==================== block 1
## config.mk

```make
export PLATFORM = sky130hd
export DESIGN_NAME = acc_grp
export DESIGN_NICKNAME = d
export VERILOG_FILES = /design/src/rtl/acc_grp.sv
export SDC_FILE = /design/constraint.sdc
export NUM_CORES = 1
export LEC_CHECK = 0
export ABC_AREA = 1
export CAP_MARGIN = 30
export CORE_UTILIZATION = 30
export CTS_CLUSTER_DIAMETER = 80
export DETAILED_ROUTE_END_ITERATION = 10
export GPL_TIMING_DRIVEN = 0
export PLACE_DENSITY = 0.51
export SLEW_MARGIN = 20
export SYNTH_ARGS = -nofsm -noshare
export SYNTH_HDL_FRONTEND = slang
export SYNTH_SLANG_ARGS = --single-unit
```

## constraint.sdc

```tcl
create_clock -name clk -period 6.16 [get_ports clk]
set_clock_uncertainty 0.15 [all_clocks]
set_input_delay 1.232 -clock clk [delete_from_list [all_inputs] [get_ports clk]]
set_output_delay 1.232 -clock clk [all_outputs]
set_load 0.005 [all_outputs]
```

## src/rtl/acc_grp.sv

```systemverilog
// acc_grp: stream reducer that sums each group of N accepted beats into one
// result beat; a beat carrying last closes the group early and ends the frame.
// Optional feature macro: ACC_GRP_SAT_EN (saturating adder instead of wrap).
// Flag packing: mflags = {again, first, last, vld}, sflags = {abt, bsy}.
module acc_grp #(
    parameter int unsigned W = 32
) (
    input  logic         clk,
    input  logic         rst,
    input  logic [W-1:0] N,
    input  logic [W-1:0] uc_d0,
    input  logic [3:0]   uc_mflags,
    output logic [1:0]   cu_sflags,
    output logic [W-1:0] cd_d0,
    output logic [3:0]   cd_mflags,
    input  logic [1:0]   dc_sflags
);

    localparam logic [0:0] S_IDLE = 1'b0;
    localparam logic [0:0] S_ACC  = 1'b1;

    logic [0:0]   state, state_n;
    logic [W-1:0] acc, acc_n;
    logic [W-1:0] cnt, cnt_n;
    logic [W-1:0] nlat, nlat_n;
    logic         first_pend, first_pend_n;
    logic         full, full_n;
    logic [W-1:0] out_d, out_d_n;
    logic         out_first, out_first_n;
    logic         out_last, out_last_n;

    logic         uc_vld, uc_last, uc_first, uc_again;
    logic         dc_bsy, dc_abt;
    logic         cu_bsy_c, accept_c, take_c, grp_start_c, close_c;
    logic [W-1:0] base_c, sum_c, cnt_eff_c, cnt_inc_c, nlat_eff_c;
    logic         first_eff_c;

    assign uc_vld   = uc_mflags[0];
    assign uc_last  = uc_mflags[1];
    assign uc_first = uc_mflags[2];
    assign uc_again = uc_mflags[3];
    assign dc_bsy   = dc_sflags[0];
    assign dc_abt   = dc_sflags[1];

    // Output register is occupied and not draining: stall upstream
    assign cu_bsy_c  = full & dc_bsy;
    assign cu_sflags = {dc_abt, cu_bsy_c};
    assign cd_d0     = out_d;
    assign cd_mflags = {cu_bsy_c, out_first, out_last, full};

    // Beat qualification, group-start selection and close detection
    always_comb begin
        accept_c    = uc_vld & ~uc_again & ~cu_bsy_c;
        take_c      = accept_c & ((state == S_ACC) | uc_first);
        grp_start_c = uc_first | (cnt == '0);
        base_c      = grp_start_c ? '0 : acc;
        cnt_eff_c   = uc_first ? '0 : cnt;
        nlat_eff_c  = uc_first ? N : nlat;
        first_eff_c = uc_first | first_pend;
        cnt_inc_c   = cnt_eff_c + W'(1);
        close_c     = uc_last | ((nlat_eff_c != '0) && (cnt_inc_c == nlat_eff_c));
    end

    // Adder: saturating when the feature is enabled, modulo 2^W otherwise
`ifdef ACC_GRP_SAT_EN
    logic [W:0] sum_wide_c;
    always_comb begin
        sum_wide_c = {1'b0, base_c} + {1'b0, uc_d0};
        sum_c      = sum_wide_c[W] ? {W{1'b1}} : sum_wide_c[W-1:0];
    end
`else
    always_comb begin
        sum_c = base_c + uc_d0;
    end
`endif

    // Next-state and register-next computation; abort has priority over beats
    always_comb begin
        state_n      = state;
        acc_n        = acc;
        cnt_n        = cnt;
        nlat_n       = nlat;
        first_pend_n = first_pend;
        full_n       = full & dc_bsy;
        out_d_n      = out_d;
        out_first_n  = out_first;
        out_last_n   = out_last;
        if (dc_abt) begin
            state_n      = S_IDLE;
            full_n       = 1'b0;
            acc_n        = '0;
            cnt_n        = '0;
            first_pend_n = 1'b0;
        end else if (take_c) begin
            nlat_n = nlat_eff_c;
            if (close_c) begin
                out_d_n      = sum_c;
                out_first_n  = first_eff_c;
                out_last_n   = uc_last;
                full_n       = 1'b1;
                first_pend_n = 1'b0;
                cnt_n        = '0;
                state_n      = uc_last ? S_IDLE : S_ACC;
            end else begin
                acc_n        = sum_c;
                cnt_n        = cnt_inc_c;
                first_pend_n = first_eff_c;
                state_n      = S_ACC;
            end
        end
    end

    // State and datapath registers
    always_ff @(posedge clk or posedge rst) begin
        if (rst) begin
            state      <= S_IDLE;
            acc        <= '0;
            cnt        <= '0;
            nlat       <= '0;
            first_pend <= 1'b0;
            full       <= 1'b0;
            out_d      <= '0;
            out_first  <= 1'b0;
            out_last   <= 1'b0;
        end else begin
            state      <= state_n;
            acc        <= acc_n;
            cnt        <= cnt_n;
            nlat       <= nlat_n;
            first_pend <= first_pend_n;
            full       <= full_n;
            out_d      <= out_d_n;
            out_first  <= out_first_n;
            out_last   <= out_last_n;
        end
    end

endmodule

```

==> results.txt <==
impl run done, here's what came out: worst-path cell chain=buf_6 -> clkbuf_1 -> buf_2 -> nor2_1 -> inv_1 -> clkbuf_1 -> nor2_1 -> fa_1 -> nand3_1 -> nand3_1 -> a21oi_1 -> o21ai_0 -> a21oi_1 -> inv_1 -> nand2_1 -> nand2_1 -> a21oi_1 -> xnor2_1 -> nand3_1 -> nand2_1, crit end category=flop, flip-flops=roughly 130, FP Core Util=30.5%, number of buffers and inverters on the critical path=6, largest net degree at the start of global routing=about 90, Async S/R FF share, synth=100%, 1st-pass router iterations=7, Skew-Pair Late Insertion Delay=0.43 ns, VDD IR max=about 190 uV, slowest stage delay, CP=0.45 ns, status=complete, no violations, CP required=around 6.4 ns, relative slew slack=slightly below 30%, # hold bufs at CTS=0, CTS Buf Count=17
Fig. 1: block 1, zoomed window
Region (78, 42) to (103, 67) um. Cells in grey, sequential cells in the stronger grey; small squares are vias.
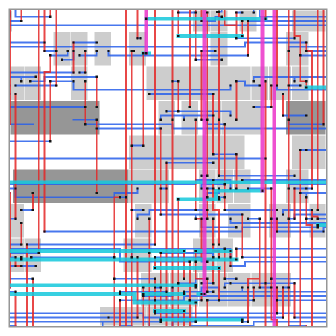
[metal 4] magenta
[metal 3] cyan
[metal 2] red
[metal 1] blue
netlist names of flops here include: `cnt` (2)
most frequent: nor2_1 (10), nand2_1 (9), nand3_1 (7)
cells with their middle in the window: 46
sequential cells in the window: 2


==================== block 2
Fig. 2: block 2, where the registers sit
(3 px per um) Other sequential cells in the stronger grey, the rest of the logic in the fainter grey.
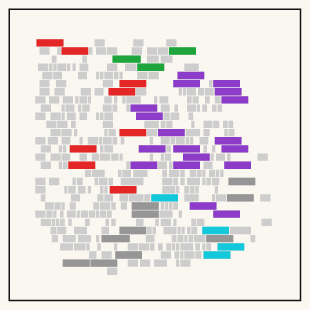
Fig. 3: block 2, zoomed window
Region (36, 16) to (61, 41) um. Cells in grey, sequential cells in the stronger grey; small squares are vias.
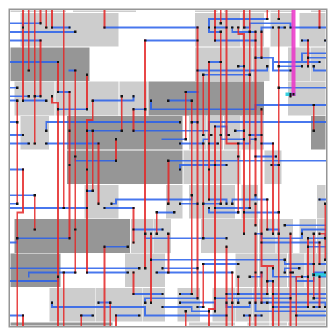
**config.mk**
```make
export PLATFORM = sky130hd
export DESIGN_NAME = uart_tx_arbiter_flat
export DESIGN_NICKNAME = d
export VERILOG_FILES = /design/src/rtl/uart_tx_arbiter_if.sv /design/src/rtl/uart_tx_arbiter.sv /design/src/flat_wrapper.sv
export SDC_FILE = /design/constraint.sdc
export NUM_CORES = 1
export LEC_CHECK = 0
export CAP_MARGIN = 10
export CORE_MARGIN = 8
export CORE_UTILIZATION = 40
export CTS_CLUSTER_SIZE = 30
export DETAILED_ROUTE_END_ITERATION = 6
export GPL_ROUTABILITY_DRIVEN = 0
export GPL_TIMING_DRIVEN = 0
export PLACE_DENSITY = 0.68
export SYNTH_ARGS = -nofsm -noshare
export SYNTH_HDL_FRONTEND = slang
export SYNTH_SLANG_ARGS = --single-unit
```
**constraint.sdc**
```tcl
create_clock -name sysclk -period 3.7 [get_ports sysclk]
set_input_delay 0.555 -clock sysclk [delete_from_list [all_inputs] [get_ports sysclk]]
set_output_delay 0.555 -clock sysclk [all_outputs]
set_load 0.005 [all_outputs]
```
**src/rtl/uart_tx_arbiter_if.sv**
```systemverilog
// ---------------------------------------------------------------------------
// uart_tx_arbiter_if
// Bundles the requester side, the transmitter side and the baud control of
// the UART transmit arbiter.
//
// Handshake semantics (requester side): a requester raises req[i] with its
// byte on req_data[8i+7:8i] and holds both stable until ack[i] pulses for
// one cycle. In the cycle after ack it either drops req[i] or presents its
// next byte. Dropping req[i] before ack withdraws the byte. Transmitter
// side: tx_start is a one-cycle pulse with tx_data valid, and tx_done is a
// one-cycle pulse when the frame, including its stop bit, has gone out.
//
// Signals:
//   req       requester -> arbiter  per-requester byte pending (level)
//   req_data  requester -> arbiter  byte i on bits [8i+7:8i]
//   ack       arbiter -> requester  one-cycle accept pulse, one-hot
//   cfg_baud  control -> arbiter    requested baud code
//   Baud_set  arbiter -> tx         baud code applied to the transmitter
//   tx_start  arbiter -> tx         one-cycle start pulse
//   tx_data   arbiter -> tx         byte being sent
//   tx_done   tx -> arbiter         one-cycle frame complete pulse
//   busy      arbiter -> observer   high while not IDLE
//   tx_err    arbiter -> observer   one-cycle watchdog expiry pulse
//   dbg_state arbiter -> observer   current FSM state encoding
// Modports: slave = arbiter side, master = environment side.
// ---------------------------------------------------------------------------
interface uart_tx_arbiter_if #(
  parameter int NREQ = 3
);
  logic [NREQ-1:0]   req;
  logic [8*NREQ-1:0] req_data;
  logic [NREQ-1:0]   ack;
  logic [2:0]        cfg_baud;
  logic [2:0]        Baud_set;
  logic              tx_start;
  logic [7:0]        tx_data;
  logic              tx_done;
  logic              busy;
  logic              tx_err;
  logic [1:0]        dbg_state;

  modport slave (
    input  req, req_data, cfg_baud, tx_done,
    output ack, Baud_set, tx_start, tx_data, busy, tx_err, dbg_state
  );

  modport master (
    output req, req_data, cfg_baud, tx_done,
    input  ack, Baud_set, tx_start, tx_data, busy, tx_err, dbg_state
  );
endinterface

```
**src/rtl/uart_tx_arbiter.sv**
```systemverilog
// ---------------------------------------------------------------------------
// uart_tx_arbiter
// Round-robin scheduler sharing one UART byte transmitter between NREQ byte
// sources. A grant latches the winner's byte, pulses ack, then issues a
// single-cycle tx_start. The arbiter then waits for tx_done under a
// watchdog and inserts a GAP_CYC idle gap. The baud code is only updated
// in IDLE, so a frame never sees a baud change.
//
// Ports:
//   sysclk  system clock, rising edge
//   rst     asynchronous active-low reset
//   bus     uart_tx_arbiter_if.slave (requesters, transmitter, baud, status)
// All bus outputs are registered.
// ---------------------------------------------------------------------------
module uart_tx_arbiter #(
  parameter int NREQ    = 3,
  parameter int TIMEOUT = 131072,
  parameter int GAP_CYC = 16
) (
  input  logic             sysclk,
  input  logic             rst,
  uart_tx_arbiter_if.slave bus
);
  localparam int PW = $clog2(NREQ);
  localparam int WW = $clog2(TIMEOUT + 1);
  localparam int GW = (GAP_CYC > 1) ? $clog2(GAP_CYC) : 1;
  localparam logic [WW-1:0] WDOG_LAST = WW'(TIMEOUT - 1);
  localparam logic [GW-1:0] GAP_LAST  = GW'((GAP_CYC > 0) ? GAP_CYC - 1 : 0);

  typedef enum logic [1:0] {S_IDLE, S_START, S_WAIT, S_GAP} state_e;

  state_e          state_q, state_d;
  logic [PW-1:0]   ptr_q, ptr_d;
  logic [WW-1:0]   wdog_q, wdog_d;
  logic [GW-1:0]   gap_q, gap_d;
  logic [NREQ-1:0] ack_q, ack_d;
  logic [2:0]      baud_q, baud_d;
  logic            tx_start_q, tx_start_d;
  logic [7:0]      tx_data_q, tx_data_d;
  logic            busy_q, busy_d;
  logic            tx_err_q, tx_err_d;

  // Round-robin search: the candidate at distance off from ptr is checked in
  // order off = 1..NREQ, so the last winner (off = NREQ) ranks lowest.
  logic            found;
  logic [PW-1:0]   win;
  logic [NREQ-1:0] win_oh;
  logic [7:0]      win_data;

  always_comb begin
    found    = 1'b0;
    win      = '0;
    win_oh   = '0;
    win_data = '0;
    for (int off = 1; off <= NREQ; off++) begin
      for (int i = 0; i < NREQ; i++) begin
        if (!found && bus.req[i] &&
            ((int'(ptr_q) + off == i) || (int'(ptr_q) + off == i + NREQ))) begin
          found     = 1'b1;
          win       = PW'(i);
          win_oh[i] = 1'b1;
          win_data  = bus.req_data[8*i +: 8];
        end
      end
    end
  end

  always_comb begin
    state_d    = state_q;
    ptr_d      = ptr_q;
    wdog_d     = wdog_q;
    gap_d      = gap_q;
    ack_d      = '0;
    baud_d     = baud_q;
    tx_start_d = 1'b0;
    tx_data_d  = tx_data_q;
    tx_err_d   = 1'b0;
    case (state_q)
      S_IDLE: begin
        // Baud tracks cfg_baud only while idle, including the grant cycle.
        baud_d = bus.cfg_baud;
        if (found) begin
          tx_data_d = win_data;
          ack_d     = win_oh;
          ptr_d     = win;
          state_d   = S_START;
        end
      end
      S_START: begin
        tx_start_d = 1'b1;
        wdog_d     = '0;
        state_d    = S_WAIT;
      end
      S_WAIT: begin
        wdog_d = wdog_q + 1'b1;
        // tx_done takes precedence over a coincident watchdog expiry.
        if (bus.tx_done) begin
          gap_d   = '0;
          state_d = (GAP_CYC == 0) ? S_IDLE : S_GAP;
        end else if (wdog_q == WDOG_LAST) begin
          tx_err_d = 1'b1;
          state_d  = S_IDLE;
        end
      end
      S_GAP: begin
        if (gap_q == GAP_LAST) state_d = S_IDLE;
        else                   gap_d   = gap_q + 1'b1;
      end
      default: state_d = S_IDLE;
    endcase
    // Registered busy mirrors the state that the flops are about to take.
    busy_d = (state_d != S_IDLE);
  end

  always_ff @(posedge sysclk or negedge rst) begin
    if (!rst) begin
      state_q    <= S_IDLE;
      ptr_q      <= PW'(NREQ - 1);
      wdog_q     <= '0;
      gap_q      <= '0;
      ack_q      <= '0;
      baud_q     <= 3'd2;
      tx_start_q <= 1'b0;
      tx_data_q  <= '0;
      busy_q     <= 1'b0;
      tx_err_q   <= 1'b0;
    end else begin
      state_q    <= state_d;
      ptr_q      <= ptr_d;
      wdog_q     <= wdog_d;
      gap_q      <= gap_d;
      ack_q      <= ack_d;
      baud_q     <= baud_d;
      tx_start_q <= tx_start_d;
      tx_data_q  <= tx_data_d;
      busy_q     <= busy_d;
      tx_err_q   <= tx_err_d;
    end
  end

  assign bus.ack       = ack_q;
  assign bus.Baud_set  = baud_q;
  assign bus.tx_start  = tx_start_q;
  assign bus.tx_data   = tx_data_q;
  assign bus.busy      = busy_q;
  assign bus.tx_err    = tx_err_q;
  assign bus.dbg_state = state_q;
endmodule

```
**src/flat_wrapper.sv**
```systemverilog
// flat-port wrapper written by rule: the top's interface ports become plain ports
module uart_tx_arbiter_flat 
#(
  parameter int NREQ    = 3,
  parameter int TIMEOUT = 131072,
  parameter int GAP_CYC = 16
)
  (sysclk, rst, bus_req, bus_req_data, bus_cfg_baud, bus_tx_done, bus_ack, bus_Baud_set, bus_tx_start, bus_tx_data, bus_busy, bus_tx_err, bus_dbg_state);
  uart_tx_arbiter_if #(.NREQ(NREQ)) bus_i ();
  input  logic sysclk;
  input  logic rst;
  input wire logic [$bits(bus_i.req)-1:0] bus_req;
  input wire logic [$bits(bus_i.req_data)-1:0] bus_req_data;
  input wire logic [$bits(bus_i.cfg_baud)-1:0] bus_cfg_baud;
  input wire logic [$bits(bus_i.tx_done)-1:0] bus_tx_done;
  output wire logic [$bits(bus_i.ack)-1:0] bus_ack;
  output wire logic [$bits(bus_i.Baud_set)-1:0] bus_Baud_set;
  output wire logic [$bits(bus_i.tx_start)-1:0] bus_tx_start;
  output wire logic [$bits(bus_i.tx_data)-1:0] bus_tx_data;
  output wire logic [$bits(bus_i.busy)-1:0] bus_busy;
  output wire logic [$bits(bus_i.tx_err)-1:0] bus_tx_err;
  output wire logic [$bits(bus_i.dbg_state)-1:0] bus_dbg_state;
  assign bus_i.req = bus_req;
  assign bus_i.req_data = bus_req_data;
  assign bus_i.cfg_baud = bus_cfg_baud;
  assign bus_i.tx_done = bus_tx_done;
  assign bus_ack = bus_i.ack;
  assign bus_Baud_set = bus_i.Baud_set;
  assign bus_tx_start = bus_i.tx_start;
  assign bus_tx_data = bus_i.tx_data;
  assign bus_busy = bus_i.busy;
  assign bus_tx_err = bus_i.tx_err;
  assign bus_dbg_state = bus_i.dbg_state;
  uart_tx_arbiter #(.NREQ(NREQ), .TIMEOUT(TIMEOUT), .GAP_CYC(GAP_CYC)) u_core (.sysclk(sysclk), .rst(rst), .bus(bus_i));
endmodule
```
==> results.txt <==
impl run done, here's what came out: Fin Setup TNS=0 ns, status=complete, no violations, # hold bufs at CTS=0, P_int=~1400 uW, switching power=1000 uW, maxcap violations=0, crit end category=flop, number of buffers and inverters on the critical path=2, Combinational Area=between 1000 and 1500 um^2, row count=29, synthesized area per cell=approximately 9.0 um^2, Filler cells=between 500 and 600, Worst Hold Class=in2async, CTS Buffer Depth=2, n_taps=77, reg-to-reg startpoint=u_core.ptr_q[1]$_DFFE_PN1P_
## Picture notes: Fig. 2
[`u_core.wdog_q`] purple | placed flops: 18
[`u_core.bus.tx_data`] red | placed flops: 8
[`u_core.bus.Baud_set`] green | placed flops: 3
[`u_core.gap_q`] cyan | placed flops: 4
not coloured: 10

## Picture notes: Fig. 3
[metal 3] cyan
[metal 2] red
[metal 4] magenta
[metal 1] blue
sequential cells in the window: 5
cells with their middle in the window: 47
netlist names of flops here include: `u_core.bus.dbg_state` (2)
most frequent: dfrtp_1 (5)


==================== block 3
Fig. 4: block 3, where the registers sit
(2 px per um) Other sequential cells in the stronger grey, the rest of the logic in the fainter grey.
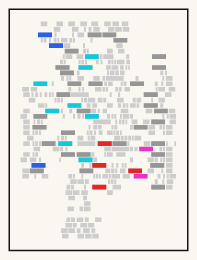
Fig. 5: block 3, track usage over the die
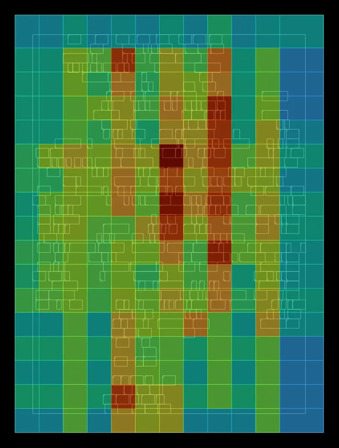
===== config.mk =====
export PLATFORM = sky130hd
export DESIGN_NAME = alu_op_sequencer_flat
export DESIGN_NICKNAME = d
export VERILOG_FILES = /design/src/rtl/alu_pkg.sv /design/src/rtl/alu_op_sequencer_if.sv /design/src/rtl/alu_op_decode.sv /design/src/rtl/alu_op_sequencer.sv /design/src/flat_wrapper.sv
export SDC_FILE = /design/constraint.sdc
export NUM_CORES = 1
export LEC_CHECK = 0
export CAP_MARGIN = 20
export CORE_ASPECT_RATIO = 1.4
export CORE_MARGIN = 5
export CORE_UTILIZATION = 26
export DETAILED_ROUTE_END_ITERATION = 12
export MAX_ROUTING_LAYER = met4
export SYNTH_ARGS = -nofsm -noshare
export SYNTH_HDL_FRONTEND = slang
export SYNTH_SLANG_ARGS = --single-unit

===== constraint.sdc =====
create_clock -name CLK -period 6.13 [get_ports CLK]
set_input_delay 0.613 -clock CLK [delete_from_list [all_inputs] [get_ports CLK]]
set_output_delay 0.613 -clock CLK [all_outputs]
set_load 0.01 [all_outputs]

===== src/rtl/alu_pkg.sv =====
// Shared definitions for the ALU issue sequencer: datapath widths, opcode
// encodings, ALU function selects and the sequencer state encoding.
package alu_pkg;

   localparam int DW = 8;
   localparam int AW = 3;

   localparam logic [7:0] OP_LOADI = 8'h00;
   localparam logic [7:0] OP_MOV   = 8'h01;
   localparam logic [7:0] OP_ADD   = 8'h02;
   localparam logic [7:0] OP_SUB   = 8'h03;
   localparam logic [7:0] OP_AND   = 8'h04;
   localparam logic [7:0] OP_OR    = 8'h05;

   localparam logic [2:0] SEL_FWD = 3'b000;
   localparam logic [2:0] SEL_ADD = 3'b001;
   localparam logic [2:0] SEL_AND = 3'b010;
   localparam logic [2:0] SEL_OR  = 3'b011;

   typedef enum logic [1:0] {
      IDLE = 2'd0,
      READ = 2'd1,
      EXEC = 2'd2,
      WB   = 2'd3
   } state_e;

endpackage


===== src/rtl/alu_op_sequencer_if.sv =====
// Bundle of every non-clock signal of the sequencer.
//   master : sequencer side (drives INSTR_READY, READREG*, ALU_*, WRITE*, flags)
//   slave  : environment side (fetch path, register file, ALU)
interface alu_op_sequencer_if
   import alu_pkg::*;
#(
   parameter int DATA_W = DW,
   parameter int REG_AW = AW
);
   logic [31:0]       INSTR;
   logic              INSTR_VALID;
   logic              INSTR_READY;
   logic [REG_AW-1:0] READREG1;
   logic [REG_AW-1:0] READREG2;
   logic [DATA_W-1:0] REG_OUT1;
   logic [DATA_W-1:0] REG_OUT2;
   logic [DATA_W-1:0] ALU_DATA1;
   logic [DATA_W-1:0] ALU_DATA2;
   logic [2:0]        ALU_SELECT;
   logic [DATA_W-1:0] ALU_RESULT;
   logic              ALU_ZERO;
   logic [REG_AW-1:0] WRITEREG;
   logic [DATA_W-1:0] WRITEDATA;
   logic              WRITEENABLE;
   logic              ZERO_FLAG;
   logic              ILLEGAL;

   modport master (
      input  INSTR, INSTR_VALID, REG_OUT1, REG_OUT2, ALU_RESULT, ALU_ZERO,
      output INSTR_READY, READREG1, READREG2, ALU_DATA1, ALU_DATA2, ALU_SELECT,
             WRITEREG, WRITEDATA, WRITEENABLE, ZERO_FLAG, ILLEGAL
   );

   modport slave (
      output INSTR, INSTR_VALID, REG_OUT1, REG_OUT2, ALU_RESULT, ALU_ZERO,
      input  INSTR_READY, READREG1, READREG2, ALU_DATA1, ALU_DATA2, ALU_SELECT,
             WRITEREG, WRITEDATA, WRITEENABLE, ZERO_FLAG, ILLEGAL
   );

endinterface


===== src/rtl/alu_op_decode.sv =====
// Combinational opcode decoder.
//   opcode  in  : instruction opcode byte
//   sel     out : ALU function select
//   imm_sel out : operand 2 comes from the immediate byte instead of REG_OUT2
//   negate  out : operand 2 is two's-complement negated (subtract via add)
//   illegal out : opcode is not defined
module alu_op_decode
   import alu_pkg::*;
(
   input  logic [7:0] opcode,
   output logic [2:0] sel,
   output logic       imm_sel,
   output logic       negate,
   output logic       illegal
);

   always_comb begin
      sel     = SEL_FWD;
      imm_sel = 1'b0;
      negate  = 1'b0;
      illegal = 1'b0;
      case (opcode)
         OP_LOADI: imm_sel = 1'b1;
         OP_MOV:   sel     = SEL_FWD;
         OP_ADD:   sel     = SEL_ADD;
         OP_SUB: begin
            sel    = SEL_ADD;
            negate = 1'b1;
         end
         OP_AND:   sel     = SEL_AND;
         OP_OR:    sel     = SEL_OR;
         default:  illegal = 1'b1;
      endcase
   end

endmodule


===== src/rtl/alu_op_sequencer.sv =====
// Issue-side sequencer for the 8-bit ALU. Accepts one instruction per
// valid/ready handshake, reads operands from the register file, drives the
// ALU for its fixed latency and issues a one-cycle register writeback.
//   CLK   in : clock, rising edge
//   RESET in : synchronous active-low reset
//   bus      : master side of alu_op_sequencer_if (fetch, regfile, ALU)
//
// state | meaning
// ------+------------------------------------------------------------
// IDLE  | ready for a new instruction; ALU inputs hold last values
// READ  | regfile read of the latched instruction; form ALU operands
// EXEC  | ALU inputs held; latency counter runs down to 1
// WB    | one-cycle writeback of ALU_RESULT; capture ALU_ZERO
module alu_op_sequencer
   import alu_pkg::*;
#(
   parameter int DATA_W   = DW,
   parameter int REG_AW   = AW,
   parameter int LAT_FAST = 1,
   parameter int LAT_ADD  = 2
) (
   input logic                CLK,
   input logic                RESET,
   alu_op_sequencer_if.master bus
);

   localparam logic [1:0] S_IDLE = IDLE;
   localparam logic [1:0] S_READ = READ;
   localparam logic [1:0] S_EXEC = EXEC;
   localparam logic [1:0] S_WB   = WB;

   logic [1:0]        state;
   logic [7:0]        op_q;
   logic [REG_AW-1:0] dest_q;
   logic [REG_AW-1:0] src1_q;
   logic [7:0]        imm_q;
   logic [3:0]        cnt;
   logic [DATA_W-1:0] data1;
   logic [DATA_W-1:0] data2;
   logic [2:0]        sel;
   logic              zero_q;
   logic              ill_q;

   logic [2:0]        dec_sel;
   logic              dec_imm;
   logic              dec_neg;
   logic              dec_ill;
   logic [DATA_W-1:0] base2;
   logic [DATA_W-1:0] operand2;
   logic [3:0]        lat_load;

   alu_op_decode u_decode (
      .opcode  (op_q),
      .sel     (dec_sel),
      .imm_sel (dec_imm),
      .negate  (dec_neg),
      .illegal (dec_ill)
   );

   always_comb begin
      base2    = dec_imm ? DATA_W'(imm_q) : bus.REG_OUT2;
      operand2 = dec_neg ? (~base2 + DATA_W'(1)) : base2;
      lat_load = (dec_sel == SEL_ADD) ? 4'(LAT_ADD) : 4'(LAT_FAST);
   end

   always_ff @(posedge CLK) begin
      if (!RESET) begin
         state  <= S_IDLE;
         op_q   <= '0;
         dest_q <= '0;
         src1_q <= '0;
         imm_q  <= '0;
         cnt    <= '0;
         data1  <= '0;
         data2  <= '0;
         sel    <= SEL_FWD;
         zero_q <= 1'b0;
         ill_q  <= 1'b0;
      end else begin
         ill_q <= 1'b0;
         case (state)
            S_IDLE: begin
               if (bus.INSTR_VALID && bus.INSTR_READY) begin
                  op_q   <= bus.INSTR[31:24];
                  dest_q <= bus.INSTR[16 +: REG_AW];
                  src1_q <= bus.INSTR[8 +: REG_AW];
                  imm_q  <= bus.INSTR[7:0];
                  state  <= S_READ;
               end
            end
            S_READ: begin
               if (dec_ill) begin
                  ill_q <= 1'b1;
                  state <= S_IDLE;
               end else begin
                  data1 <= bus.REG_OUT1;
                  data2 <= operand2;
                  sel   <= dec_sel;
                  cnt   <= lat_load;
                  state <= S_EXEC;
               end
            end
            S_EXEC: begin
               if (cnt == 4'd1) state <= S_WB;
               else             cnt   <= cnt - 4'd1;
            end
            S_WB: begin
               zero_q <= bus.ALU_ZERO;
               state  <= S_IDLE;
            end
            default: state <= S_IDLE;
         endcase
      end
   end

   // Ready is withheld during the ILLEGAL pulse so a rejected instruction
   // costs the same turnaround as a zero-latency operation.
   assign bus.INSTR_READY = (state == S_IDLE) && !ill_q;
   assign bus.READREG1    = src1_q;
   assign bus.READREG2    = imm_q[REG_AW-1:0];
   assign bus.ALU_DATA1   = data1;
   assign bus.ALU_DATA2   = data2;
   assign bus.ALU_SELECT  = sel;
   assign bus.WRITEREG    = dest_q;
   assign bus.WRITEENABLE = (state == S_WB);
   assign bus.WRITEDATA   = (state == S_WB) ? bus.ALU_RESULT : '0;
   assign bus.ZERO_FLAG   = zero_q;
   assign bus.ILLEGAL     = ill_q;

endmodule


===== src/flat_wrapper.sv =====
// flat-port wrapper written by rule: the top's interface ports become plain ports
module alu_op_sequencer_flat import alu_pkg::*;
#(
   parameter int DATA_W   = DW,
   parameter int REG_AW   = AW,
   parameter int LAT_FAST = 1,
   parameter int LAT_ADD  = 2
)
  (CLK, RESET, bus_INSTR, bus_INSTR_VALID, bus_REG_OUT1, bus_REG_OUT2, bus_ALU_RESULT, bus_ALU_ZERO, bus_INSTR_READY, bus_READREG1, bus_READREG2, bus_ALU_DATA1, bus_ALU_DATA2, bus_ALU_SELECT, bus_WRITEREG, bus_WRITEDATA, bus_WRITEENABLE, bus_ZERO_FLAG, bus_ILLEGAL);
  alu_op_sequencer_if #(.DATA_W(DATA_W), .REG_AW(REG_AW)) bus_i ();
  input logic CLK;
  input logic RESET;
  input wire logic [$bits(bus_i.INSTR)-1:0] bus_INSTR;
  input wire logic [$bits(bus_i.INSTR_VALID)-1:0] bus_INSTR_VALID;
  input wire logic [$bits(bus_i.REG_OUT1)-1:0] bus_REG_OUT1;
  input wire logic [$bits(bus_i.REG_OUT2)-1:0] bus_REG_OUT2;
  input wire logic [$bits(bus_i.ALU_RESULT)-1:0] bus_ALU_RESULT;
  input wire logic [$bits(bus_i.ALU_ZERO)-1:0] bus_ALU_ZERO;
  output wire logic [$bits(bus_i.INSTR_READY)-1:0] bus_INSTR_READY;
  output wire logic [$bits(bus_i.READREG1)-1:0] bus_READREG1;
  output wire logic [$bits(bus_i.READREG2)-1:0] bus_READREG2;
  output wire logic [$bits(bus_i.ALU_DATA1)-1:0] bus_ALU_DATA1;
  output wire logic [$bits(bus_i.ALU_DATA2)-1:0] bus_ALU_DATA2;
  output wire logic [$bits(bus_i.ALU_SELECT)-1:0] bus_ALU_SELECT;
  output wire logic [$bits(bus_i.WRITEREG)-1:0] bus_WRITEREG;
  output wire logic [$bits(bus_i.WRITEDATA)-1:0] bus_WRITEDATA;
  output wire logic [$bits(bus_i.WRITEENABLE)-1:0] bus_WRITEENABLE;
  output wire logic [$bits(bus_i.ZERO_FLAG)-1:0] bus_ZERO_FLAG;
  output wire logic [$bits(bus_i.ILLEGAL)-1:0] bus_ILLEGAL;
  assign bus_i.INSTR = bus_INSTR;
  assign bus_i.INSTR_VALID = bus_INSTR_VALID;
  assign bus_i.REG_OUT1 = bus_REG_OUT1;
  assign bus_i.REG_OUT2 = bus_REG_OUT2;
  assign bus_i.ALU_RESULT = bus_ALU_RESULT;
  assign bus_i.ALU_ZERO = bus_ALU_ZERO;
  assign bus_INSTR_READY = bus_i.INSTR_READY;
  assign bus_READREG1 = bus_i.READREG1;
  assign bus_READREG2 = bus_i.READREG2;
  assign bus_ALU_DATA1 = bus_i.ALU_DATA1;
  assign bus_ALU_DATA2 = bus_i.ALU_DATA2;
  assign bus_ALU_SELECT = bus_i.ALU_SELECT;
  assign bus_WRITEREG = bus_i.WRITEREG;
  assign bus_WRITEDATA = bus_i.WRITEDATA;
  assign bus_WRITEENABLE = bus_i.WRITEENABLE;
  assign bus_ZERO_FLAG = bus_i.ZERO_FLAG;
  assign bus_ILLEGAL = bus_i.ILLEGAL;
  alu_op_sequencer #(.DATA_W(DATA_W), .REG_AW(REG_AW), .LAT_FAST(LAT_FAST), .LAT_ADD(LAT_ADD)) u_core (.CLK(CLK), .RESET(RESET), .bus(bus_i));
endmodule

==> results.txt <==
impl run done, here's what came out: Adder Area Share=1.12%, status=complete, no violations, Worst Tran Pin Value=a little over 0.9 ns, vias in the first global route=between 2,000 and 2,500, pins over their slew limit=0, Max FO, Critical Path=5, WL/cell=around 14 um, Fin. Hold Viols=0, max layer used=met4, Synth-to-Final Area Change=47.2%, Synth area leader=dfxtp_1, crit end category=flop, total gr overflow=0, ClkCell Share=between 4 and 5%, period utilization=between 40% and 50%, P_int=a little over 600 uW, crit-path leading delay family=simple AND/OR/NAND/NOR gates, Combinational Area=approximately 1100 um^2, CTS resizes=0, critical path endpoint=u_core.bus.ALU_DATA2[6]$_SDFFE_PN0P_, Worst R2R Path Depth=5, Placed Instance Area=approximately 3100 um^2, cell area after layout=between 3000 and 4000 um^2, GRT Max-Usage Layer=met2, Floorplan Nets=roughly 360, WS Path Type=in2reg, flip-flops=between 40 and 50, setup slack, reg-to-reg=approximately 3.7 ns, met1 usage=between 10 and 15%, number of multi-input logic gates=between 200 and 250, initial antenna violation count=0, Filler cells=~900, num ports=100, chip area=between 10,000 and 15,000 um^2, Worst Hold Class=reg2reg, chip height=approximately 120 um, first-pass GRT wire length=roughly 10,000 um, clk slew on worst S/H paths=0.06 ns, # hold bufs at CTS=0, Layout Nets=roughly 430, critical path depth in cells=6, met3 GRT Util=around 2.2%, min-delay src=u_core.bus.ALU_DATA1[1]$_SDFFE_PN0P_, Skew-Pair Late Insertion Delay=0.28 ns, CP Launch Type=primary input, combinational share of cell area=approximately a third, H-tree levels=2, CTS Buffer Depth=2
## Picture notes: Fig. 4
[`u_core.cnt`] red | placed flops: 4
[`u_core.op_q`] cyan | placed flops: 8
[`u_core.bus.ALU_SELECT`] magenta | placed flops: 2
[`u_core.bus.READREG1`] blue | placed flops: 3
not coloured: 31

## Picture notes: Fig. 5
GRT Total Usage: 12.4%
GR Util met2: 20.7%
final core occ: 38.8%


==================== block 4
Fig. 6: block 4, zoomed window
Region (26, 11) to (51, 36) um. Cells in grey, sequential cells in the stronger grey; small squares are vias.
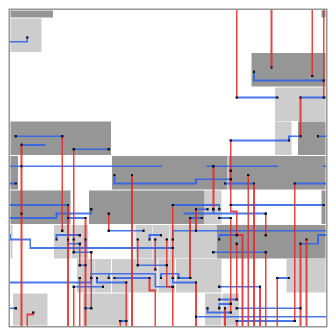
Fig. 7: block 4, where the registers sit
(4 px per um) Other sequential cells in the stronger grey, the rest of the logic in the fainter grey.
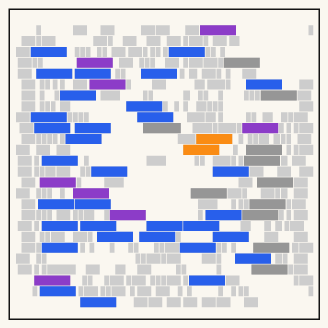
Fig. 8: block 4, track usage over the die
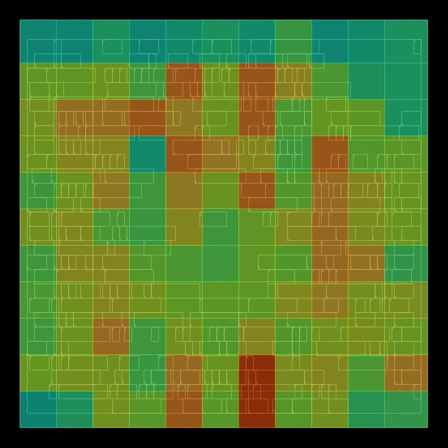
## src/rtl/ram_arb_pkg.sv

```systemverilog
// Shared types and limits for the round-robin RAM arbiter.
package ram_arb_pkg;

    typedef enum logic [1:0] {
        IDLE  = 2'd0,
        ISSUE = 2'd1,
        WAIT  = 2'd2,
        RESP  = 2'd3
    } arb_state_t;

    localparam int STAT_WIDTH = 16;
    localparam int N_REQ_MIN  = 2;
    localparam int N_REQ_MAX  = 8;

endpackage

```

## src/rtl/ram_arbiter_rr_picker.sv

```systemverilog
// Combinational round-robin picker: first requester after last_gnt, wrapping.
module rr_picker #(
    parameter int N_REQ = 2,
    parameter int IDX_W = $clog2(N_REQ)
) (
    input  logic [N_REQ-1:0] req,
    input  logic [IDX_W-1:0] last_gnt,
    output logic [N_REQ-1:0] gnt,
    output logic [IDX_W-1:0] gnt_idx
);

    int   cand;
    logic found;

    always_comb begin
        gnt     = '0;
        gnt_idx = '0;
        found   = 1'b0;
        cand    = 0;
        // Offset 1..N_REQ so last_gnt itself is considered only after everyone else.
        for (int i = 1; i <= N_REQ; i++) begin
            cand = (int'(last_gnt) + i) % N_REQ;
            if (!found && req[IDX_W'(cand)]) begin
                found                = 1'b1;
                gnt[IDX_W'(cand)]    = 1'b1;
                gnt_idx              = IDX_W'(cand);
            end
        end
    end

endmodule

```

## src/rtl/ram_arbiter.sv

```systemverilog
// Round-robin arbiter sharing one synchronous RAM port among N_REQ requesters.
// Optional per-requester grant counters when RAM_ARB_STATS_EN is defined.
module ram_arbiter
    import ram_arb_pkg::*;
#(
    parameter int DATA_WIDTH = 8,
    parameter int ADDR_WIDTH = 32,
    parameter int N_REQ      = 2
) (
    input  logic                                 clk,
    input  logic                                 reset,
    input  logic [N_REQ-1:0]                     req_valid,
    output logic [N_REQ-1:0]                     req_ready,
    input  logic [N_REQ-1:0]                     req_we,
    input  logic [N_REQ-1:0][ADDR_WIDTH-1:0]     req_addr,
    input  logic [N_REQ-1:0][DATA_WIDTH-1:0]     req_wdata,
    output logic [N_REQ-1:0]                     rsp_valid,
    output logic [DATA_WIDTH-1:0]                rsp_rdata,
    output logic [ADDR_WIDTH-1:0]                ram_addr,
    output logic [DATA_WIDTH-1:0]                ram_din,
    output logic                                 ram_we,
    input  logic [DATA_WIDTH-1:0]                ram_dout
`ifdef RAM_ARB_STATS_EN
    ,
    output logic [N_REQ-1:0][STAT_WIDTH-1:0]     stat_grants
`endif
);

    localparam int IDX_W = $clog2(N_REQ);

    if (N_REQ < N_REQ_MIN || N_REQ > N_REQ_MAX) begin : g_bad_n_req
        $error("ram_arbiter: N_REQ out of range");
    end

    arb_state_t            state_q, state_d;
    logic [IDX_W-1:0]      last_gnt_q;
    logic [N_REQ-1:0]      gnt;
    logic [IDX_W-1:0]      gnt_idx;
    logic                  hs;

    logic                  cmd_we_q;
    logic [ADDR_WIDTH-1:0] cmd_addr_q;
    logic [DATA_WIDTH-1:0] cmd_wdata_q;
    logic [IDX_W-1:0]      cmd_idx_q;
    logic [DATA_WIDTH-1:0] rdata_q;

    rr_picker #(.N_REQ(N_REQ), .IDX_W(IDX_W)) u_picker (
        .req      (req_valid),
        .last_gnt (last_gnt_q),
        .gnt      (gnt),
        .gnt_idx  (gnt_idx)
    );

    // The picker only grants valid requesters, so any grant in IDLE is a handshake.
    assign hs = (state_q == IDLE) && (|gnt);

    always_comb begin
        state_d   = state_q;
        req_ready = '0;
        rsp_valid = '0;
        ram_we    = 1'b0;
        case (state_q)
            IDLE: begin
                req_ready = gnt;
                if (|gnt) state_d = ISSUE;
            end
            ISSUE: begin
                ram_we  = cmd_we_q;
                state_d = cmd_we_q ? RESP : WAIT;
            end
            WAIT:    state_d = RESP;
            RESP: begin
                rsp_valid[cmd_idx_q] = 1'b1;
                state_d              = IDLE;
            end
            default: state_d = IDLE;
        endcase
    end

    // Command registers drive the RAM directly, so the bus holds between commands.
    assign ram_addr  = cmd_addr_q;
    assign ram_din   = cmd_wdata_q;
    assign rsp_rdata = rdata_q;

    always_ff @(posedge clk or posedge reset) begin
        if (reset) begin
            state_q     <= IDLE;
            last_gnt_q  <= IDX_W'(N_REQ - 1);
            cmd_we_q    <= 1'b0;
            cmd_addr_q  <= '0;
            cmd_wdata_q <= '0;
            cmd_idx_q   <= '0;
            rdata_q     <= '0;
        end else begin
            state_q <= state_d;
            if (hs) begin
                last_gnt_q  <= gnt_idx;
                cmd_idx_q   <= gnt_idx;
                cmd_we_q    <= req_we[gnt_idx];
                cmd_addr_q  <= req_addr[gnt_idx];
                cmd_wdata_q <= req_wdata[gnt_idx];
            end
            if (state_q == WAIT) rdata_q <= ram_dout;
        end
    end

`ifdef RAM_ARB_STATS_EN
    logic [N_REQ-1:0][STAT_WIDTH-1:0] stat_q;

    always_ff @(posedge clk or posedge reset) begin
        if (reset) begin
            stat_q <= '0;
        end else begin
            for (int i = 0; i < N_REQ; i++) begin
                if (hs && gnt[i] && (stat_q[i] != {STAT_WIDTH{1'b1}}))
                    stat_q[i] <= stat_q[i] + 1'b1;
            end
        end
    end

    assign stat_grants = stat_q;
`endif

endmodule
```

## config.mk

```make
export PLATFORM = sky130hd
export DESIGN_NAME = ram_arbiter
export DESIGN_NICKNAME = d
export VERILOG_FILES = /design/src/rtl/ram_arb_pkg.sv /design/src/rtl/ram_arbiter_rr_picker.sv /design/src/rtl/ram_arbiter.sv
export SDC_FILE = /design/constraint.sdc
export NUM_CORES = 1
export LEC_CHECK = 0
export ABC_AREA = 1
export CAP_MARGIN = 25
export CORE_UTILIZATION = 38
export CTS_CLUSTER_SIZE = 8
export DETAILED_ROUTE_END_ITERATION = 8
export PLACE_DENSITY = 0.86
export REMOVE_ABC_BUFFERS = 1
export SLEW_MARGIN = 25
export SYNTH_ARGS = -nofsm -noshare
export SYNTH_HDL_FRONTEND = slang
export SYNTH_SLANG_ARGS = --single-unit
export TNS_END_PERCENT = 20
```

## constraint.sdc

```tcl
create_clock -name clk -period 3.4 [get_ports clk]
set_input_delay 0.68 -clock clk [delete_from_list [all_inputs] [get_ports clk]]
set_output_delay 0.68 -clock clk [all_outputs]
set_load 0.1 [all_outputs]
```

==> results.txt <==
impl run done, here's what came out: synthesized area=~2100 um^2, Adder Area Share=2.92%, status=complete, no violations, CTS tree=built, Synth logic family=simple AND/OR/NAND/NOR gates, mux frac, synth=0%, AO/OA Area Share=under 10%, largest net degree at the start of global routing=around 44, tool warnings=between 70 and 80, Post-Place Cells=approximately 410, num ports=147, CTS resizes=0, number of enable flip-flop cells=0, clk slew on worst S/H paths=0.09 ns, yosys cell count=241, vias per cell=between 4 and 5, synthesized area per cell=~8.9 um^2
Notes on Fig. 6 above:
[metal 1] blue
[metal 2] red
cells with their middle in the window: 25
netlist names of flops here include: `ram_addr` (5)
sequential cells in the window: 7
most frequent: nand2_1 (10), dfrtp_1 (7), clkdlybuf4s50_1 (5)

Notes on Fig. 7 above:
[`state_q`] orange | placed flops: 2
[`ram_din`] purple | placed flops: 8
[`ram_addr`] blue | placed flops: 32

Notes on Fig. 8 above:
GRT Max-Usage Layer: met2
met3 GRT Util: 5.83%
met1 usage: 20.4%
GR Util met2: 30.4%
WL/cell: 11.8 um


==================== block 5
Fig. 9: block 5, zoomed window
Region (58, 26) to (83, 51) um. Cells in grey, sequential cells in the stronger grey; small squares are vias.
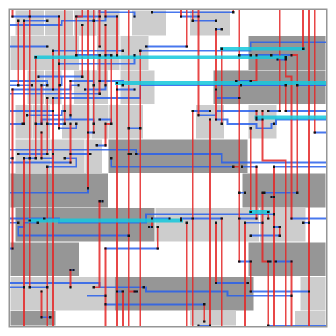
Fig. 10: block 5, where the registers sit
(2 px per um) Other sequential cells in the stronger grey, the rest of the logic in the fainter grey.
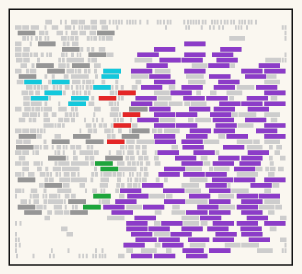
**src/rtl/sram_prog_loader.sv**
```systemverilog
// sram_prog_loader
//
// Loads a block of instruction bytes into the on-chip instruction SRAM.
// Software pushes bytes into a small FIFO and then issues one start command.
// For each word the block writes the SRAM address, then the data, then fires
// LOAD_ON and LOAD_OFF control writes. It then waits out the serial shift
// before it moves on to the next word.
//
// Ports:
//   csi_clk, rsi_reset         clock, asynchronous active-high reset
//   avs_prog_write/writedata   byte push into the FIFO (bits [7:0])
//   avs_ldctrl_write/writedata command: [8:0] base, [24:16] count,
//                              [25] TEST, [30] abort, [31] start
//   avs_ldstat_readdata        status: [0] busy, [1] done, [3] overflow,
//                              [8:4] FIFO level, [24:16] current address
//   avm_sram_addr_*            address write port of the SRAM shell
//   avm_sram_data_*            data write port of the SRAM shell
//   avm_cpuctrl_*              control write port of the SRAM shell
module sram_prog_loader #(
  parameter int DATA_WIDTH = 8,
  parameter int ADDR_WIDTH = 9,
  parameter int FIFO_DEPTH = 16,
  parameter int SHIFT_WAIT = 19
) (
  input  logic        csi_clk,
  input  logic        rsi_reset,
  input  logic [31:0] avs_prog_writedata,
  input  logic        avs_prog_write,
  input  logic [31:0] avs_ldctrl_writedata,
  input  logic        avs_ldctrl_write,
  output logic [31:0] avs_ldstat_readdata,
  output logic [31:0] avm_sram_addr_writedata,
  output logic        avm_sram_addr_write,
  output logic [31:0] avm_sram_data_writedata,
  output logic        avm_sram_data_write,
  output logic [31:0] avm_cpuctrl_writedata,
  output logic        avm_cpuctrl_write
);

  localparam int PTR_W = $clog2(FIFO_DEPTH);
  localparam int LVL_W = PTR_W + 1;
  localparam int SC_W  = $clog2(SHIFT_WAIT + 1);

  localparam logic [2:0] S_IDLE      = 3'd0;
  localparam logic [2:0] S_WAIT_DATA = 3'd1;
  localparam logic [2:0] S_WR_ADDR   = 3'd2;
  localparam logic [2:0] S_WR_DATA   = 3'd3;
  localparam logic [2:0] S_LOAD_ON   = 3'd4;
  localparam logic [2:0] S_LOAD_OFF  = 3'd5;
  localparam logic [2:0] S_SHIFT     = 3'd6;
  localparam logic [2:0] S_NEXT      = 3'd7;

  logic [2:0]            state;
  logic [ADDR_WIDTH-1:0] addr_q;
  logic [ADDR_WIDTH-1:0] count_q;
  logic                  test_q;
  logic                  done_q;
  logic                  ovf_q;
  logic                  rst_bit_q;
  logic [SC_W-1:0]       shift_cnt;

  logic [DATA_WIDTH-1:0] fifo_mem [FIFO_DEPTH];
  logic [PTR_W-1:0]      wr_ptr;
  logic [PTR_W-1:0]      rd_ptr;
  logic [LVL_W-1:0]      level;
  logic [DATA_WIDTH-1:0] head_byte;

  logic                  cmd_abort;
  logic                  cmd_start;
  logic [ADDR_WIDTH-1:0] cmd_addr;
  logic [ADDR_WIDTH-1:0] cmd_count;
  logic                  fifo_full;
  logic                  fifo_pop;
  logic                  push_ok;
  logic                  unused_bits;

  // Abort beats start. A start is only honoured while idle.
  assign cmd_abort = avs_ldctrl_write & avs_ldctrl_writedata[30];
  assign cmd_start = avs_ldctrl_write & avs_ldctrl_writedata[31] &
                     ~avs_ldctrl_writedata[30] & (state == S_IDLE);
  assign cmd_addr  = avs_ldctrl_writedata[ADDR_WIDTH-1:0];
  assign cmd_count = avs_ldctrl_writedata[16 +: ADDR_WIDTH];

  assign fifo_full = (level == LVL_W'(FIFO_DEPTH));
  assign fifo_pop  = (state == S_WR_DATA) && (level != '0);
  // A push into a full FIFO still fits if the head leaves in the same cycle.
  assign push_ok   = avs_prog_write & ~cmd_abort & (~fifo_full | fifo_pop);

  // FIFO pointers, level and the sticky overflow flag.
  always_ff @(posedge csi_clk or posedge rsi_reset) begin
    if (rsi_reset) begin
      wr_ptr <= '0;
      rd_ptr <= '0;
      level  <= '0;
      ovf_q  <= 1'b0;
    end else if (cmd_abort) begin
      wr_ptr <= '0;
      rd_ptr <= '0;
      level  <= '0;
    end else begin
      if (push_ok)
        wr_ptr <= wr_ptr + PTR_W'(1);
      if (fifo_pop)
        rd_ptr <= rd_ptr + PTR_W'(1);
      case ({push_ok, fifo_pop})
        2'b10:   level <= level + LVL_W'(1);
        2'b01:   level <= level - LVL_W'(1);
        default: level <= level;
      endcase
      if (avs_prog_write && fifo_full && !fifo_pop)
        ovf_q <= 1'b1;
      else if (cmd_start)
        ovf_q <= 1'b0;
    end
  end

  // Storage only. Stale contents are harmless because the head is masked when empty.
  always_ff @(posedge csi_clk) begin
    if (push_ok)
      fifo_mem[wr_ptr] <= avs_prog_writedata[DATA_WIDTH-1:0];
  end

  // Sequencer. Each state lasts one cycle, except WAIT_DATA and SHIFT.
  // rst_bit_q keeps the shell's RST bit low only while this block is in reset.
  always_ff @(posedge csi_clk or posedge rsi_reset) begin
    if (rsi_reset) begin
      state     <= S_IDLE;
      addr_q    <= '0;
      count_q   <= '0;
      test_q    <= 1'b0;
      done_q    <= 1'b0;
      shift_cnt <= '0;
      rst_bit_q <= 1'b0;
    end else begin
      rst_bit_q <= 1'b1;
      if (cmd_abort) begin
        state <= S_IDLE;
      end else begin
        case (state)
          S_IDLE: begin
            if (cmd_start) begin
              if (cmd_count != '0) begin
                addr_q  <= cmd_addr;
                count_q <= cmd_count;
                test_q  <= avs_ldctrl_writedata[25];
                done_q  <= 1'b0;
                state   <= S_WAIT_DATA;
              end else begin
                done_q <= 1'b1;
              end
            end
          end
          S_WAIT_DATA: if (level != '0) state <= S_WR_ADDR;
          S_WR_ADDR:   state <= S_WR_DATA;
          S_WR_DATA:   state <= S_LOAD_ON;
          S_LOAD_ON:   state <= S_LOAD_OFF;
          S_LOAD_OFF: begin
            shift_cnt <= '0;
            state     <= S_SHIFT;
          end
          S_SHIFT: begin
            if (shift_cnt == SC_W'(SHIFT_WAIT - 1))
              state <= S_NEXT;
            else
              shift_cnt <= shift_cnt + SC_W'(1);
          end
          S_NEXT: begin
            addr_q  <= addr_q + ADDR_WIDTH'(1);
            count_q <= count_q - ADDR_WIDTH'(1);
            if (count_q == ADDR_WIDTH'(1)) begin
              state  <= S_IDLE;
              done_q <= 1'b1;
            end else begin
              state <= S_WAIT_DATA;
            end
          end
          default: state <= S_IDLE;
        endcase
      end
    end
  end

  assign head_byte = (level != '0) ? fifo_mem[rd_ptr] : '0;

  assign avm_sram_addr_write     = (state == S_WR_ADDR);
  assign avm_sram_data_write     = (state == S_WR_DATA);
  assign avm_cpuctrl_write       = (state == S_LOAD_ON) || (state == S_LOAD_OFF);
  assign avm_sram_addr_writedata = {{(32-ADDR_WIDTH){1'b0}}, addr_q};
  assign avm_sram_data_writedata = {{(32-DATA_WIDTH){1'b0}}, head_byte};
  assign avm_cpuctrl_writedata   = {25'b0, test_q, 1'b0, rst_bit_q, 2'b00,
                                    (state == S_LOAD_ON), 1'b0};

  always_comb begin
    avs_ldstat_readdata                  = '0;
    avs_ldstat_readdata[0]               = (state != S_IDLE);
    avs_ldstat_readdata[1]               = done_q;
    avs_ldstat_readdata[3]               = ovf_q;
    avs_ldstat_readdata[4 +: LVL_W]      = level;
    avs_ldstat_readdata[16 +: ADDR_WIDTH] = addr_q;
  end

  assign unused_bits = ^{avs_prog_writedata[31:DATA_WIDTH],
                         avs_ldctrl_writedata[29:26],
                         avs_ldctrl_writedata[15:ADDR_WIDTH]};

endmodule

```
**config.mk**
```make
export PLATFORM = sky130hd
export DESIGN_NAME = sram_prog_loader
export DESIGN_NICKNAME = d
export VERILOG_FILES = /design/src/rtl/sram_prog_loader.sv
export SDC_FILE = /design/constraint.sdc
export NUM_CORES = 1
export LEC_CHECK = 0
export CAP_MARGIN = 20
export CORE_ASPECT_RATIO = 0.9
export CORE_MARGIN = 2
export CORE_UTILIZATION = 50
export DETAILED_ROUTE_END_ITERATION = 8
export PLACE_DENSITY_LB_ADDON = 0.2
export SLEW_MARGIN = 10
export SYNTH_ARGS = -nofsm -noshare
export SYNTH_HDL_FRONTEND = slang
export SYNTH_SLANG_ARGS = --single-unit
export TNS_END_PERCENT = 5
```
**constraint.sdc**
```tcl
create_clock -name csi_clk -period 2.7 [get_ports csi_clk]
set_input_delay 0.27 -clock csi_clk [delete_from_list [all_inputs] [get_ports csi_clk]]
set_output_delay 0.27 -clock csi_clk [all_outputs]
set_load 0.02 [all_outputs]
```
==> results.txt <==
impl run done, here's what came out: status=complete, no violations, highest-count logic cell in the final layout=edfxtp_1, critical path depth in cells=6, period utilization=96.4%, largest net degree at the start of global routing=29, Root Buffer=clkbuf_16, vias in the first global route=approximately 4,800, reg-to-reg startpoint=level[2]$_DFFE_PP0P_, worst-path cell chain=buf_12 -> clkbuf_16 -> mux4_2 -> mux2i_1 -> o22ai_1 -> dlygate4sd2_1, P_clk=between 2000 and 3000 uW, P_leak=approximately 0.0036 uW, WS Path Type=reg2out, # hold bufs at CTS=0, P_int=6080 uW, met1 usage=24.7%, GRT Total Usage=a little under a fifth, GR Util met2=between 30 and 40%, Filler cells=about 1,300, top flop regs=fifo_mem x128, addr_q x9, count_q x9, Max FO, Critical Path=12, met3 GRT Util=under 10%, Mapped Cells=627, Top reg by flops=fifo_mem, Commonest flop=edfxtp_1, CTS resizes=8, switch share=34.6%, number of buffers and inverters on the critical path=3, CTS tree=built, max reg flops=around 130, maxcap violations=0, port buffer count=72, switching power=roughly 3200 uW, Fmax=a little under 400 MHz, count of non-CTS buffers in the layout=around 110, Worst R2R Path Depth=11, xor and xnor area share after synthesis=0.728%, Top cells by area=edfxtp_1 46%, dfrtp_1 13%, buf_4 9.4%, max layer used=met4, num ports=about 200, CTS Buf Count=17, number of enable flip-flop cells=128, initial detailed-routing violation count=approximately 260, WL/cell=between 15 and 20 um, P_seq=3540 uW, VDD IR max=between 600 and 700 uV, setup bufs post-CTS=3, CP Launch Type=flop, Reg power frac=around two fifths, Synth-to-Final Area Change=15.9%, GRT Max-Usage Layer=met2, ClkCell Share=approximately 6.4%, Setup Skew=around 0.0067 ns, tool warnings=~67, Top cells excl fill/tap=128 x edfxtp_1, 92 x conb_1, 64 x clkdlybuf4s50_1, 42 x dfrtp_1, Combinational Power Share=between 30% and 40%, Storage cell area=around 4900 um^2, first-pass GRT wire length=roughly 26,000 um, Tot Pwr=about 9300 uW, Worst Tran Pin Value=~0.84 ns, relative slew slack=43.8%, Post-Place Cells=around 890, chip height=around 130 um, Min Hold Slack=about 0.21 ns, yosys cell count=roughly 630, Skew-Pair Late Insertion Delay=between 0.4 and 0.5 ns, Routed met3 length=approximately 790 um, crit-path leading delay family=multiplexers
## Picture notes: Fig. 9
[metal 3] cyan
[metal 2] red
[metal 1] blue
cells with their middle in the window: 35
sequential cells in the window: 8
most frequent: edfxtp_1 (8), buf_4 (5)
netlist names of flops here include: `fifo_mem` (8)

## Picture notes: Fig. 10
[`shift_cnt`] red | placed flops: 5 | where: middle
[`fifo_mem`] purple | placed flops: 128
[`count_q`] cyan | placed flops: 9
[`wr_ptr`] green | placed flops: 4


==================== block 6
Fig. 11: block 6, ports around the boundary
(3 px per um) Pins as bars across the die edge, other pins in grey.
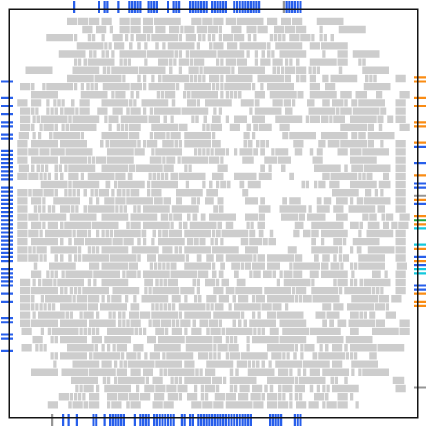
Fig. 12: block 6, zoomed window
Region (55, 28) to (80, 53) um. Cells in grey, sequential cells in the stronger grey; small squares are vias.
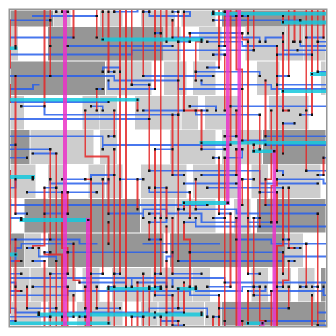
**config.mk**
```make
export PLATFORM = sky130hd
export DESIGN_NAME = argmax_classifier
export DESIGN_NICKNAME = d
export VERILOG_FILES = /design/src/rtl/cnn_pkg.sv /design/src/rtl/argmax_classifier.sv
export SDC_FILE = /design/constraint.sdc
export NUM_CORES = 1
export LEC_CHECK = 0
export CORE_MARGIN = 2
export CORE_UTILIZATION = 57
export CTS_CLUSTER_SIZE = 30
export DETAILED_ROUTE_END_ITERATION = 8
export PLACE_DENSITY = 0.87
export SYNTH_ARGS = -nofsm -noshare
export SYNTH_HDL_FRONTEND = slang
export SYNTH_SLANG_ARGS = --single-unit
```
**constraint.sdc**
```tcl
create_clock -name clk -period 14.9 [get_ports clk]
set_clock_uncertainty 0.2 [all_clocks]
set_input_delay 1.49 -clock clk [delete_from_list [all_inputs] [get_ports clk]]
set_output_delay 1.49 -clock clk [all_outputs]
set_load 0.05 [all_outputs]
```
**src/rtl/cnn_pkg.sv**
```systemverilog
`default_nettype none
// ============================================================================
//  Module      : cnn_pkg
//  Description : Shared CNN types: default logit width, logit type and the
//                argmax classifier state encoding.
//  Revision    : 1.0  initial release
// ============================================================================
package cnn_pkg;

    localparam int DATA_WIDTH = 16;

    typedef logic signed [DATA_WIDTH-1:0] logit_t;

    typedef enum logic [1:0] {
        IDLE   = 2'd0,
        SCAN   = 2'd1,
        FINISH = 2'd2
    } state_t;

endpackage : cnn_pkg
`default_nettype wire

```
**src/rtl/argmax_classifier.sv**
```systemverilog
`default_nettype none
// ============================================================================
//  Module      : argmax_classifier
//  Description : Snapshots a signed logit vector on start, scans it one
//                element per cycle and reports the index/value of the largest
//                logit (lowest index wins ties) with a one-cycle done pulse.
//  Revision    : 1.0  initial release
// ============================================================================
module argmax_classifier
    import cnn_pkg::*;
#(
    parameter  int DATA_WIDTH  = cnn_pkg::DATA_WIDTH,
    parameter  int NUM_CLASSES = 10,
    localparam int IDX_W       = (NUM_CLASSES > 1) ? $clog2(NUM_CLASSES) : 1
)(
    input  logic                         clk,
    input  logic                         reset,
    input  logic                         start,
    input  logic signed [DATA_WIDTH-1:0] in_vec [0:NUM_CLASSES-1],
    output logic                         busy,
    output logic                         done,
    output logic        [IDX_W-1:0]      class_idx,
    output logic signed [DATA_WIDTH-1:0] max_val
);

    localparam logic [IDX_W-1:0] c_LAST_IDX = IDX_W'(NUM_CLASSES - 1);

    state_t                       r_state;
    state_t                       w_state_next;

    logic signed [DATA_WIDTH-1:0] r_snap [0:NUM_CLASSES-1];
    logic signed [DATA_WIDTH-1:0] r_best_val;
    logic        [IDX_W-1:0]      r_best_idx;
    logic        [IDX_W-1:0]      r_idx;

    logic                         w_load;
    logic                         w_last;
    logic signed [DATA_WIDTH-1:0] w_cand;
    logic                         w_take;
    logic signed [DATA_WIDTH-1:0] w_scan_val;
    logic        [IDX_W-1:0]      w_scan_idx;

    // A new vector is only accepted when no scan is running
    assign w_load     = start && (r_state != SCAN);
    assign w_last     = (r_idx == c_LAST_IDX);
    assign w_cand     = r_snap[r_idx];
    // Strict compare keeps the earlier index on a tie
    assign w_take     = (w_cand > r_best_val);
    assign w_scan_val = w_take ? w_cand : r_best_val;
    assign w_scan_idx = w_take ? r_idx  : r_best_idx;

    // State register
    always_ff @(posedge clk or posedge reset) begin
        if (reset) begin
            r_state <= IDLE;
        end else begin
            r_state <= w_state_next;
        end
    end

    // Next-state decode and status outputs
    always_comb begin
        w_state_next = r_state;
        busy         = 1'b0;
        done         = 1'b0;
        case (r_state)
            IDLE: begin
                if (start) begin
                    w_state_next = (NUM_CLASSES == 1) ? FINISH : SCAN;
                end
            end
            SCAN: begin
                busy = 1'b1;
                if (w_last) begin
                    w_state_next = FINISH;
                end
            end
            FINISH: begin
                done = 1'b1;
                if (start) begin
                    w_state_next = (NUM_CLASSES == 1) ? FINISH : SCAN;
                end else begin
                    w_state_next = IDLE;
                end
            end
            default: begin
                w_state_next = IDLE;
            end
        endcase
    end

    // Snapshot capture and running-best tracking
    always_ff @(posedge clk or posedge reset) begin
        if (reset) begin
            for (int j = 0; j < NUM_CLASSES; j++) begin
                r_snap[j] <= '0;
            end
            r_best_val <= '0;
            r_best_idx <= '0;
            r_idx      <= '0;
        end else if (w_load) begin
            for (int j = 0; j < NUM_CLASSES; j++) begin
                r_snap[j] <= in_vec[j];
            end
            r_best_val <= in_vec[0];
            r_best_idx <= '0;
            r_idx      <= IDX_W'(1);
        end else if (r_state == SCAN) begin
            r_best_val <= w_scan_val;
            r_best_idx <= w_scan_idx;
            if (!w_last) begin
                r_idx <= r_idx + IDX_W'(1);
            end
        end
    end

    // Result registers update only on the edge that enters FINISH
    always_ff @(posedge clk or posedge reset) begin
        if (reset) begin
            class_idx <= '0;
            max_val   <= '0;
        end else if (w_load && (NUM_CLASSES == 1)) begin
            class_idx <= '0;
            max_val   <= in_vec[0];
        end else if ((r_state == SCAN) && w_last) begin
            class_idx <= w_scan_idx;
            max_val   <= w_scan_val;
        end
    end

endmodule : argmax_classifier
`default_nettype wire
```
==> results.txt <==
impl run done, here's what came out: Fin. Hold Viols=0, CTS sink cnt=~210, Worst Tran Pin Value=between 1 and 1.5 ns, Skew-Pair Late Insertion Delay=a little over 0.5 ns, CP required=about 15 ns, num ports=~190, P_comb=roughly 1500 uW, Yosys warnings=0, antenna cell count=0, initial detailed-routing violation count=approximately 890, count leader, synth=nand2_1, depth of the worst hold-timing path=2, WHS Endpoint=r_snap[78]$_DFFE_PP0P_, Pwr Density=241 nW/um^2, WL/cell=roughly 19 um, Synth logic family=simple AND/OR/NAND/NOR gates, Fmax=~180 MHz, switching power=1340 uW, Routed met3 length=1880 um, switch share=~44%, Worst Hold Class=reg2reg, ClkCell Share=under 10%, period utilization=around 37%, critical path depth in cells=11, row count=about 48, chip area=~18,000 um^2, status=complete, no violations, Worst R2R Path Depth=11, top flop regs=r_snap x160, max_val x16, r_best_val x16, Met1 Routed Length=12,100 um, Top reg by flops=r_snap, setup slack, reg-to-reg=about 9.5 ns, CTS Buffer Depth=3, sequential share of cell area=about 41%, # hold bufs at CTS=0, GRT Total Usage=between 30% and 40%, Fin Setup TNS=0 ns, drt drc=0, AO/OA Area Share=a little under an eighth, vias per cell=5.81, Min Hold Slack=between 0.2 and 0.3 ns, combinational share of cell area=a little over a third, Post-Place Cells=between 1,000 and 1,500, Non-Filler Instances=roughly 1,500, Tot Pwr=slightly above 3000 uW, n_taps=around 230, FP Core Util=between 50% and 60%, CP startpoint=r_idx[3]$_DFFE_PP0P_, Synth-to-Final Area Change=26.3%, CTS resizes=0, inverters=28, Reg power frac=33.9%, Top cells excl fill/tap=493 x nand2_1, 205 x dfrtp_1, 184 x clkdlybuf4s50_1, 63 x mux2i_1, 36 x nor2_1, Synth flops=a little over 200, r2r endpoint=class_idx[1]$_DFFE_PP0P_, P_clk=roughly 520 uW, yosys cell count=roughly 1,100, H-tree levels=1, min-delay src=r_snap[78]$_DFFE_PP0P_, Setup WS post-layout=about 9.5 ns, slowest stage delay, CP=~1.1 ns, Adder Area Share=about 2.3%, setup bufs post-CTS=0, max reg flops=between 150 and 200, relative slew slack=slightly below 10%, critical path endpoint=class_idx[1]$_DFFE_PP0P_, Synth area leader=dfrtp_1
Notes on Fig. 11 above:
[`max_val`] orange | pins: 16 | direction: output | edge: right
[`class_idx`] cyan | pins: 4 | direction: output | edge: right
[`in_vec`] blue | pins: 160 | direction: input | edge: 57 bottom, 47 top, 47 left, 9 right
[`done`] green | pins: 1 | direction: output | edge: right

Notes on Fig. 12 above:
[metal 3] cyan
[metal 1] blue
[metal 4] magenta
[metal 2] red
netlist names of flops here include: `r_snap` (7), `r_best_val` (1)
most frequent: nand2_1 (22), dfrtp_1 (8), mux2i_1 (7)
cells with their middle in the window: 56
sequential cells in the window: 8


==================== block 7
## src/rtl/uart_frame_ctrl.sv

```systemverilog
// Command-frame sequencer: assembles 8-byte UART frames, validates them and issues one channel write.
// Optional macro FRAME_CHECKSUM_EN enables checking b7 against the XOR of b0..b6.
module uart_frame_ctrl #(
  parameter int         TIMEOUT_CYC = 200000,
  parameter logic [7:0] HEADER      = 8'hA5,
  parameter int         N_CH        = 8
) (
  input  logic        clk,
  input  logic        rst_n,
  input  logic [7:0]  rx_data,
  input  logic        rx_valid,
  output logic        cfg_wr,
  output logic [2:0]  cfg_ch,
  output logic [31:0] cfg_delay,
  output logic [7:0]  cfg_width,
  output logic        frame_ok,
  output logic        frame_err,
  output logic        overrun,
  output logic        busy,
  output logic [7:0]  frame_cnt
);

  localparam int            TW      = $clog2(TIMEOUT_CYC + 1);
  localparam logic [TW-1:0] TO_LAST = TW'(TIMEOUT_CYC - 1);

  typedef enum logic [1:0] {S_IDLE, S_COLLECT, S_CHECK, S_WRITE} state_t;

  state_t        r_state, w_state_next;
  logic [2:0]    r_idx, w_idx_next;
  logic [TW-1:0] r_tmo, w_tmo_next;
  logic [7:0]    r_frame [0:7];

  logic          r_cfg_wr, r_frame_ok, r_frame_err, r_overrun;
  logic [2:0]    r_cfg_ch;
  logic [31:0]   r_cfg_delay;
  logic [7:0]    r_cfg_width;
  logic [7:0]    r_frame_cnt;

  logic          w_store, w_wr_next, w_err_next, w_ovr_next;
  logic [7:0]    w_xor;
  logic          w_sum_ok, w_ch_ok, w_good;

  assign w_xor   = r_frame[0] ^ r_frame[1] ^ r_frame[2] ^ r_frame[3]
                 ^ r_frame[4] ^ r_frame[5] ^ r_frame[6];
  assign w_ch_ok = (r_frame[1][7:3] == 5'd0) && ({1'b0, r_frame[1][2:0]} < 4'(N_CH));

`ifdef FRAME_CHECKSUM_EN
  assign w_sum_ok = (w_xor == r_frame[7]);
`else
  // b7 is still collected so frames stay 8 bytes, but its value is ignored.
  logic w_unused_sum;
  assign w_unused_sum = ^{w_xor, r_frame[7]};
  assign w_sum_ok     = 1'b1;
`endif

  assign w_good = w_sum_ok && w_ch_ok;

  always_comb begin
    w_state_next = r_state;
    w_idx_next   = r_idx;
    w_tmo_next   = r_tmo;
    w_store      = 1'b0;
    w_wr_next    = 1'b0;
    w_err_next   = 1'b0;
    w_ovr_next   = 1'b0;
    case (r_state)
      S_IDLE: begin
        w_tmo_next = '0;
        if (rx_valid && rx_data == HEADER) begin
          w_store      = 1'b1;
          w_idx_next   = 3'd1;
          w_state_next = S_COLLECT;
        end
      end
      S_COLLECT: begin
        if (rx_valid) begin
          // A mid-frame HEADER value is plain data; the 3-bit index wraps to 0 after b7.
          w_store    = 1'b1;
          w_idx_next = r_idx + 3'd1;
          w_tmo_next = '0;
          if (r_idx == 3'd7) w_state_next = S_CHECK;
        end else if (r_tmo == TO_LAST) begin
          w_err_next   = 1'b1;
          w_idx_next   = 3'd0;
          w_tmo_next   = '0;
          w_state_next = S_IDLE;
        end else begin
          w_tmo_next = r_tmo + 1'b1;
        end
      end
      S_CHECK: begin
        w_ovr_next = rx_valid;
        w_idx_next = 3'd0;
        if (w_good) begin
          w_wr_next    = 1'b1;
          w_state_next = S_WRITE;
        end else begin
          w_err_next   = 1'b1;
          w_state_next = S_IDLE;
        end
      end
      S_WRITE: begin
        w_ovr_next   = rx_valid;
        w_state_next = S_IDLE;
      end
      default: w_state_next = S_IDLE;
    endcase
  end

  // Frame bytes are only consumed after all eight have been written, so no reset is needed.
  always_ff @(posedge clk) begin
    if (w_store) r_frame[r_idx] <= rx_data;
  end

  always_ff @(posedge clk or negedge rst_n) begin
    if (!rst_n) begin
      r_state     <= S_IDLE;
      r_idx       <= 3'd0;
      r_tmo       <= '0;
      r_cfg_wr    <= 1'b0;
      r_frame_ok  <= 1'b0;
      r_frame_err <= 1'b0;
      r_overrun   <= 1'b0;
      r_cfg_ch    <= 3'd0;
      r_cfg_delay <= 32'd0;
      r_cfg_width <= 8'd0;
      r_frame_cnt <= 8'd0;
    end else begin
      r_state     <= w_state_next;
      r_idx       <= w_idx_next;
      r_tmo       <= w_tmo_next;
      r_cfg_wr    <= w_wr_next;
      r_frame_ok  <= w_wr_next;
      r_frame_err <= w_err_next;
      r_overrun   <= w_ovr_next;
      if (w_wr_next) begin
        r_cfg_ch    <= r_frame[1][2:0];
        r_cfg_delay <= {r_frame[5], r_frame[4], r_frame[3], r_frame[2]};
        r_cfg_width <= r_frame[6];
        r_frame_cnt <= r_frame_cnt + 8'd1;
      end
    end
  end

  assign cfg_wr    = r_cfg_wr;
  assign frame_ok  = r_frame_ok;
  assign frame_err = r_frame_err;
  assign overrun   = r_overrun;
  assign cfg_ch    = r_cfg_ch;
  assign cfg_delay = r_cfg_delay;
  assign cfg_width = r_cfg_width;
  assign frame_cnt = r_frame_cnt;
  assign busy      = (r_state != S_IDLE);

endmodule

```

## config.mk

```make
export PLATFORM = sky130hd
export DESIGN_NAME = uart_frame_ctrl
export DESIGN_NICKNAME = d
export VERILOG_FILES = /design/src/rtl/uart_frame_ctrl.sv
export SDC_FILE = /design/constraint.sdc
export NUM_CORES = 1
export LEC_CHECK = 0
export CAP_MARGIN = 25
export CELL_PAD_IN_SITES_DETAIL_PLACEMENT = 0
export CELL_PAD_IN_SITES_GLOBAL_PLACEMENT = 1
export CORE_MARGIN = 2
export CORE_UTILIZATION = 39
export DETAILED_ROUTE_END_ITERATION = 7
export PLACE_DENSITY_LB_ADDON = 0.1
export SETUP_SLACK_MARGIN = 0.2
export SLEW_MARGIN = 20
export SYNTH_ARGS = -nofsm -noshare
export SYNTH_HDL_FRONTEND = slang
export SYNTH_SLANG_ARGS = --single-unit
```

## constraint.sdc

```tcl
create_clock -name clk -period 1.99 [get_ports clk]
set_input_delay 0.398 -clock clk [delete_from_list [all_inputs] [get_ports clk]]
set_output_delay 0.398 -clock clk [all_outputs]
set_load 0.05 [all_outputs]
```

Fig. 13: block 7, gate-type map
(2 px per um)
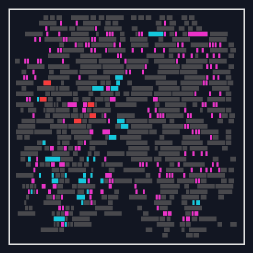
[nor cells] cyan | cells: 30
[mux cells] red | cells: 5
[nand cells] magenta | cells: 182 | where: all over the die

==> results.txt <==
impl run done, here's what came out: YS chip area=about 5000 um^2, tool warnings=33, antenna cell count=0, Fin. Hold Viols=0, pre-CTS WS=-0.662 ns, CTS resizes=about 78, crit end category=flop, mux frac, synth=under 10%, CP startpoint=r_state[1]$_DFFE_PN0P_, Worst Hold Class=in2reg, status=complete, no violations, max reg flops=~48, min-delay src=rx_valid, WL/cell=15.7 um, sequential share of cell area=48.0%, relative slew slack=65.2%, CP required=between 2 and 2.5 ns, P_seq=around 3200 uW, AO/OA Area Share=under 10%, Storage cell area=between 3000 and 4000 um^2, Setup Skew=0.00756 ns, period utilization=a little over 90%, Leading cell kind=sequential cells, cell area after layout=7020 um^2, Synth flops=125, RSZ-0062 raised after global routing=yes, Floorplan Nets=454, Yosys warnings=0, flip-flops=roughly 130, Root Buffer=clkbuf_16, vias per cell=slightly below 5, depth of the worst hold-timing path=2, WHS Endpoint=overrun$_DFF_PN0_, GRT Total Usage=a little under a fifth, CTS Buffer Depth=2, CP Launch Type=flop, synthesized area per cell=11.4 um^2, Commonest flop=dfrtp_1, met1 usage=between 20 and 30%, met3 GRT Util=around 4.4%, GRT Max-Usage Layer=met2, port buffer count=approximately 66, Placed Instance Area=about 6100 um^2, Layout Nets=roughly 580, Biggest consumer=sequential cells, ClkCell Share=under 10%, xor and xnor area share after synthesis=under 10%, Slowest cell on crit path=dfrtp_1, count leader, synth=nand2_1, pins over their slew limit=0, P_int=5950 uW, reg-to-reg startpoint=r_state[1]$_DFFE_PN0P_, # hold bufs at CTS=1, Top cells by area=dfrtp_1 39%, edfxtp_1 29%, nand2_1 12%, FP Core Util=approximately 40%, Clock Power Share=34.7%, register area share after synthesis=68.0%, GR Util met2=about a quarter, first-pass GRT wire length=around 18,000 um, Skew-Pair Late Insertion Delay=roughly 0.42 ns, Core Box Area=12,500 um^2, VDD IR max=roughly 840 uV, P_comb=2650 uW

==================== block 8
File: config.mk
export PLATFORM = sky130hd
export DESIGN_NAME = dmem_ctrl_flat
export DESIGN_NICKNAME = d
export VERILOG_FILES = /design/src/rtl/dmem_ctrl_pkg.sv /design/src/rtl/dmem_ctrl_if.sv /design/src/rtl/dmem_extract.sv /design/src/rtl/dmem_ctrl.sv /design/src/flat_wrapper.sv
export SDC_FILE = /design/constraint.sdc
export NUM_CORES = 1
export LEC_CHECK = 0
export CELL_PAD_IN_SITES_DETAIL_PLACEMENT = 1
export CELL_PAD_IN_SITES_GLOBAL_PLACEMENT = 1
export CORE_MARGIN = 1.5
export CORE_UTILIZATION = 23
export CTS_CLUSTER_DIAMETER = 150
export CTS_CLUSTER_SIZE = 10
export DETAILED_ROUTE_END_ITERATION = 8
export PLACE_DENSITY = 0.87
export SLEW_MARGIN = 20
export SYNTH_ARGS = -nofsm -noshare
export SYNTH_HDL_FRONTEND = slang
export SYNTH_SLANG_ARGS = --single-unit
File: constraint.sdc
create_clock -name clk -period 2.1 [get_ports clk]
set_input_delay 0.525 -clock clk [delete_from_list [all_inputs] [get_ports clk]]
set_output_delay 0.525 -clock clk [all_outputs]
set_load 0.01 [all_outputs]
File: src/rtl/dmem_ctrl_pkg.sv
// dmem_ctrl_pkg: access-mode encodings, size decode, FSM states and lane-enable constants
package dmem_ctrl_pkg;
   localparam logic [2:0] MODE_B  = 3'd0;
   localparam logic [2:0] MODE_H  = 3'd1;
   localparam logic [2:0] MODE_W  = 3'd2;
   localparam logic [2:0] MODE_BU = 3'd4;
   localparam logic [2:0] MODE_HU = 3'd5;
   localparam logic [3:0] BE_B = 4'b0001;
   localparam logic [3:0] BE_H = 4'b0011;
   localparam logic [3:0] BE_W = 4'b1111;
   typedef enum logic [1:0] {SZ_B, SZ_H, SZ_W} size_e;
   typedef enum logic [1:0] {IDLE, RWAIT, RESP} state_e;
   // Encodings outside the byte/half families (3, 6, 7) fall through to word.
   function automatic size_e mode_size(input logic [2:0] mode);
      return (mode == MODE_B || mode == MODE_BU) ? SZ_B :
             (mode == MODE_H || mode == MODE_HU) ? SZ_H : SZ_W;
   endfunction
endpackage

File: src/rtl/dmem_ctrl_if.sv
// dmem_ctrl_if: Memory-stage request/response bundle between pipeline (master) and controller (slave)
interface dmem_ctrl_if;
   logic [31:0] dmem_addr;
   logic [31:0] dmem_in;
   logic        dmem_write;
   logic        dmem_read;
   logic [2:0]  dmem_mode;
   logic [31:0] dmem_out;
   logic        mem_stall;
   logic        dmem_misalign;
   modport master (output dmem_addr, dmem_in, dmem_write, dmem_read, dmem_mode,
                   input  dmem_out, mem_stall, dmem_misalign);
   modport slave  (input  dmem_addr, dmem_in, dmem_write, dmem_read, dmem_mode,
                   output dmem_out, mem_stall, dmem_misalign);
endinterface

File: src/rtl/dmem_extract.sv
// dmem_extract: lane select plus sign/zero extension of a loaded SRAM word
module dmem_extract
   import dmem_ctrl_pkg::*;
(
   input  logic [31:0] rdata,
   input  logic [1:0]  lane,
   input  logic [2:0]  mode,
   output logic [31:0] data
);
   size_e       sz;
   logic        sx;
   logic [7:0]  b;
   logic [15:0] h;
   always_comb begin
      sz   = mode_size(mode);
      sx   = mode == MODE_B || mode == MODE_H;
      b    = rdata[8*lane +: 8];
      h    = lane[1] ? rdata[31:16] : rdata[15:0];
      data = sz == SZ_B ? {{24{sx & b[7]}}, b} :
             sz == SZ_H ? {{16{sx & h[15]}}, h} : rdata;
   end
endmodule

File: src/rtl/dmem_ctrl.sv
// dmem_ctrl: data-memory controller for a 1-cycle-latency word SRAM; DMEM_MISALIGN_TRAP_EN traps misaligned
// half/word accesses instead of forcing them to alignment.
module dmem_ctrl
   import dmem_ctrl_pkg::*;
#(
   parameter int ADDR_WIDTH = 10
) (
   input  logic                  clk,
   input  logic                  rst,
   dmem_ctrl_if.slave            bus,
   output logic                  sram_en,
   output logic                  sram_we,
   output logic [3:0]            sram_be,
   output logic [ADDR_WIDTH-1:0] sram_addr,
   output logic [31:0]           sram_wdata,
   input  logic [31:0]           sram_rdata
);
   state_e      state;
   size_e       sz;
   logic [1:0]  lane;
   logic        trap;
   logic        go;
   logic        wr;
   logic        rd;
   logic [31:0] ext;
   logic        unused_addr;
   assign unused_addr = ^bus.dmem_addr[31:ADDR_WIDTH+2];
   always_comb begin
      sz   = mode_size(bus.dmem_mode);
      lane = sz == SZ_B ? bus.dmem_addr[1:0] : sz == SZ_H ? {bus.dmem_addr[1], 1'b0} : 2'b00;
`ifdef DMEM_MISALIGN_TRAP_EN
      trap = lane != bus.dmem_addr[1:0];
`else
      trap = 1'b0;
`endif
      // Reset gates the strobes so nothing reaches the SRAM while it is held.
      go                = state == IDLE && !rst;
      wr                = go && bus.dmem_write && !trap;
      rd                = go && bus.dmem_read && !bus.dmem_write && !trap;
      bus.dmem_misalign = go && trap && (bus.dmem_write || bus.dmem_read);
      bus.mem_stall     = rd || state == RWAIT;
      sram_en           = wr || rd;
      sram_we           = wr;
      sram_be           = sram_en ? (sz == SZ_B ? BE_B : sz == SZ_H ? BE_H : BE_W) << lane : 4'b0000;
      sram_addr         = bus.dmem_addr[ADDR_WIDTH+1:2];
      sram_wdata        = sz == SZ_B ? {4{bus.dmem_in[7:0]}} :
                          sz == SZ_H ? {2{bus.dmem_in[15:0]}} : bus.dmem_in;
   end
   dmem_extract u_extract (
      .rdata (sram_rdata),
      .lane  (lane),
      .mode  (bus.dmem_mode),
      .data  (ext)
   );
   always_ff @(posedge clk or posedge rst) begin
      if (rst) begin
         state        <= IDLE;
         bus.dmem_out <= '0;
      end else begin
         state <= state == IDLE ? (rd ? RWAIT : IDLE) : state == RWAIT ? RESP : IDLE;
         if (state == RWAIT) bus.dmem_out <= ext;
      end
   end
endmodule

File: src/flat_wrapper.sv
// flat-port wrapper written by rule: the top's interface ports become plain ports
module dmem_ctrl_flat import dmem_ctrl_pkg::*;
#(
   parameter int ADDR_WIDTH = 10
)
  (clk, rst, sram_en, sram_we, sram_be, sram_addr, sram_wdata, sram_rdata, bus_dmem_addr, bus_dmem_in, bus_dmem_write, bus_dmem_read, bus_dmem_mode, bus_dmem_out, bus_mem_stall, bus_dmem_misalign);
  dmem_ctrl_if bus_i ();
  input  logic clk;
  input  logic rst;
  output logic sram_en;
  output logic sram_we;
  output logic [3:0] sram_be;
  output logic [ADDR_WIDTH-1:0] sram_addr;
  output logic [31:0] sram_wdata;
  input  logic [31:0] sram_rdata;
  input wire logic [$bits(bus_i.dmem_addr)-1:0] bus_dmem_addr;
  input wire logic [$bits(bus_i.dmem_in)-1:0] bus_dmem_in;
  input wire logic [$bits(bus_i.dmem_write)-1:0] bus_dmem_write;
  input wire logic [$bits(bus_i.dmem_read)-1:0] bus_dmem_read;
  input wire logic [$bits(bus_i.dmem_mode)-1:0] bus_dmem_mode;
  output wire logic [$bits(bus_i.dmem_out)-1:0] bus_dmem_out;
  output wire logic [$bits(bus_i.mem_stall)-1:0] bus_mem_stall;
  output wire logic [$bits(bus_i.dmem_misalign)-1:0] bus_dmem_misalign;
  assign bus_i.dmem_addr = bus_dmem_addr;
  assign bus_i.dmem_in = bus_dmem_in;
  assign bus_i.dmem_write = bus_dmem_write;
  assign bus_i.dmem_read = bus_dmem_read;
  assign bus_i.dmem_mode = bus_dmem_mode;
  assign bus_dmem_out = bus_i.dmem_out;
  assign bus_mem_stall = bus_i.mem_stall;
  assign bus_dmem_misalign = bus_i.dmem_misalign;
  dmem_ctrl #(.ADDR_WIDTH(ADDR_WIDTH)) u_core (.clk(clk), .rst(rst), .bus(bus_i), .sram_en(sram_en), .sram_we(sram_we), .sram_be(sram_be), .sram_addr(sram_addr), .sram_wdata(sram_wdata), .sram_rdata(sram_rdata));
endmodule
Fig. 14: block 8, zoomed window
Region (41, 20) to (66, 45) um. Cells in grey, sequential cells in the stronger grey; small squares are vias.
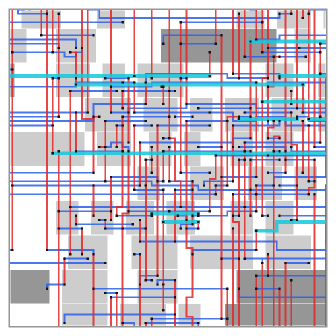
[metal 2] red
[metal 1] blue
[metal 3] cyan
most frequent: a211oi_1 (6), clkdlybuf4s50_1 (5)
sequential cells in the window: 3
cells with their middle in the window: 43
netlist names of flops here include: `u_core.bus.dmem_out` (3)

==> results.txt <==
impl run done, here's what came out: Mapped Cells=approximately 290, Skew-Pair Late Insertion Delay=roughly 0.29 ns, synthesized area per cell=~8.6 um^2, DR WL met2=around 5000 um, pins over their slew limit=0, Synth-to-Final Area Change=67.7%, switching power=between 800 and 900 uW, Die X=approximately 110 um, Floorplan Nets=slightly below 400, Storage cell area=about 850 um^2, crit path DAT=approximately 1.6 ns, CP startpoint=bus_dmem_in[2], WHS Endpoint=u_core.bus.dmem_out[21]$_DFFE_PP0P_, Synth flops=34, CTS Buffer Depth=2, setup bufs post-CTS=3, CTS sink cnt=34, # hold bufs at CTS=0, Filler cells=roughly 1,200, GR Util met2=30.4%, Leading cell kind=non-clock buffers, RePlAce Congestion=0.823, DP HPWL=just under 8000 um, CP Launch Type=primary input, Final non-clock buffer share=around two fifths, status=complete, no violations, synthesized area=approximately 2500 um^2, cell area after layout=around 4200 um^2, Tot Pwr=roughly 2500 uW, CTS tree=built, depth of the worst hold-timing path=2, reg-to-reg startpoint=u_core.state[1]$_DFF_PP0_, # clk buffers=7, initial antenna violation count=0, clk slew on worst S/H paths=about 0.06 ns, switch share=around a third, Core Box Area=~10,000 um^2, max layer used=met4

==================== block 9
<file path="src/rtl/uart_pkg.sv">
// ============================================================================
// uart_pkg : shared receiver/transmitter types, parity modes, oversample rate
// Revision : 1.0
// ============================================================================
`default_nettype none

package uart_pkg;

    localparam int OVS      = 16;
    localparam int PAR_NONE = 0;
    localparam int PAR_ODD  = 1;
    localparam int PAR_EVEN = 2;

    typedef enum logic [2:0] {
        S_IDLE     = 3'd0,
        S_START    = 3'd1,
        S_DATA     = 3'd2,
        S_PARITY   = 3'd3,
        S_STOP     = 3'd4,
        S_DELIVER  = 3'd5,
        S_BRK_WAIT = 3'd6
    } state_t;

    function automatic logic maj3(input logic a, input logic b, input logic c);
        return (a & b) | (a & c) | (b & c);
    endfunction

endpackage

`default_nettype wire

</file>
<file path="src/rtl/uart_baud_tick.sv">
// ============================================================================
// uart_baud_tick : one-cycle tick every TICK_DIV clocks while en is high
// Revision       : 1.0
// ============================================================================
`default_nettype none

module uart_baud_tick #(
    parameter int TICK_DIV = 651
) (
    input  logic clk,
    input  logic rst,
    input  logic en,
    output logic tick
);

    localparam int CW = (TICK_DIV > 1) ? $clog2(TICK_DIV) : 1;

    logic [CW-1:0] cnt_q;

    always_ff @(posedge clk) begin
        if (rst || !en) begin
            cnt_q <= '0;
        end else if (cnt_q == CW'(TICK_DIV - 1)) begin
            cnt_q <= '0;
        end else begin
            cnt_q <= cnt_q + 1'b1;
        end
    end

    assign tick = en && (cnt_q == CW'(TICK_DIV - 1));

endmodule

`default_nettype wire

</file>
<file path="src/rtl/uart_rx_cfg.sv">
// ============================================================================
// uart_rx_cfg : configurable 16x oversampled UART receiver with valid/ready out
// Option      : define UART_RX_BREAK_DET_EN to enable line-break detection
// Revision    : 1.0
// ============================================================================
`default_nettype none

module uart_rx_cfg
    import uart_pkg::*;
#(
    parameter int TICK_DIV  = 651,
    parameter int DATA_BITS = 8,
    parameter int PARITY    = 0,
    parameter int STOP_BITS = 1
) (
    input  logic                 clk,
    input  logic                 rst,
    input  logic                 rx,
    output logic [DATA_BITS-1:0] o_data,
    output logic                 o_valid,
    input  logic                 i_ready,
    output logic                 o_frame_err,
    output logic                 o_parity_err,
    output logic                 o_overrun,
    output logic                 o_break,
    output logic                 o_busy
);

    state_t                 state_q;
    logic                   rx_s1_q, rx_s2_q, rx_s3_q;
    logic [3:0]             ovs_q;
    logic [3:0]             bit_cnt_q;
    logic [DATA_BITS-1:0]   shreg_q;
    logic                   smp_a_q, smp_b_q;
    logic                   ferr_q, perr_q;
    logic                   tick, rx_fall, bit_maj, at_mid, at_end, par_calc;

    uart_baud_tick #(.TICK_DIV(TICK_DIV)) u_tick (
        .clk  (clk),
        .rst  (rst),
        .en   (state_q != S_IDLE),
        .tick (tick)
    );

    assign rx_fall  = rx_s3_q & ~rx_s2_q;
    assign bit_maj  = maj3(smp_a_q, smp_b_q, rx_s2_q);
    assign at_mid   = tick && (ovs_q == 4'd9);
    assign at_end   = tick && (ovs_q == 4'(OVS - 1));
    assign par_calc = (^shreg_q) ^ bit_maj;
    assign o_busy   = (state_q != S_IDLE);

`ifdef UART_RX_BREAK_DET_EN
    logic par_bit_q, brk_q, brk_hit;
    assign brk_hit = (shreg_q == '0) && !par_bit_q && !bit_maj;
    assign o_break = brk_q;
`else
    assign o_break = 1'b0;
`endif

    always_ff @(posedge clk) begin
        if (rst) begin
            state_q      <= S_IDLE;
            rx_s1_q      <= 1'b1;
            rx_s2_q      <= 1'b1;
            rx_s3_q      <= 1'b1;
            ovs_q        <= '0;
            bit_cnt_q    <= '0;
            shreg_q      <= '0;
            smp_a_q      <= 1'b0;
            smp_b_q      <= 1'b0;
            ferr_q       <= 1'b0;
            perr_q       <= 1'b0;
            o_data       <= '0;
            o_valid      <= 1'b0;
            o_frame_err  <= 1'b0;
            o_parity_err <= 1'b0;
            o_overrun    <= 1'b0;
`ifdef UART_RX_BREAK_DET_EN
            par_bit_q    <= 1'b0;
            brk_q        <= 1'b0;
`endif
        end else begin
            rx_s1_q   <= rx;
            rx_s2_q   <= rx_s1_q;
            rx_s3_q   <= rx_s2_q;
            o_overrun <= 1'b0;
`ifdef UART_RX_BREAK_DET_EN
            brk_q     <= 1'b0;
`endif
            if (o_valid && i_ready) begin
                o_valid <= 1'b0;
            end
            // Ticks 7 and 8 are stored; tick 9 votes with the live sample.
            if (tick) begin
                if (ovs_q == 4'd7) smp_a_q <= rx_s2_q;
                if (ovs_q == 4'd8) smp_b_q <= rx_s2_q;
                ovs_q <= ovs_q + 1'b1;
            end

            case (state_q)
                S_IDLE: begin
                    if (rx_fall) begin
                        state_q   <= S_START;
                        ovs_q     <= '0;
                        bit_cnt_q <= '0;
                        ferr_q    <= 1'b0;
                        perr_q    <= 1'b0;
`ifdef UART_RX_BREAK_DET_EN
                        par_bit_q <= 1'b0;
`endif
                    end
                end
                S_START: begin
                    if (at_mid && bit_maj) begin
                        state_q <= S_IDLE;
                    end else if (at_end) begin
                        state_q <= S_DATA;
                    end
                end
                S_DATA: begin
                    if (at_mid) begin
                        shreg_q <= {bit_maj, shreg_q[DATA_BITS-1:1]};
                    end
                    if (at_end) begin
                        if (bit_cnt_q == 4'(DATA_BITS - 1)) begin
                            bit_cnt_q <= '0;
                            state_q   <= (PARITY != PAR_NONE) ? S_PARITY : S_STOP;
                        end else begin
                            bit_cnt_q <= bit_cnt_q + 1'b1;
                        end
                    end
                end
                S_PARITY: begin
                    if (at_mid) begin
                        perr_q <= (PARITY == PAR_ODD) ? ~par_calc : par_calc;
`ifdef UART_RX_BREAK_DET_EN
                        par_bit_q <= bit_maj;
`endif
                    end
                    if (at_end) begin
                        state_q <= S_STOP;
                    end
                end
                S_STOP: begin
                    if (at_mid) begin
                        if (!bit_maj) ferr_q <= 1'b1;
`ifdef UART_RX_BREAK_DET_EN
                        if (bit_cnt_q == 4'd0 && brk_hit) begin
                            brk_q   <= 1'b1;
                            state_q <= S_BRK_WAIT;
                        end else
`endif
                        if (bit_cnt_q == 4'(STOP_BITS - 1)) begin
                            state_q <= S_DELIVER;
                        end
                    end else if (at_end) begin
                        bit_cnt_q <= bit_cnt_q + 1'b1;
                    end
                end
                S_DELIVER: begin
                    if (o_valid && !i_ready) begin
                        o_overrun <= 1'b1;
                    end else begin
                        o_data       <= shreg_q;
                        o_frame_err  <= ferr_q;
                        o_parity_err <= perr_q;
                        o_valid      <= 1'b1;
                    end
                    state_q <= S_IDLE;
                end
                S_BRK_WAIT: begin
`ifdef UART_RX_BREAK_DET_EN
                    if (rx_s2_q) state_q <= S_IDLE;
`else
                    state_q <= S_IDLE;
`endif
                end
                default: state_q <= S_IDLE;
            endcase
        end
    end

endmodule

`default_nettype wire

</file>
<file path="config.mk">
export PLATFORM = sky130hd
export DESIGN_NAME = uart_rx_cfg
export DESIGN_NICKNAME = d
export VERILOG_FILES = /design/src/rtl/uart_pkg.sv /design/src/rtl/uart_baud_tick.sv /design/src/rtl/uart_rx_cfg.sv
export SDC_FILE = /design/constraint.sdc
export NUM_CORES = 1
export LEC_CHECK = 0
export CAP_MARGIN = 0
export CORE_UTILIZATION = 35
export DETAILED_ROUTE_END_ITERATION = 10
export GPL_TIMING_DRIVEN = 1
export PLACE_DENSITY = 0.59
export SLEW_MARGIN = 20
export SYNTH_ARGS = -nofsm -noshare
export SYNTH_HDL_FRONTEND = slang
export SYNTH_HIERARCHICAL = 1
export SYNTH_SLANG_ARGS = --single-unit
</file>
<file path="constraint.sdc">
create_clock -name clk -period 2.9 [get_ports clk]
set_input_delay 0.58 -clock clk [delete_from_list [all_inputs] [get_ports clk]]
set_output_delay 0.58 -clock clk [all_outputs]
set_load 0.1 [all_outputs]
</file>
Fig. 15: block 9, where the registers sit
(3 px per um) Other sequential cells in the stronger grey, the rest of the logic in the fainter grey.
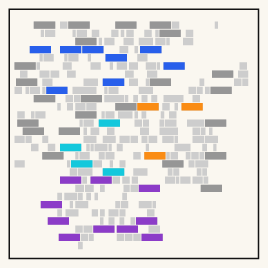
[`state_q`] orange | placed flops: 3
[`shreg_q`] blue | placed flops: 8
[`ovs_q`] cyan | placed flops: 4
[`u_tick/cnt_q`] purple | placed flops: 10

Fig. 16: block 9, track usage over the die
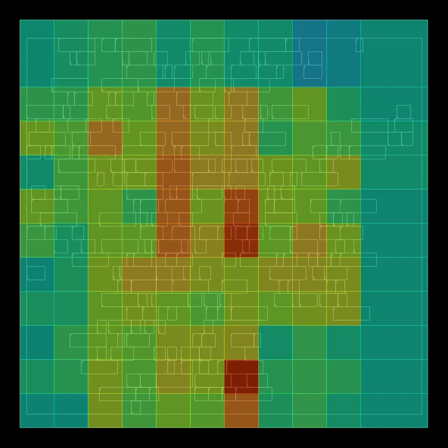
final core occ: 41.6%
GRT Total Usage: 12.9%
met3 GRT Util: 3.30%
met1 usage: 18.0%

==> results.txt <==
impl run done, here's what came out: yosys cell count=approximately 230, chip area=roughly 7000 um^2, Combinational Power Share=6.3%, Skew-Pair Late Insertion Delay=approximately 0.3 ns, critical path depth in cells=7, P_seq=673 uW, status=complete, no violations, Biggest consumer=sequential cells, CTS Buffer Depth=2, CTS sink cnt=~48, Tot Pwr=1170 uW, crit path DAT=2.84 ns, CP required=3.13 ns, GR Util met2=approximately a fifth, n_taps=roughly 75, Yosys warnings=6, Fin Setup TNS=0 ns, Storage cell area=approximately 960 um^2, cell area after layout=2540 um^2, Top reg by flops=u_tick/cnt_q, Filler cells=~630, flip-flops=around 48, synthesized area per cell=a little under 10 um^2, Root Buffer=clkbuf_8, Post-synth top cells=48 x dfxtp_1, 29 x nor2_1, 21 x mux2i_1, Pwr Density=~460 nW/um^2, vias in the first global route=about 1,400, setup bufs post-CTS=0, CTS resizes=0, Adder Area Share=about 4.3%, row count=28, antenna cell count=0, sequential share of cell area=between 30% and 40%, Antenna Nets Post-Route=0, Combinational Area=1190 um^2, Min Hold Slack=~0.41 ns, Slowest cell on crit path=or4b_1, P_clk=around 420 uW, setup slack, reg-to-reg=0.30 ns, WL final=about 4000 um, Synth flops=between 40 and 50, DP HPWL=2720 um, Non-Filler Instances=around 320, switching power=about 280 uW, chip height=between 80 and 90 um, Top cells by area=dfxtp_1 42%, mux2i_1 9.3%, nor2_1 4.8%

==================== block 10
===== src/rtl/fetch_redirect_ctrl.sv =====
// fetch_redirect_ctrl: picks the highest-priority PC redirect, holds it until the PC generator accepts it,
// and advances the fetch epoch on each accepted redirect so stale fetch packets are dropped.
module fetch_redirect_ctrl #(
    parameter int EPOCH_W = 3
) (
    input  logic               clk,
    input  logic               rst_n,
    input  logic               exc_valid_i,
    input  logic [31:0]        exc_target_i,
    input  logic               br_valid_i,
    input  logic [31:0]        br_target_i,
    input  logic               pd_valid_i,
    input  logic [31:0]        pd_target_i,
    input  logic               fetch_ready_i,
    output logic               redir_valid_o,
    output logic [31:0]        redir_target_o,
    output logic [1:0]         redir_src_o,
    output logic               kill_o,
    output logic [EPOCH_W-1:0] epoch_o,
    output logic               busy_o
);
    typedef enum logic {IDLE, HOLD} state_t;

    state_t             state, state_nx;
    logic [31:0]        target_nx;
    logic [1:0]         src_nx, win_src;
    logic [31:0]        win_tgt;
    logic               xfer, capture;
    logic [EPOCH_W-1:0] epoch_nx;

    always_comb begin
        win_src   = exc_valid_i ? 2'd3 : br_valid_i ? 2'd2 : pd_valid_i ? 2'd1 : 2'd0;
        win_tgt   = exc_valid_i ? exc_target_i : br_valid_i ? br_target_i : pd_target_i;
        xfer      = (state == HOLD) && fetch_ready_i;
        // While holding without a transfer, only an equal-or-higher priority request may replace the entry
        capture   = (win_src != 2'd0) && (state == IDLE || xfer || win_src >= redir_src_o);
        state_nx  = capture ? HOLD : xfer ? IDLE : state;
        src_nx    = capture ? win_src : xfer ? 2'd0 : redir_src_o;
        target_nx = capture ? win_tgt : redir_target_o;
        epoch_nx  = epoch_o + EPOCH_W'(xfer);
    end

    always_ff @(posedge clk or negedge rst_n) begin
        if (!rst_n) begin
            state          <= IDLE;
            redir_target_o <= 32'h0;
            redir_src_o    <= 2'd0;
            kill_o         <= 1'b0;
            epoch_o        <= '0;
        end else begin
            state          <= state_nx;
            redir_target_o <= target_nx;
            redir_src_o    <= src_nx;
            kill_o         <= capture;
            epoch_o        <= epoch_nx;
        end
    end

    assign redir_valid_o = (state == HOLD);
    assign busy_o        = (state == HOLD);
endmodule


===== config.mk =====
export PLATFORM = sky130hd
export DESIGN_NAME = fetch_redirect_ctrl
export DESIGN_NICKNAME = d
export VERILOG_FILES = /design/src/rtl/fetch_redirect_ctrl.sv
export SDC_FILE = /design/constraint.sdc
export NUM_CORES = 1
export LEC_CHECK = 0
export CAP_MARGIN = 15
export CELL_PAD_IN_SITES_DETAIL_PLACEMENT = 0
export CELL_PAD_IN_SITES_GLOBAL_PLACEMENT = 1
export CORE_MARGIN = 4
export CORE_UTILIZATION = 24
export DETAILED_ROUTE_END_ITERATION = 12
export HOLD_SLACK_MARGIN = 0.12
export PLACE_DENSITY_LB_ADDON = 0.1
export SLEW_MARGIN = 20
export SYNTH_ARGS = -nofsm -noshare
export SYNTH_HDL_FRONTEND = slang
export SYNTH_SLANG_ARGS = --single-unit

===== constraint.sdc =====
create_clock -name clk -period 1.7 [get_ports clk]
set_input_delay 0.51 -clock clk [delete_from_list [all_inputs] [get_ports clk]]
set_output_delay 0.51 -clock clk [all_outputs]
set_load 0.02 [all_outputs]

Fig. 17: block 10, ports around the boundary
(4 px per um) Pins as bars across the die edge, other pins in grey.
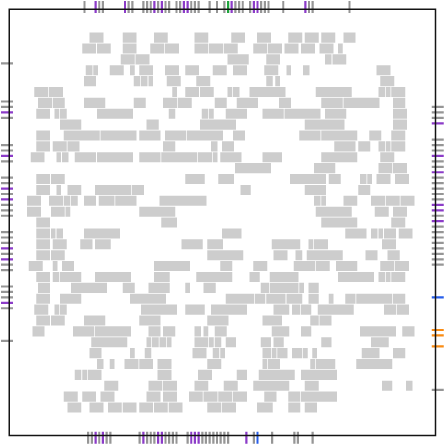
[`epoch_o`] orange | pins: 3 | direction: output | edge: right
[`br_valid_i`] green | pins: 1 | direction: input | edge: top
[`redir_src_o`] blue | pins: 2 | direction: output | edge: 1 bottom, 1 right
[`pd_target_i`] purple | pins: 32 | direction: input | edge: 10 top, 9 bottom, 7 left, 6 right
all pins by edge: 41 top, 37 bottom, 33 right, 31 left

==> results.txt <==
impl run done, here's what came out: status=finished, violations left, violated checks=setup timing, Synth-to-Final Area Change=77.3%, antenna cell count=0, Fin Setup TNS=-5.41 ns, period utilization=113%, Layout Nets=approximately 470, register area share after synthesis=42.2%, Filler cells=between 900 and 1,000, final setup vio count=32, WL/cell=~14 um, Placed Instance Area=3930 um^2, Setup WS post-layout=-0.217 ns, CTS sink cnt=39, via count=roughly 2,000, Tot Pwr=about 3300 uW, xor and xnor area share after synthesis=less than 1%, CP required=1.87 ns, vias per cell=4.09, crit path time final=~1.9 ns, tool warnings=29, Clock Power Share=roughly 18%, CTS resizes=~53, highest-count logic cell in the final layout=clkdlybuf4s50_1, FP Core Util=24.8%, maxcap violations=0, critical path endpoint=redir_target_o[15]$_DFFE_PN0P_, largest net degree at the start of global routing=49, Synth logic family=multiplexers, met3 GRT Util=4.19%, max reg flops=32, combinational share of cell area=slightly above 30%, pins over their slew limit=0, Met1 Routed Length=roughly 2700 um, WS Path Type=in2reg, Yosys warnings=0, worst-path cell chain=buf_8 -> inv_2 -> a21oi_2 -> ha_1 -> nand2b_4 -> a211oi_4 -> nor2_4 -> buf_12 -> buf_12 -> mux2_4, Combinational Power Share=between 40 and 50%, CP startpoint=br_valid_i, final core occ=between 40% and 50%, CTS Buffer Depth=2, setup bufs post-CTS=4, sequential share of cell area=between 20% and 30%, Routed met3 length=around 540 um, Post-synth top cells=39 x dfrtp_1, 35 x nand2_1, 32 x mux2i_1, 32 x o21ai_0, 28 x mux2_4, switching power=around 1000 uW, DP HPWL=~5200 um, critical path depth in cells=10, GR Util met2=between 20% and 30%, Leading cell kind=non-clock buffers, Min Hold Slack=about 0.28 ns, Biggest consumer=combinational logic

==================== block 11
<file path="src/rtl/pipe_hazard.sv">
// Hazard unit for an in-order pipeline: tracks post-ID destinations, picks forwarding
// sources per operand, raises load-use stalls and branch flushes, and counts both events.

module pipe_hazard_src #(
  parameter int DW     = 16,
  parameter int RW     = 4,
  parameter int DEPTH  = 3,
  parameter int LD_LAT = 1,
  parameter int SW     = $clog2(DEPTH+1)
) (
  input  logic [RW-1:0]                src_i,
  input  logic                         used_i,
  input  logic [DEPTH-1:0]             vld_i,
  input  logic [DEPTH-1:0]             we_i,
  input  logic [DEPTH-1:0]             ld_i,
  input  logic [DEPTH-1:0][RW-1:0]     rd_i,
  input  logic [DEPTH*DW-1:0]          res_data_i,
  input  logic [DW-1:0]                rf_data_i,
  output logic [SW-1:0]                sel_o,
  output logic [DW-1:0]                data_o,
  output logic                         pend_o
);
  logic [DEPTH-1:0] hit;

  for (genvar k = 0; k < DEPTH; k++) begin : g_hit
    assign hit[k] = vld_i[k] & we_i[k] & used_i & (|src_i) & (rd_i[k] == src_i);
  end

  // Walk oldest to youngest so the youngest (lowest index) hit is written last and wins.
  always_comb begin
    sel_o  = '0;
    data_o = rf_data_i;
    pend_o = 1'b0;
    for (int k = DEPTH-1; k >= 0; k--) begin
      if (hit[k]) begin
        sel_o  = SW'(k+1);
        data_o = res_data_i[k*DW +: DW];
        pend_o = ld_i[k] && (k < LD_LAT);
      end
    end
  end
endmodule

module pipe_hazard #(
  parameter int DW     = 16,
  parameter int RW     = 4,
  parameter int DEPTH  = 3,
  parameter int LD_LAT = 1,
  parameter int SW     = $clog2(DEPTH+1)
) (
  input  logic                clk,
  input  logic                rst,
  input  logic                id_valid,
  input  logic [RW-1:0]       id_rs,
  input  logic [RW-1:0]       id_rt,
  input  logic                id_rs_used,
  input  logic                id_rt_used,
  input  logic [RW-1:0]       id_rd,
  input  logic                id_we,
  input  logic                id_ld,
  input  logic                br_taken,
  input  logic [DEPTH*DW-1:0] res_data,
  input  logic [DW-1:0]       rf_rs_data,
  input  logic [DW-1:0]       rf_rt_data,
  output logic                stall,
  output logic                flush,
  output logic [SW-1:0]       fwd_rs_sel,
  output logic [SW-1:0]       fwd_rt_sel,
  output logic [DW-1:0]       fwd_rs_data,
  output logic [DW-1:0]       fwd_rt_data,
  output logic [15:0]         stall_cnt,
  output logic [15:0]         flush_cnt
);
  localparam int NSRC = 2;

  logic [DEPTH-1:0]          vld_q, we_q, ld_q;
  logic [DEPTH-1:0][RW-1:0]  rd_q;
  logic [15:0]               stall_cnt_q, stall_cnt_d;
  logic [15:0]               flush_cnt_q, flush_cnt_d;

  logic [NSRC-1:0][RW-1:0]   src_addr;
  logic [NSRC-1:0]           src_used;
  logic [NSRC-1:0][DW-1:0]   src_rf;
  logic [NSRC-1:0][SW-1:0]   src_sel;
  logic [NSRC-1:0][DW-1:0]   src_data;
  logic [NSRC-1:0]           src_pend;

  assign src_addr = {id_rt, id_rs};
  assign src_used = {id_rt_used, id_rs_used};
  assign src_rf   = {rf_rt_data, rf_rs_data};

  for (genvar s = 0; s < NSRC; s++) begin : g_src
    pipe_hazard_src #(
      .DW(DW), .RW(RW), .DEPTH(DEPTH), .LD_LAT(LD_LAT), .SW(SW)
    ) u_src (
      .src_i      (src_addr[s]),
      .used_i     (src_used[s]),
      .vld_i      (vld_q),
      .we_i       (we_q),
      .ld_i       (ld_q),
      .rd_i       (rd_q),
      .res_data_i (res_data),
      .rf_data_i  (src_rf[s]),
      .sel_o      (src_sel[s]),
      .data_o     (src_data[s]),
      .pend_o     (src_pend[s])
    );
  end

  // A taken branch kills the ID instruction, so it can never also stall.
  assign flush       = br_taken;
  assign stall       = id_valid & ~br_taken & (|src_pend);
  assign fwd_rs_sel  = src_sel[0];
  assign fwd_rt_sel  = src_sel[1];
  assign fwd_rs_data = src_data[0];
  assign fwd_rt_data = src_data[1];

  assign stall_cnt_d = (stall && (stall_cnt_q != 16'hFFFF)) ? stall_cnt_q + 16'd1 : stall_cnt_q;
  assign flush_cnt_d = (flush && (flush_cnt_q != 16'hFFFF)) ? flush_cnt_q + 16'd1 : flush_cnt_q;
  assign stall_cnt   = stall_cnt_q;
  assign flush_cnt   = flush_cnt_q;

  // Only the valid bit is gated on a bubble; rd/we/ld are don't-care when invalid.
  always_ff @(posedge clk or negedge rst) begin
    if (!rst) begin
      vld_q       <= '0;
      we_q        <= '0;
      ld_q        <= '0;
      rd_q        <= '0;
      stall_cnt_q <= '0;
      flush_cnt_q <= '0;
    end else begin
      for (int k = 1; k < DEPTH; k++) begin
        vld_q[k] <= vld_q[k-1];
        we_q[k]  <= we_q[k-1];
        ld_q[k]  <= ld_q[k-1];
        rd_q[k]  <= rd_q[k-1];
      end
      vld_q[0]    <= id_valid & ~stall & ~flush;
      we_q[0]     <= id_we;
      ld_q[0]     <= id_ld;
      rd_q[0]     <= id_rd;
      stall_cnt_q <= stall_cnt_d;
      flush_cnt_q <= flush_cnt_d;
    end
  end
endmodule

</file>
<file path="config.mk">
export PLATFORM = sky130hd
export DESIGN_NAME = pipe_hazard
export DESIGN_NICKNAME = d
export VERILOG_FILES = /design/src/rtl/pipe_hazard.sv
export SDC_FILE = /design/constraint.sdc
export NUM_CORES = 1
export LEC_CHECK = 0
export ABC_AREA = 0
export CORE_MARGIN = 2
export CORE_UTILIZATION = 42
export DETAILED_ROUTE_END_ITERATION = 8
export GPL_TIMING_DRIVEN = 0
export PLACE_DENSITY_LB_ADDON = 0.12
export REMOVE_ABC_BUFFERS = 1
export SYNTH_ARGS = -nofsm -noshare
export SYNTH_HDL_FRONTEND = slang
export SYNTH_HIERARCHICAL = 1
export SYNTH_SLANG_ARGS = --single-unit
</file>
<file path="constraint.sdc">
create_clock -name clk -period 3.9 [get_ports clk]
set_clock_uncertainty 0.15 [all_clocks]
set_input_delay 0.39 -clock clk [delete_from_list [all_inputs] [get_ports clk]]
set_output_delay 0.39 -clock clk [all_outputs]
set_load 0.005 [all_outputs]
</file>
Fig. 18: block 11, track usage over the die
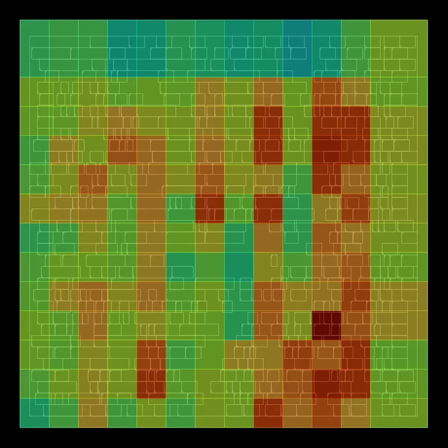
GRT Total Usage: 25.8%
met3 GRT Util: 6.26%

==> results.txt <==
impl run done, here's what came out: Post-Place Cells=652, critical path depth in cells=8, Filler cells=675, Pwr Density=between 200 and 300 nW/um^2, final setup vio count=0, CP Launch Type=primary input, CTS Buf Count=5, reg-to-reg startpoint=rd_q[3]$_DFF_PN0_, largest net degree at the start of global routing=about 40, Die X=96.3 um, most numerous cell on the critical path=clkdlybuf4s50_1, CP required=approximately 3.4 ns, Yosys warnings=6, P_comb=429 uW, final core occ=slightly below 70%, status=complete, no violations, Layout Nets=roughly 660, pins over their slew limit=0
Fig. 19: block 11, gate-type map
(3 px per um)
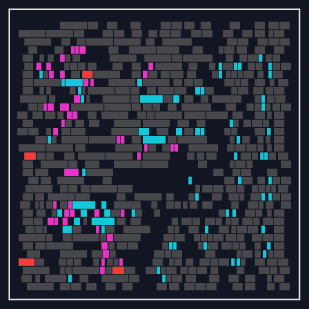
[nor cells] cyan | cells: 62
[nand cells] magenta | cells: 43
[mux cells] red | cells: 4


==================== block 12
Fig. 20: block 12, ports around the boundary
(4 px per um) Pins as bars across the die edge, other pins in grey.
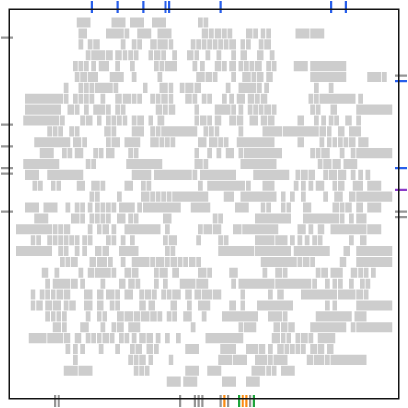
==> config.mk <==
export PLATFORM = sky130hd
export DESIGN_NAME = tank_motion_ctrl
export DESIGN_NICKNAME = d
export VERILOG_FILES = /design/src/rtl/tank_pkg.sv /design/src/rtl/tick_gen.sv /design/src/rtl/tank_motion_ctrl.sv
export SDC_FILE = /design/constraint.sdc
export NUM_CORES = 1
export LEC_CHECK = 0
export ABC_AREA = 1
export CORE_UTILIZATION = 45
export CTS_CLUSTER_DIAMETER = 30
export DETAILED_ROUTE_END_ITERATION = 10
export PLACE_DENSITY = 0.66
export SLEW_MARGIN = 5
export SYNTH_ARGS = -nofsm -noshare
export SYNTH_HDL_FRONTEND = slang
export SYNTH_SLANG_ARGS = --single-unit
export TNS_END_PERCENT = 5
==> constraint.sdc <==
create_clock -name clk_100mhz -period 6.2 [get_ports clk_100mhz]
set_input_delay 0.62 -clock clk_100mhz [delete_from_list [all_inputs] [get_ports clk_100mhz]]
set_output_delay 0.62 -clock clk_100mhz [all_outputs]
set_load 0.005 [all_outputs]
==> src/rtl/tank_pkg.sv <==
// Shared tank constants: direction codes, controller state encodings, arena geometry
// and saturating coordinate step helpers.
package tank_pkg;

  localparam int ARENA_W   = 640;
  localparam int ARENA_H   = 480;
  localparam int TANK_SIZE = 32;
  localparam int POS_W     = 10;

  typedef enum logic [2:0] {
    DIR_LEFT  = 3'b000,
    DIR_RIGHT = 3'b001,
    DIR_UP    = 3'b010,
    DIR_DOWN  = 3'b011
  } dir_e;

  typedef enum logic [1:0] {
    ST_IDLE = 2'b00,
    ST_TURN = 2'b01,
    ST_MOVE = 2'b10
  } state_e;

  function automatic logic [POS_W-1:0] step_down(input logic [POS_W-1:0] p,
                                                 input logic [POS_W-1:0] s);
    return (p < s) ? '0 : p - s;
  endfunction

  // Extra bit on the sum so a step near the top of the range cannot wrap.
  function automatic logic [POS_W-1:0] step_up(input logic [POS_W-1:0] p,
                                               input logic [POS_W-1:0] s,
                                               input logic [POS_W-1:0] lim);
    logic [POS_W:0] sum;
    sum = {1'b0, p} + {1'b0, s};
    return (sum > {1'b0, lim}) ? lim : sum[POS_W-1:0];
  endfunction

endpackage

==> src/rtl/tick_gen.sv <==
// Free-running divider: tick is high for the single cycle in which the count
// reaches DIV-1, then the count wraps to zero.
module tick_gen #(
  parameter int DIV = 1_000_000
) (
  input  logic clk_100mhz,
  input  logic rst,
  output logic tick
);

  localparam int CW = (DIV > 1) ? $clog2(DIV) : 1;

  logic [CW-1:0] cnt_q;

  assign tick = (cnt_q == CW'(DIV - 1));

  always_ff @(posedge clk_100mhz or posedge rst) begin
    if (rst) begin
      cnt_q <= '0;
    end else if (tick) begin
      cnt_q <= '0;
    end else begin
      cnt_q <= cnt_q + CW'(1);
    end
  end

endmodule

==> src/rtl/tank_motion_ctrl.sv <==
// Tank motion sequencer: turns toward the requested heading for TURN_TICKS ticks,
// then steps the position once per tick, clamped to the arena and gated by blocked.
module tank_motion_ctrl
  import tank_pkg::*;
#(
  parameter int TICK_DIV   = 1_000_000,
  parameter int TURN_TICKS = 2,
  parameter int STEP       = 2,
  parameter int X_MAX      = ARENA_W - TANK_SIZE,
  parameter int Y_MAX      = ARENA_H - TANK_SIZE,
  parameter int X_INIT     = 304,
  parameter int Y_INIT     = 400
) (
  input  logic             clk_100mhz,
  input  logic             rst,
  input  logic [2:0]       direct,
  input  logic             moving,
  input  logic             blocked,
  output logic [POS_W-1:0] pos_x,
  output logic [POS_W-1:0] pos_y,
  output logic [2:0]       heading,
  output logic [1:0]       state,
  output logic             step_pulse,
  output logic             bump_pulse
);

  localparam int TW = $clog2(TURN_TICKS + 1);

  logic tick;

  tick_gen #(.DIV(TICK_DIV)) u_tick_gen (
    .clk_100mhz (clk_100mhz),
    .rst        (rst),
    .tick       (tick)
  );

  state_e           state_q;
  logic [2:0]       heading_q;
  logic [TW-1:0]    turn_cnt_q;
  logic [POS_W-1:0] pos_x_q, pos_y_q;
  logic             step_q, bump_q;

  logic             req, change;
  logic [POS_W-1:0] step_x_d, step_y_d;
  logic             at_limit;

  assign req    = moving & ~direct[2];
  assign change = req & (direct != heading_q);

  always_comb begin
    step_x_d = pos_x_q;
    step_y_d = pos_y_q;
    case (heading_q)
      DIR_LEFT:  step_x_d = step_down(pos_x_q, POS_W'(STEP));
      DIR_RIGHT: step_x_d = step_up(pos_x_q, POS_W'(STEP), POS_W'(X_MAX));
      DIR_UP:    step_y_d = step_down(pos_y_q, POS_W'(STEP));
      DIR_DOWN:  step_y_d = step_up(pos_y_q, POS_W'(STEP), POS_W'(Y_MAX));
      default:   ;
    endcase
  end

  // A clamped step that lands where we already are counts as hitting the wall.
  assign at_limit = (step_x_d == pos_x_q) && (step_y_d == pos_y_q);

  always_ff @(posedge clk_100mhz or posedge rst) begin
    if (rst) begin
      state_q    <= ST_IDLE;
      heading_q  <= DIR_UP;
      turn_cnt_q <= '0;
      pos_x_q    <= POS_W'(X_INIT);
      pos_y_q    <= POS_W'(Y_INIT);
      step_q     <= 1'b0;
      bump_q     <= 1'b0;
    end else begin
      step_q <= 1'b0;
      bump_q <= 1'b0;
      case (state_q)
        ST_IDLE: begin
          if (change) begin
            state_q    <= ST_TURN;
            heading_q  <= direct;
            turn_cnt_q <= TW'(TURN_TICKS);
          end else if (req) begin
            state_q <= ST_MOVE;
          end
        end
        ST_TURN: begin
          if (change) begin
            heading_q  <= direct;
            turn_cnt_q <= TW'(TURN_TICKS);
          end else if (tick) begin
            turn_cnt_q <= turn_cnt_q - TW'(1);
            if (turn_cnt_q == TW'(1)) begin
              state_q <= req ? ST_MOVE : ST_IDLE;
            end
          end
        end
        ST_MOVE: begin
          if (!req) begin
            state_q <= ST_IDLE;
          end else if (change) begin
            state_q    <= ST_TURN;
            heading_q  <= direct;
            turn_cnt_q <= TW'(TURN_TICKS);
          end else if (tick) begin
            if (blocked || at_limit) begin
              bump_q <= 1'b1;
            end else begin
              pos_x_q <= step_x_d;
              pos_y_q <= step_y_d;
              step_q  <= 1'b1;
            end
          end
        end
        default: state_q <= ST_IDLE;
      endcase
    end
  end

  assign pos_x      = pos_x_q;
  assign pos_y      = pos_y_q;
  assign heading    = heading_q;
  assign state      = state_q;
  assign step_pulse = step_q;
  assign bump_pulse = bump_q;

endmodule

==> results.txt <==
impl run done, here's what came out: status=complete, no violations, number of buffers and inverters on the critical path=2, CP Launch Type=flop, Async S/R FF share, synth=100%, register area share after synthesis=approximately 30%, CTS Buffer Depth=2, inverters=~100, Largest type area fraction=25.9%, synthesized area per cell=6.23 um^2, setup bufs post-CTS=0, Synth-to-Final Area Change=10.8%, vias per cell=approximately 5.3, chip height=97.0 um, DP HPWL=~7800 um, depth of the worst hold-timing path=1, met1 usage=32.4%, Non-Filler Instances=a little under 800, # hold bufs at CTS=0, clk slew on worst S/H paths=between 0.1 and 0.15 ns, num ports=34, mux frac, synth=less than 1%, pre-CTS WS=roughly 2.6 ns, WL/cell=13.3 um, Setup WS post-layout=roughly 2.6 ns, initial antenna violation count=0, most numerous cell on the critical path=nand2_1, Pwr Density=223 nW/um^2, switching power=between 400 and 500 uW, Skew-Pair Late Insertion Delay=between 0.3 and 0.4 ns, Fin Setup TNS=0 ns, DR WL met2=4750 um, Adder Area Share=1.85%, met3 GRT Util=about 3.7%, combinational share of cell area=between 50% and 60%, row count=34, n_taps=between 100 and 150, synthesized area=between 4000 and 5000 um^2, WHS Endpoint=u_tick_gen.cnt_q[0]$_DFF_PP0_, 1st-pass router iterations=6, crit path DAT=3.83 ns, Slowest cell on crit path=dfrtp_1, critical path depth in cells=20, vias in the first global route=3,931, antenna cell count=0, Tot Pwr=a little over 1000 uW, RSZ-0062 raised after global routing=no, Met1 Routed Length=5120 um, Min Hold Slack=between 0.4 and 0.5 ns, Biggest consumer=combinational logic, Antenna Nets Post-Route=0, Worst Hold Class=reg2reg, P_seq=363 uW
## Picture notes: Fig. 20
[`state`] green | pins: 2 | direction: output | edge: bottom
[`pos_y`] blue | pins: 10 | direction: output | edge: 8 top, 2 right
[`blocked`] purple | pins: 1 | direction: input | edge: right
[`direct`] orange | pins: 3 | direction: input | edge: bottom
all pins by edge: 14 bottom, 8 top, 6 right, 6 left


==================== block 13
Fig. 21: block 13, track usage over the die
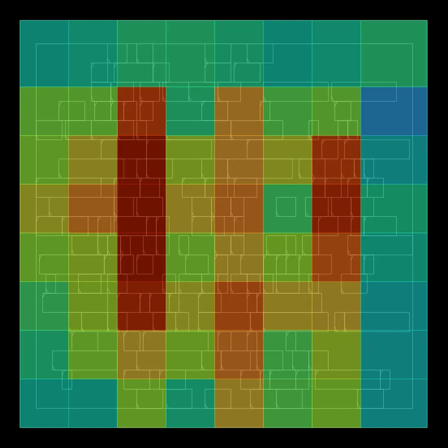
## config.mk

```make
export PLATFORM = sky130hd
export DESIGN_NAME = rs_syndrome_sched
export DESIGN_NICKNAME = d
export VERILOG_FILES = /design/src/rtl/rs_syndrome_sched.sv
export SDC_FILE = /design/constraint.sdc
export NUM_CORES = 1
export LEC_CHECK = 0
export CORE_MARGIN = 2
export CORE_UTILIZATION = 46
export CTS_BUF_LIST = sky130_fd_sc_hd__clkbuf_4 sky130_fd_sc_hd__clkbuf_8 sky130_fd_sc_hd__clkbuf_16
export DETAILED_ROUTE_END_ITERATION = 12
export GPL_ROUTABILITY_DRIVEN = 0
export PLACE_DENSITY = 0.72
export SETUP_SLACK_MARGIN = 0.3
export SLEW_MARGIN = 0
export SYNTH_ARGS = -nofsm -noshare
export SYNTH_HDL_FRONTEND = slang
export SYNTH_SLANG_ARGS = --single-unit
```

## constraint.sdc

```tcl
create_clock -name clk -period 3.3 [get_ports clk]
set_input_delay 0.66 -clock clk [delete_from_list [all_inputs] [get_ports clk]]
set_output_delay 0.66 -clock clk [all_outputs]
set_load 0.05 [all_outputs]
```

## src/rtl/rs_syndrome_sched.sv

```systemverilog
// Reed-Solomon syndrome scheduler: Horner accumulation of S1 = r(alpha) and
// S2 = r(alpha^2) over GF(2^5), with codeword framing and a result hold stage.
module rs_syndrome_sched #(
  parameter int NSYM = 31
) (
  input  logic       clk,
  input  logic       rst,
  input  logic [4:0] sym_data,
  input  logic       sym_valid,
  input  logic       sym_first,
  input  logic       sym_last,
  output logic       sym_ready,
  output logic [4:0] syn1,
  output logic [4:0] syn2,
  output logic       syn_err,
  output logic       len_err,
  output logic       syn_valid,
  input  logic       syn_ready
);

  typedef enum logic [1:0] {IDLE, ACC, HOLD} state_t;

  localparam logic [4:0] NSYM_L = 5'(NSYM);

  state_t     state_q, state_d;
  logic [4:0] cnt_q, cnt_d;
  logic [4:0] s1_q, s1_d;
  logic [4:0] s2_q, s2_d;
  logic       syn_err_q, syn_err_d;
  logic       len_err_q, len_err_d;
  logic       act_q, act_d;

  logic       accept;
  logic       close;
  logic       len_bad;
  logic [4:0] cnt_nxt;

  // Multiply by alpha modulo x^5 + x^2 + 1.
  function automatic logic [4:0] mul_a(input logic [4:0] x);
    mul_a = {x[3:0], 1'b0} ^ (x[4] ? 5'h05 : 5'h00);
  endfunction

  function automatic logic [4:0] mul_a2(input logic [4:0] x);
    mul_a2 = mul_a(mul_a(x));
  endfunction

  function automatic logic [4:0] cnt_inc(input logic [4:0] c);
    cnt_inc = (c == 5'd31) ? 5'd31 : c + 5'd1;
  endfunction

  // act_q holds sym_ready low until the first edge after reset release.
  assign sym_ready = act_q && (state_q != HOLD);
  assign accept    = sym_valid && sym_ready;
  assign cnt_nxt   = cnt_inc(cnt_q);

  always_comb begin
    state_d   = state_q;
    cnt_d     = cnt_q;
    s1_d      = s1_q;
    s2_d      = s2_q;
    syn_err_d = syn_err_q;
    len_err_d = len_err_q;
    act_d     = 1'b1;
    close     = 1'b0;
    len_bad   = 1'b0;

    case (state_q)
      IDLE: begin
        if (accept && sym_first) begin
          s1_d  = sym_data;
          s2_d  = sym_data;
          cnt_d = 5'd1;
          if (sym_last) begin
            close   = 1'b1;
            len_bad = (NSYM_L != 5'd1);
          end else begin
            state_d = ACC;
          end
        end
      end
      ACC: begin
        if (accept) begin
          if (sym_first) begin
            // A new first symbol abandons the partial codeword silently.
            s1_d  = sym_data;
            s2_d  = sym_data;
            cnt_d = 5'd1;
            if (sym_last) begin
              close   = 1'b1;
              len_bad = (NSYM_L != 5'd1);
            end
          end else begin
            s1_d  = mul_a(s1_q) ^ sym_data;
            s2_d  = mul_a2(s2_q) ^ sym_data;
            cnt_d = cnt_nxt;
            if (sym_last) begin
              close   = 1'b1;
              len_bad = (cnt_nxt != NSYM_L);
            end else if (cnt_nxt == NSYM_L) begin
              close   = 1'b1;
              len_bad = 1'b1;
            end
          end
        end
      end
      HOLD: begin
        if (syn_ready) begin
          state_d = IDLE;
        end
      end
      default: begin
        state_d = IDLE;
      end
    endcase

    if (close) begin
      state_d   = HOLD;
      syn_err_d = (s1_d != 5'h00) || (s2_d != 5'h00);
      len_err_d = len_bad;
    end
  end

  always_ff @(posedge clk or posedge rst) begin
    if (rst) begin
      state_q   <= IDLE;
      cnt_q     <= 5'd0;
      s1_q      <= 5'h00;
      s2_q      <= 5'h00;
      syn_err_q <= 1'b0;
      len_err_q <= 1'b0;
      act_q     <= 1'b0;
    end else begin
      state_q   <= state_d;
      cnt_q     <= cnt_d;
      s1_q      <= s1_d;
      s2_q      <= s2_d;
      syn_err_q <= syn_err_d;
      len_err_q <= len_err_d;
      act_q     <= act_d;
    end
  end

  assign syn1      = s1_q;
  assign syn2      = s2_q;
  assign syn_err   = syn_err_q;
  assign len_err   = len_err_q;
  assign syn_valid = (state_q == HOLD);

endmodule

```

==> results.txt <==
impl run done, here's what came out: Adder Area Share=approximately 1.9%, Leading cell kind=logic gates, Pwr Density=567 nW/um^2, max layer used=met4, Final non-clock buffer share=around 15%, Slowest cell on crit path=clkdlybuf4s50_1, Floorplan Nets=approximately 160, register area share after synthesis=37.7%, depth of the worst hold-timing path=2, maxcap violations=0, CTS tree=built, Storage cell area=500 um^2, slowest stage delay, CP=approximately 0.79 ns, Setup WS post-layout=roughly 0.7 ns, Routed met3 length=~150 um, critical path endpoint=sym_ready, worst-path cell chain=nand2b_1 -> and2_2 -> clkdlybuf4s50_1, crit path DAT=between 1.5 and 2 ns, Placed Instance Area=between 1500 and 2000 um^2, row count=19, Max FO, Critical Path=8, Combinational Power Share=between 40% and 50%, Largest type area fraction=between 30% and 40%, status=complete, no violations, mux frac, synth=under 10%, Post-synth top cells=20 x dfrtp_1, 14 x nor2_1, 12 x a21oi_1, n_taps=31, WL final=roughly 3100 um, WS Path Type=reg2out, xor and xnor area share after synthesis=around 2.6%, ratio of cells with drive above 1 in the final layout=about a tenth, initial antenna violation count=0, Top cells excl fill/tap=24 x clkdlybuf4s50_1, 20 x dfrtp_1, 14 x nor2_1, 12 x a21oi_1, 11 x nand2_1, P_clk=115 uW, CTS sink cnt=20, YS chip area=1330 um^2
About Fig. 21:
final core occ: 58.0%
GRT Total Usage: 20.3%
GR Util met2: 35.2%
met1 usage: 25.4%



## Gallery

Where the registers sit.
shot_01.png
(4 px per um) Other sequential cells in the stronger grey, the rest of the logic in the fainter grey.
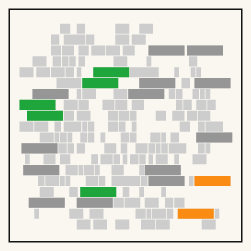
shot_02.png
(2 px per um) Other cells in grey.
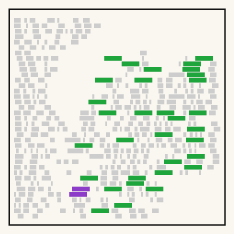
shot_03.png
(2 px per um) Other sequential cells in the stronger grey, the rest of the logic in the fainter grey.
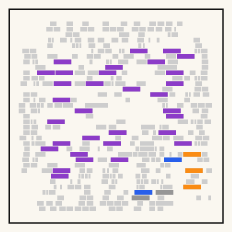
shot_04.png
(3 px per um) Other sequential cells in the stronger grey, the rest of the logic in the fainter grey.
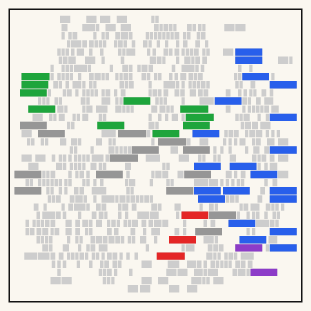
shot_05.png
(2 px per um) Other sequential cells in the stronger grey, the rest of the logic in the fainter grey.
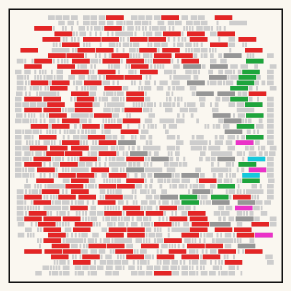
shot_06.png
(2 px per um) Other sequential cells in the stronger grey, the rest of the logic in the fainter grey.
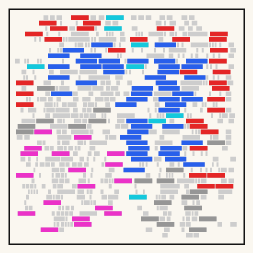
shot_02.png -> block 8
shot_04.png -> block 12
shot_05.png -> block 6
shot_03.png -> block 10
shot_06.png -> block 7
shot_01.png -> block 13
- fewest sequential cells: shot_01.png

Key to shot_01.png:
[`state_q`] orange | placed flops: 2
[`syn1`] green | placed flops: 5


==> layout pictures side by side <==
Track usage over the die.
image #1
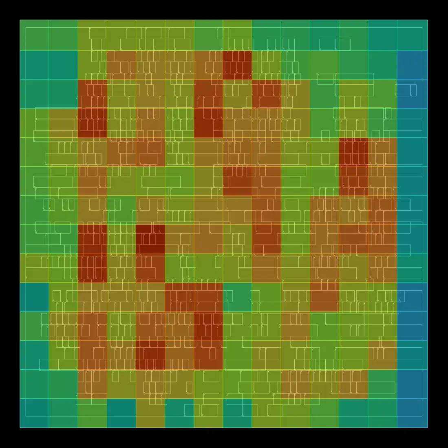
image #2
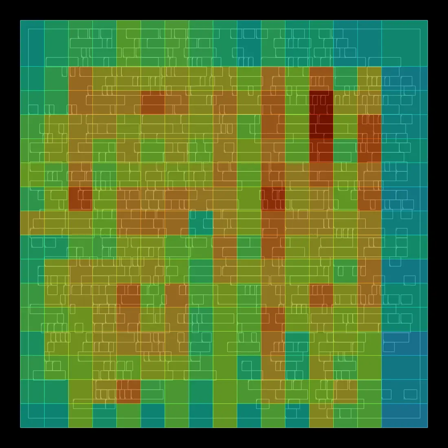
image #3
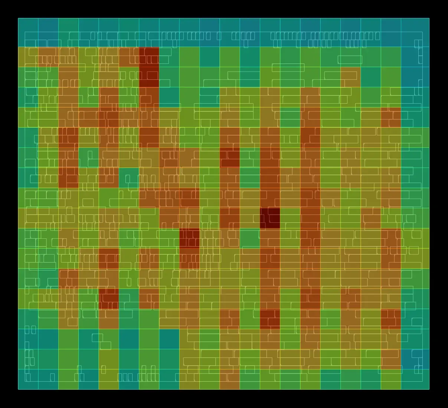
image #4
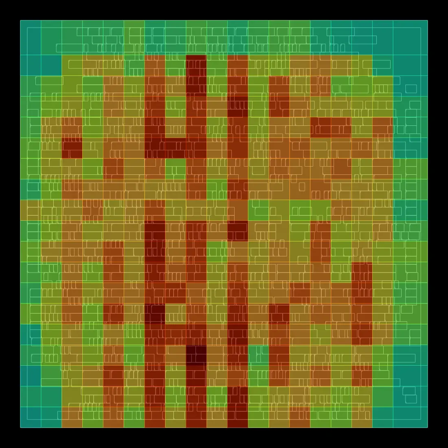
image #5
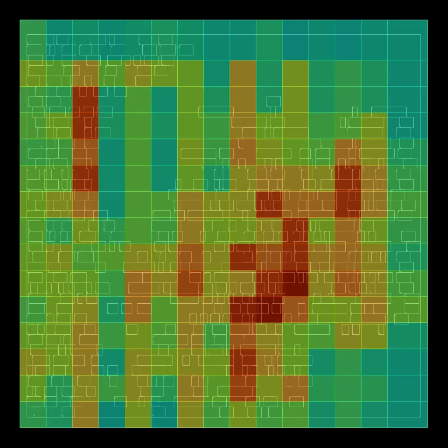
image #6
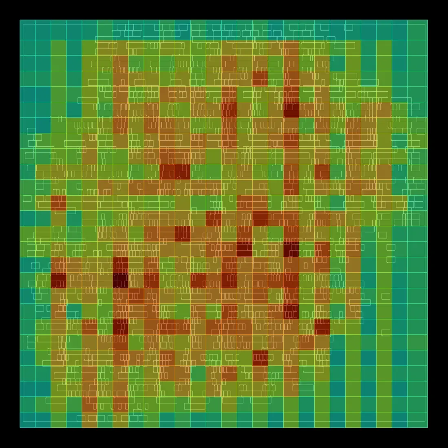
| picture | from |
|---|---|
| image #3 | block 5 |
| image #1 | block 12 |
| image #5 | block 8 |
| image #4 | block 6 |
| image #2 | block 7 |
| image #6 | block 1 |
Of these, least wire per cell: image #1
Of these, highest utilization: image #4

No activity file was given, so power comes from the tool's default toggle rates.
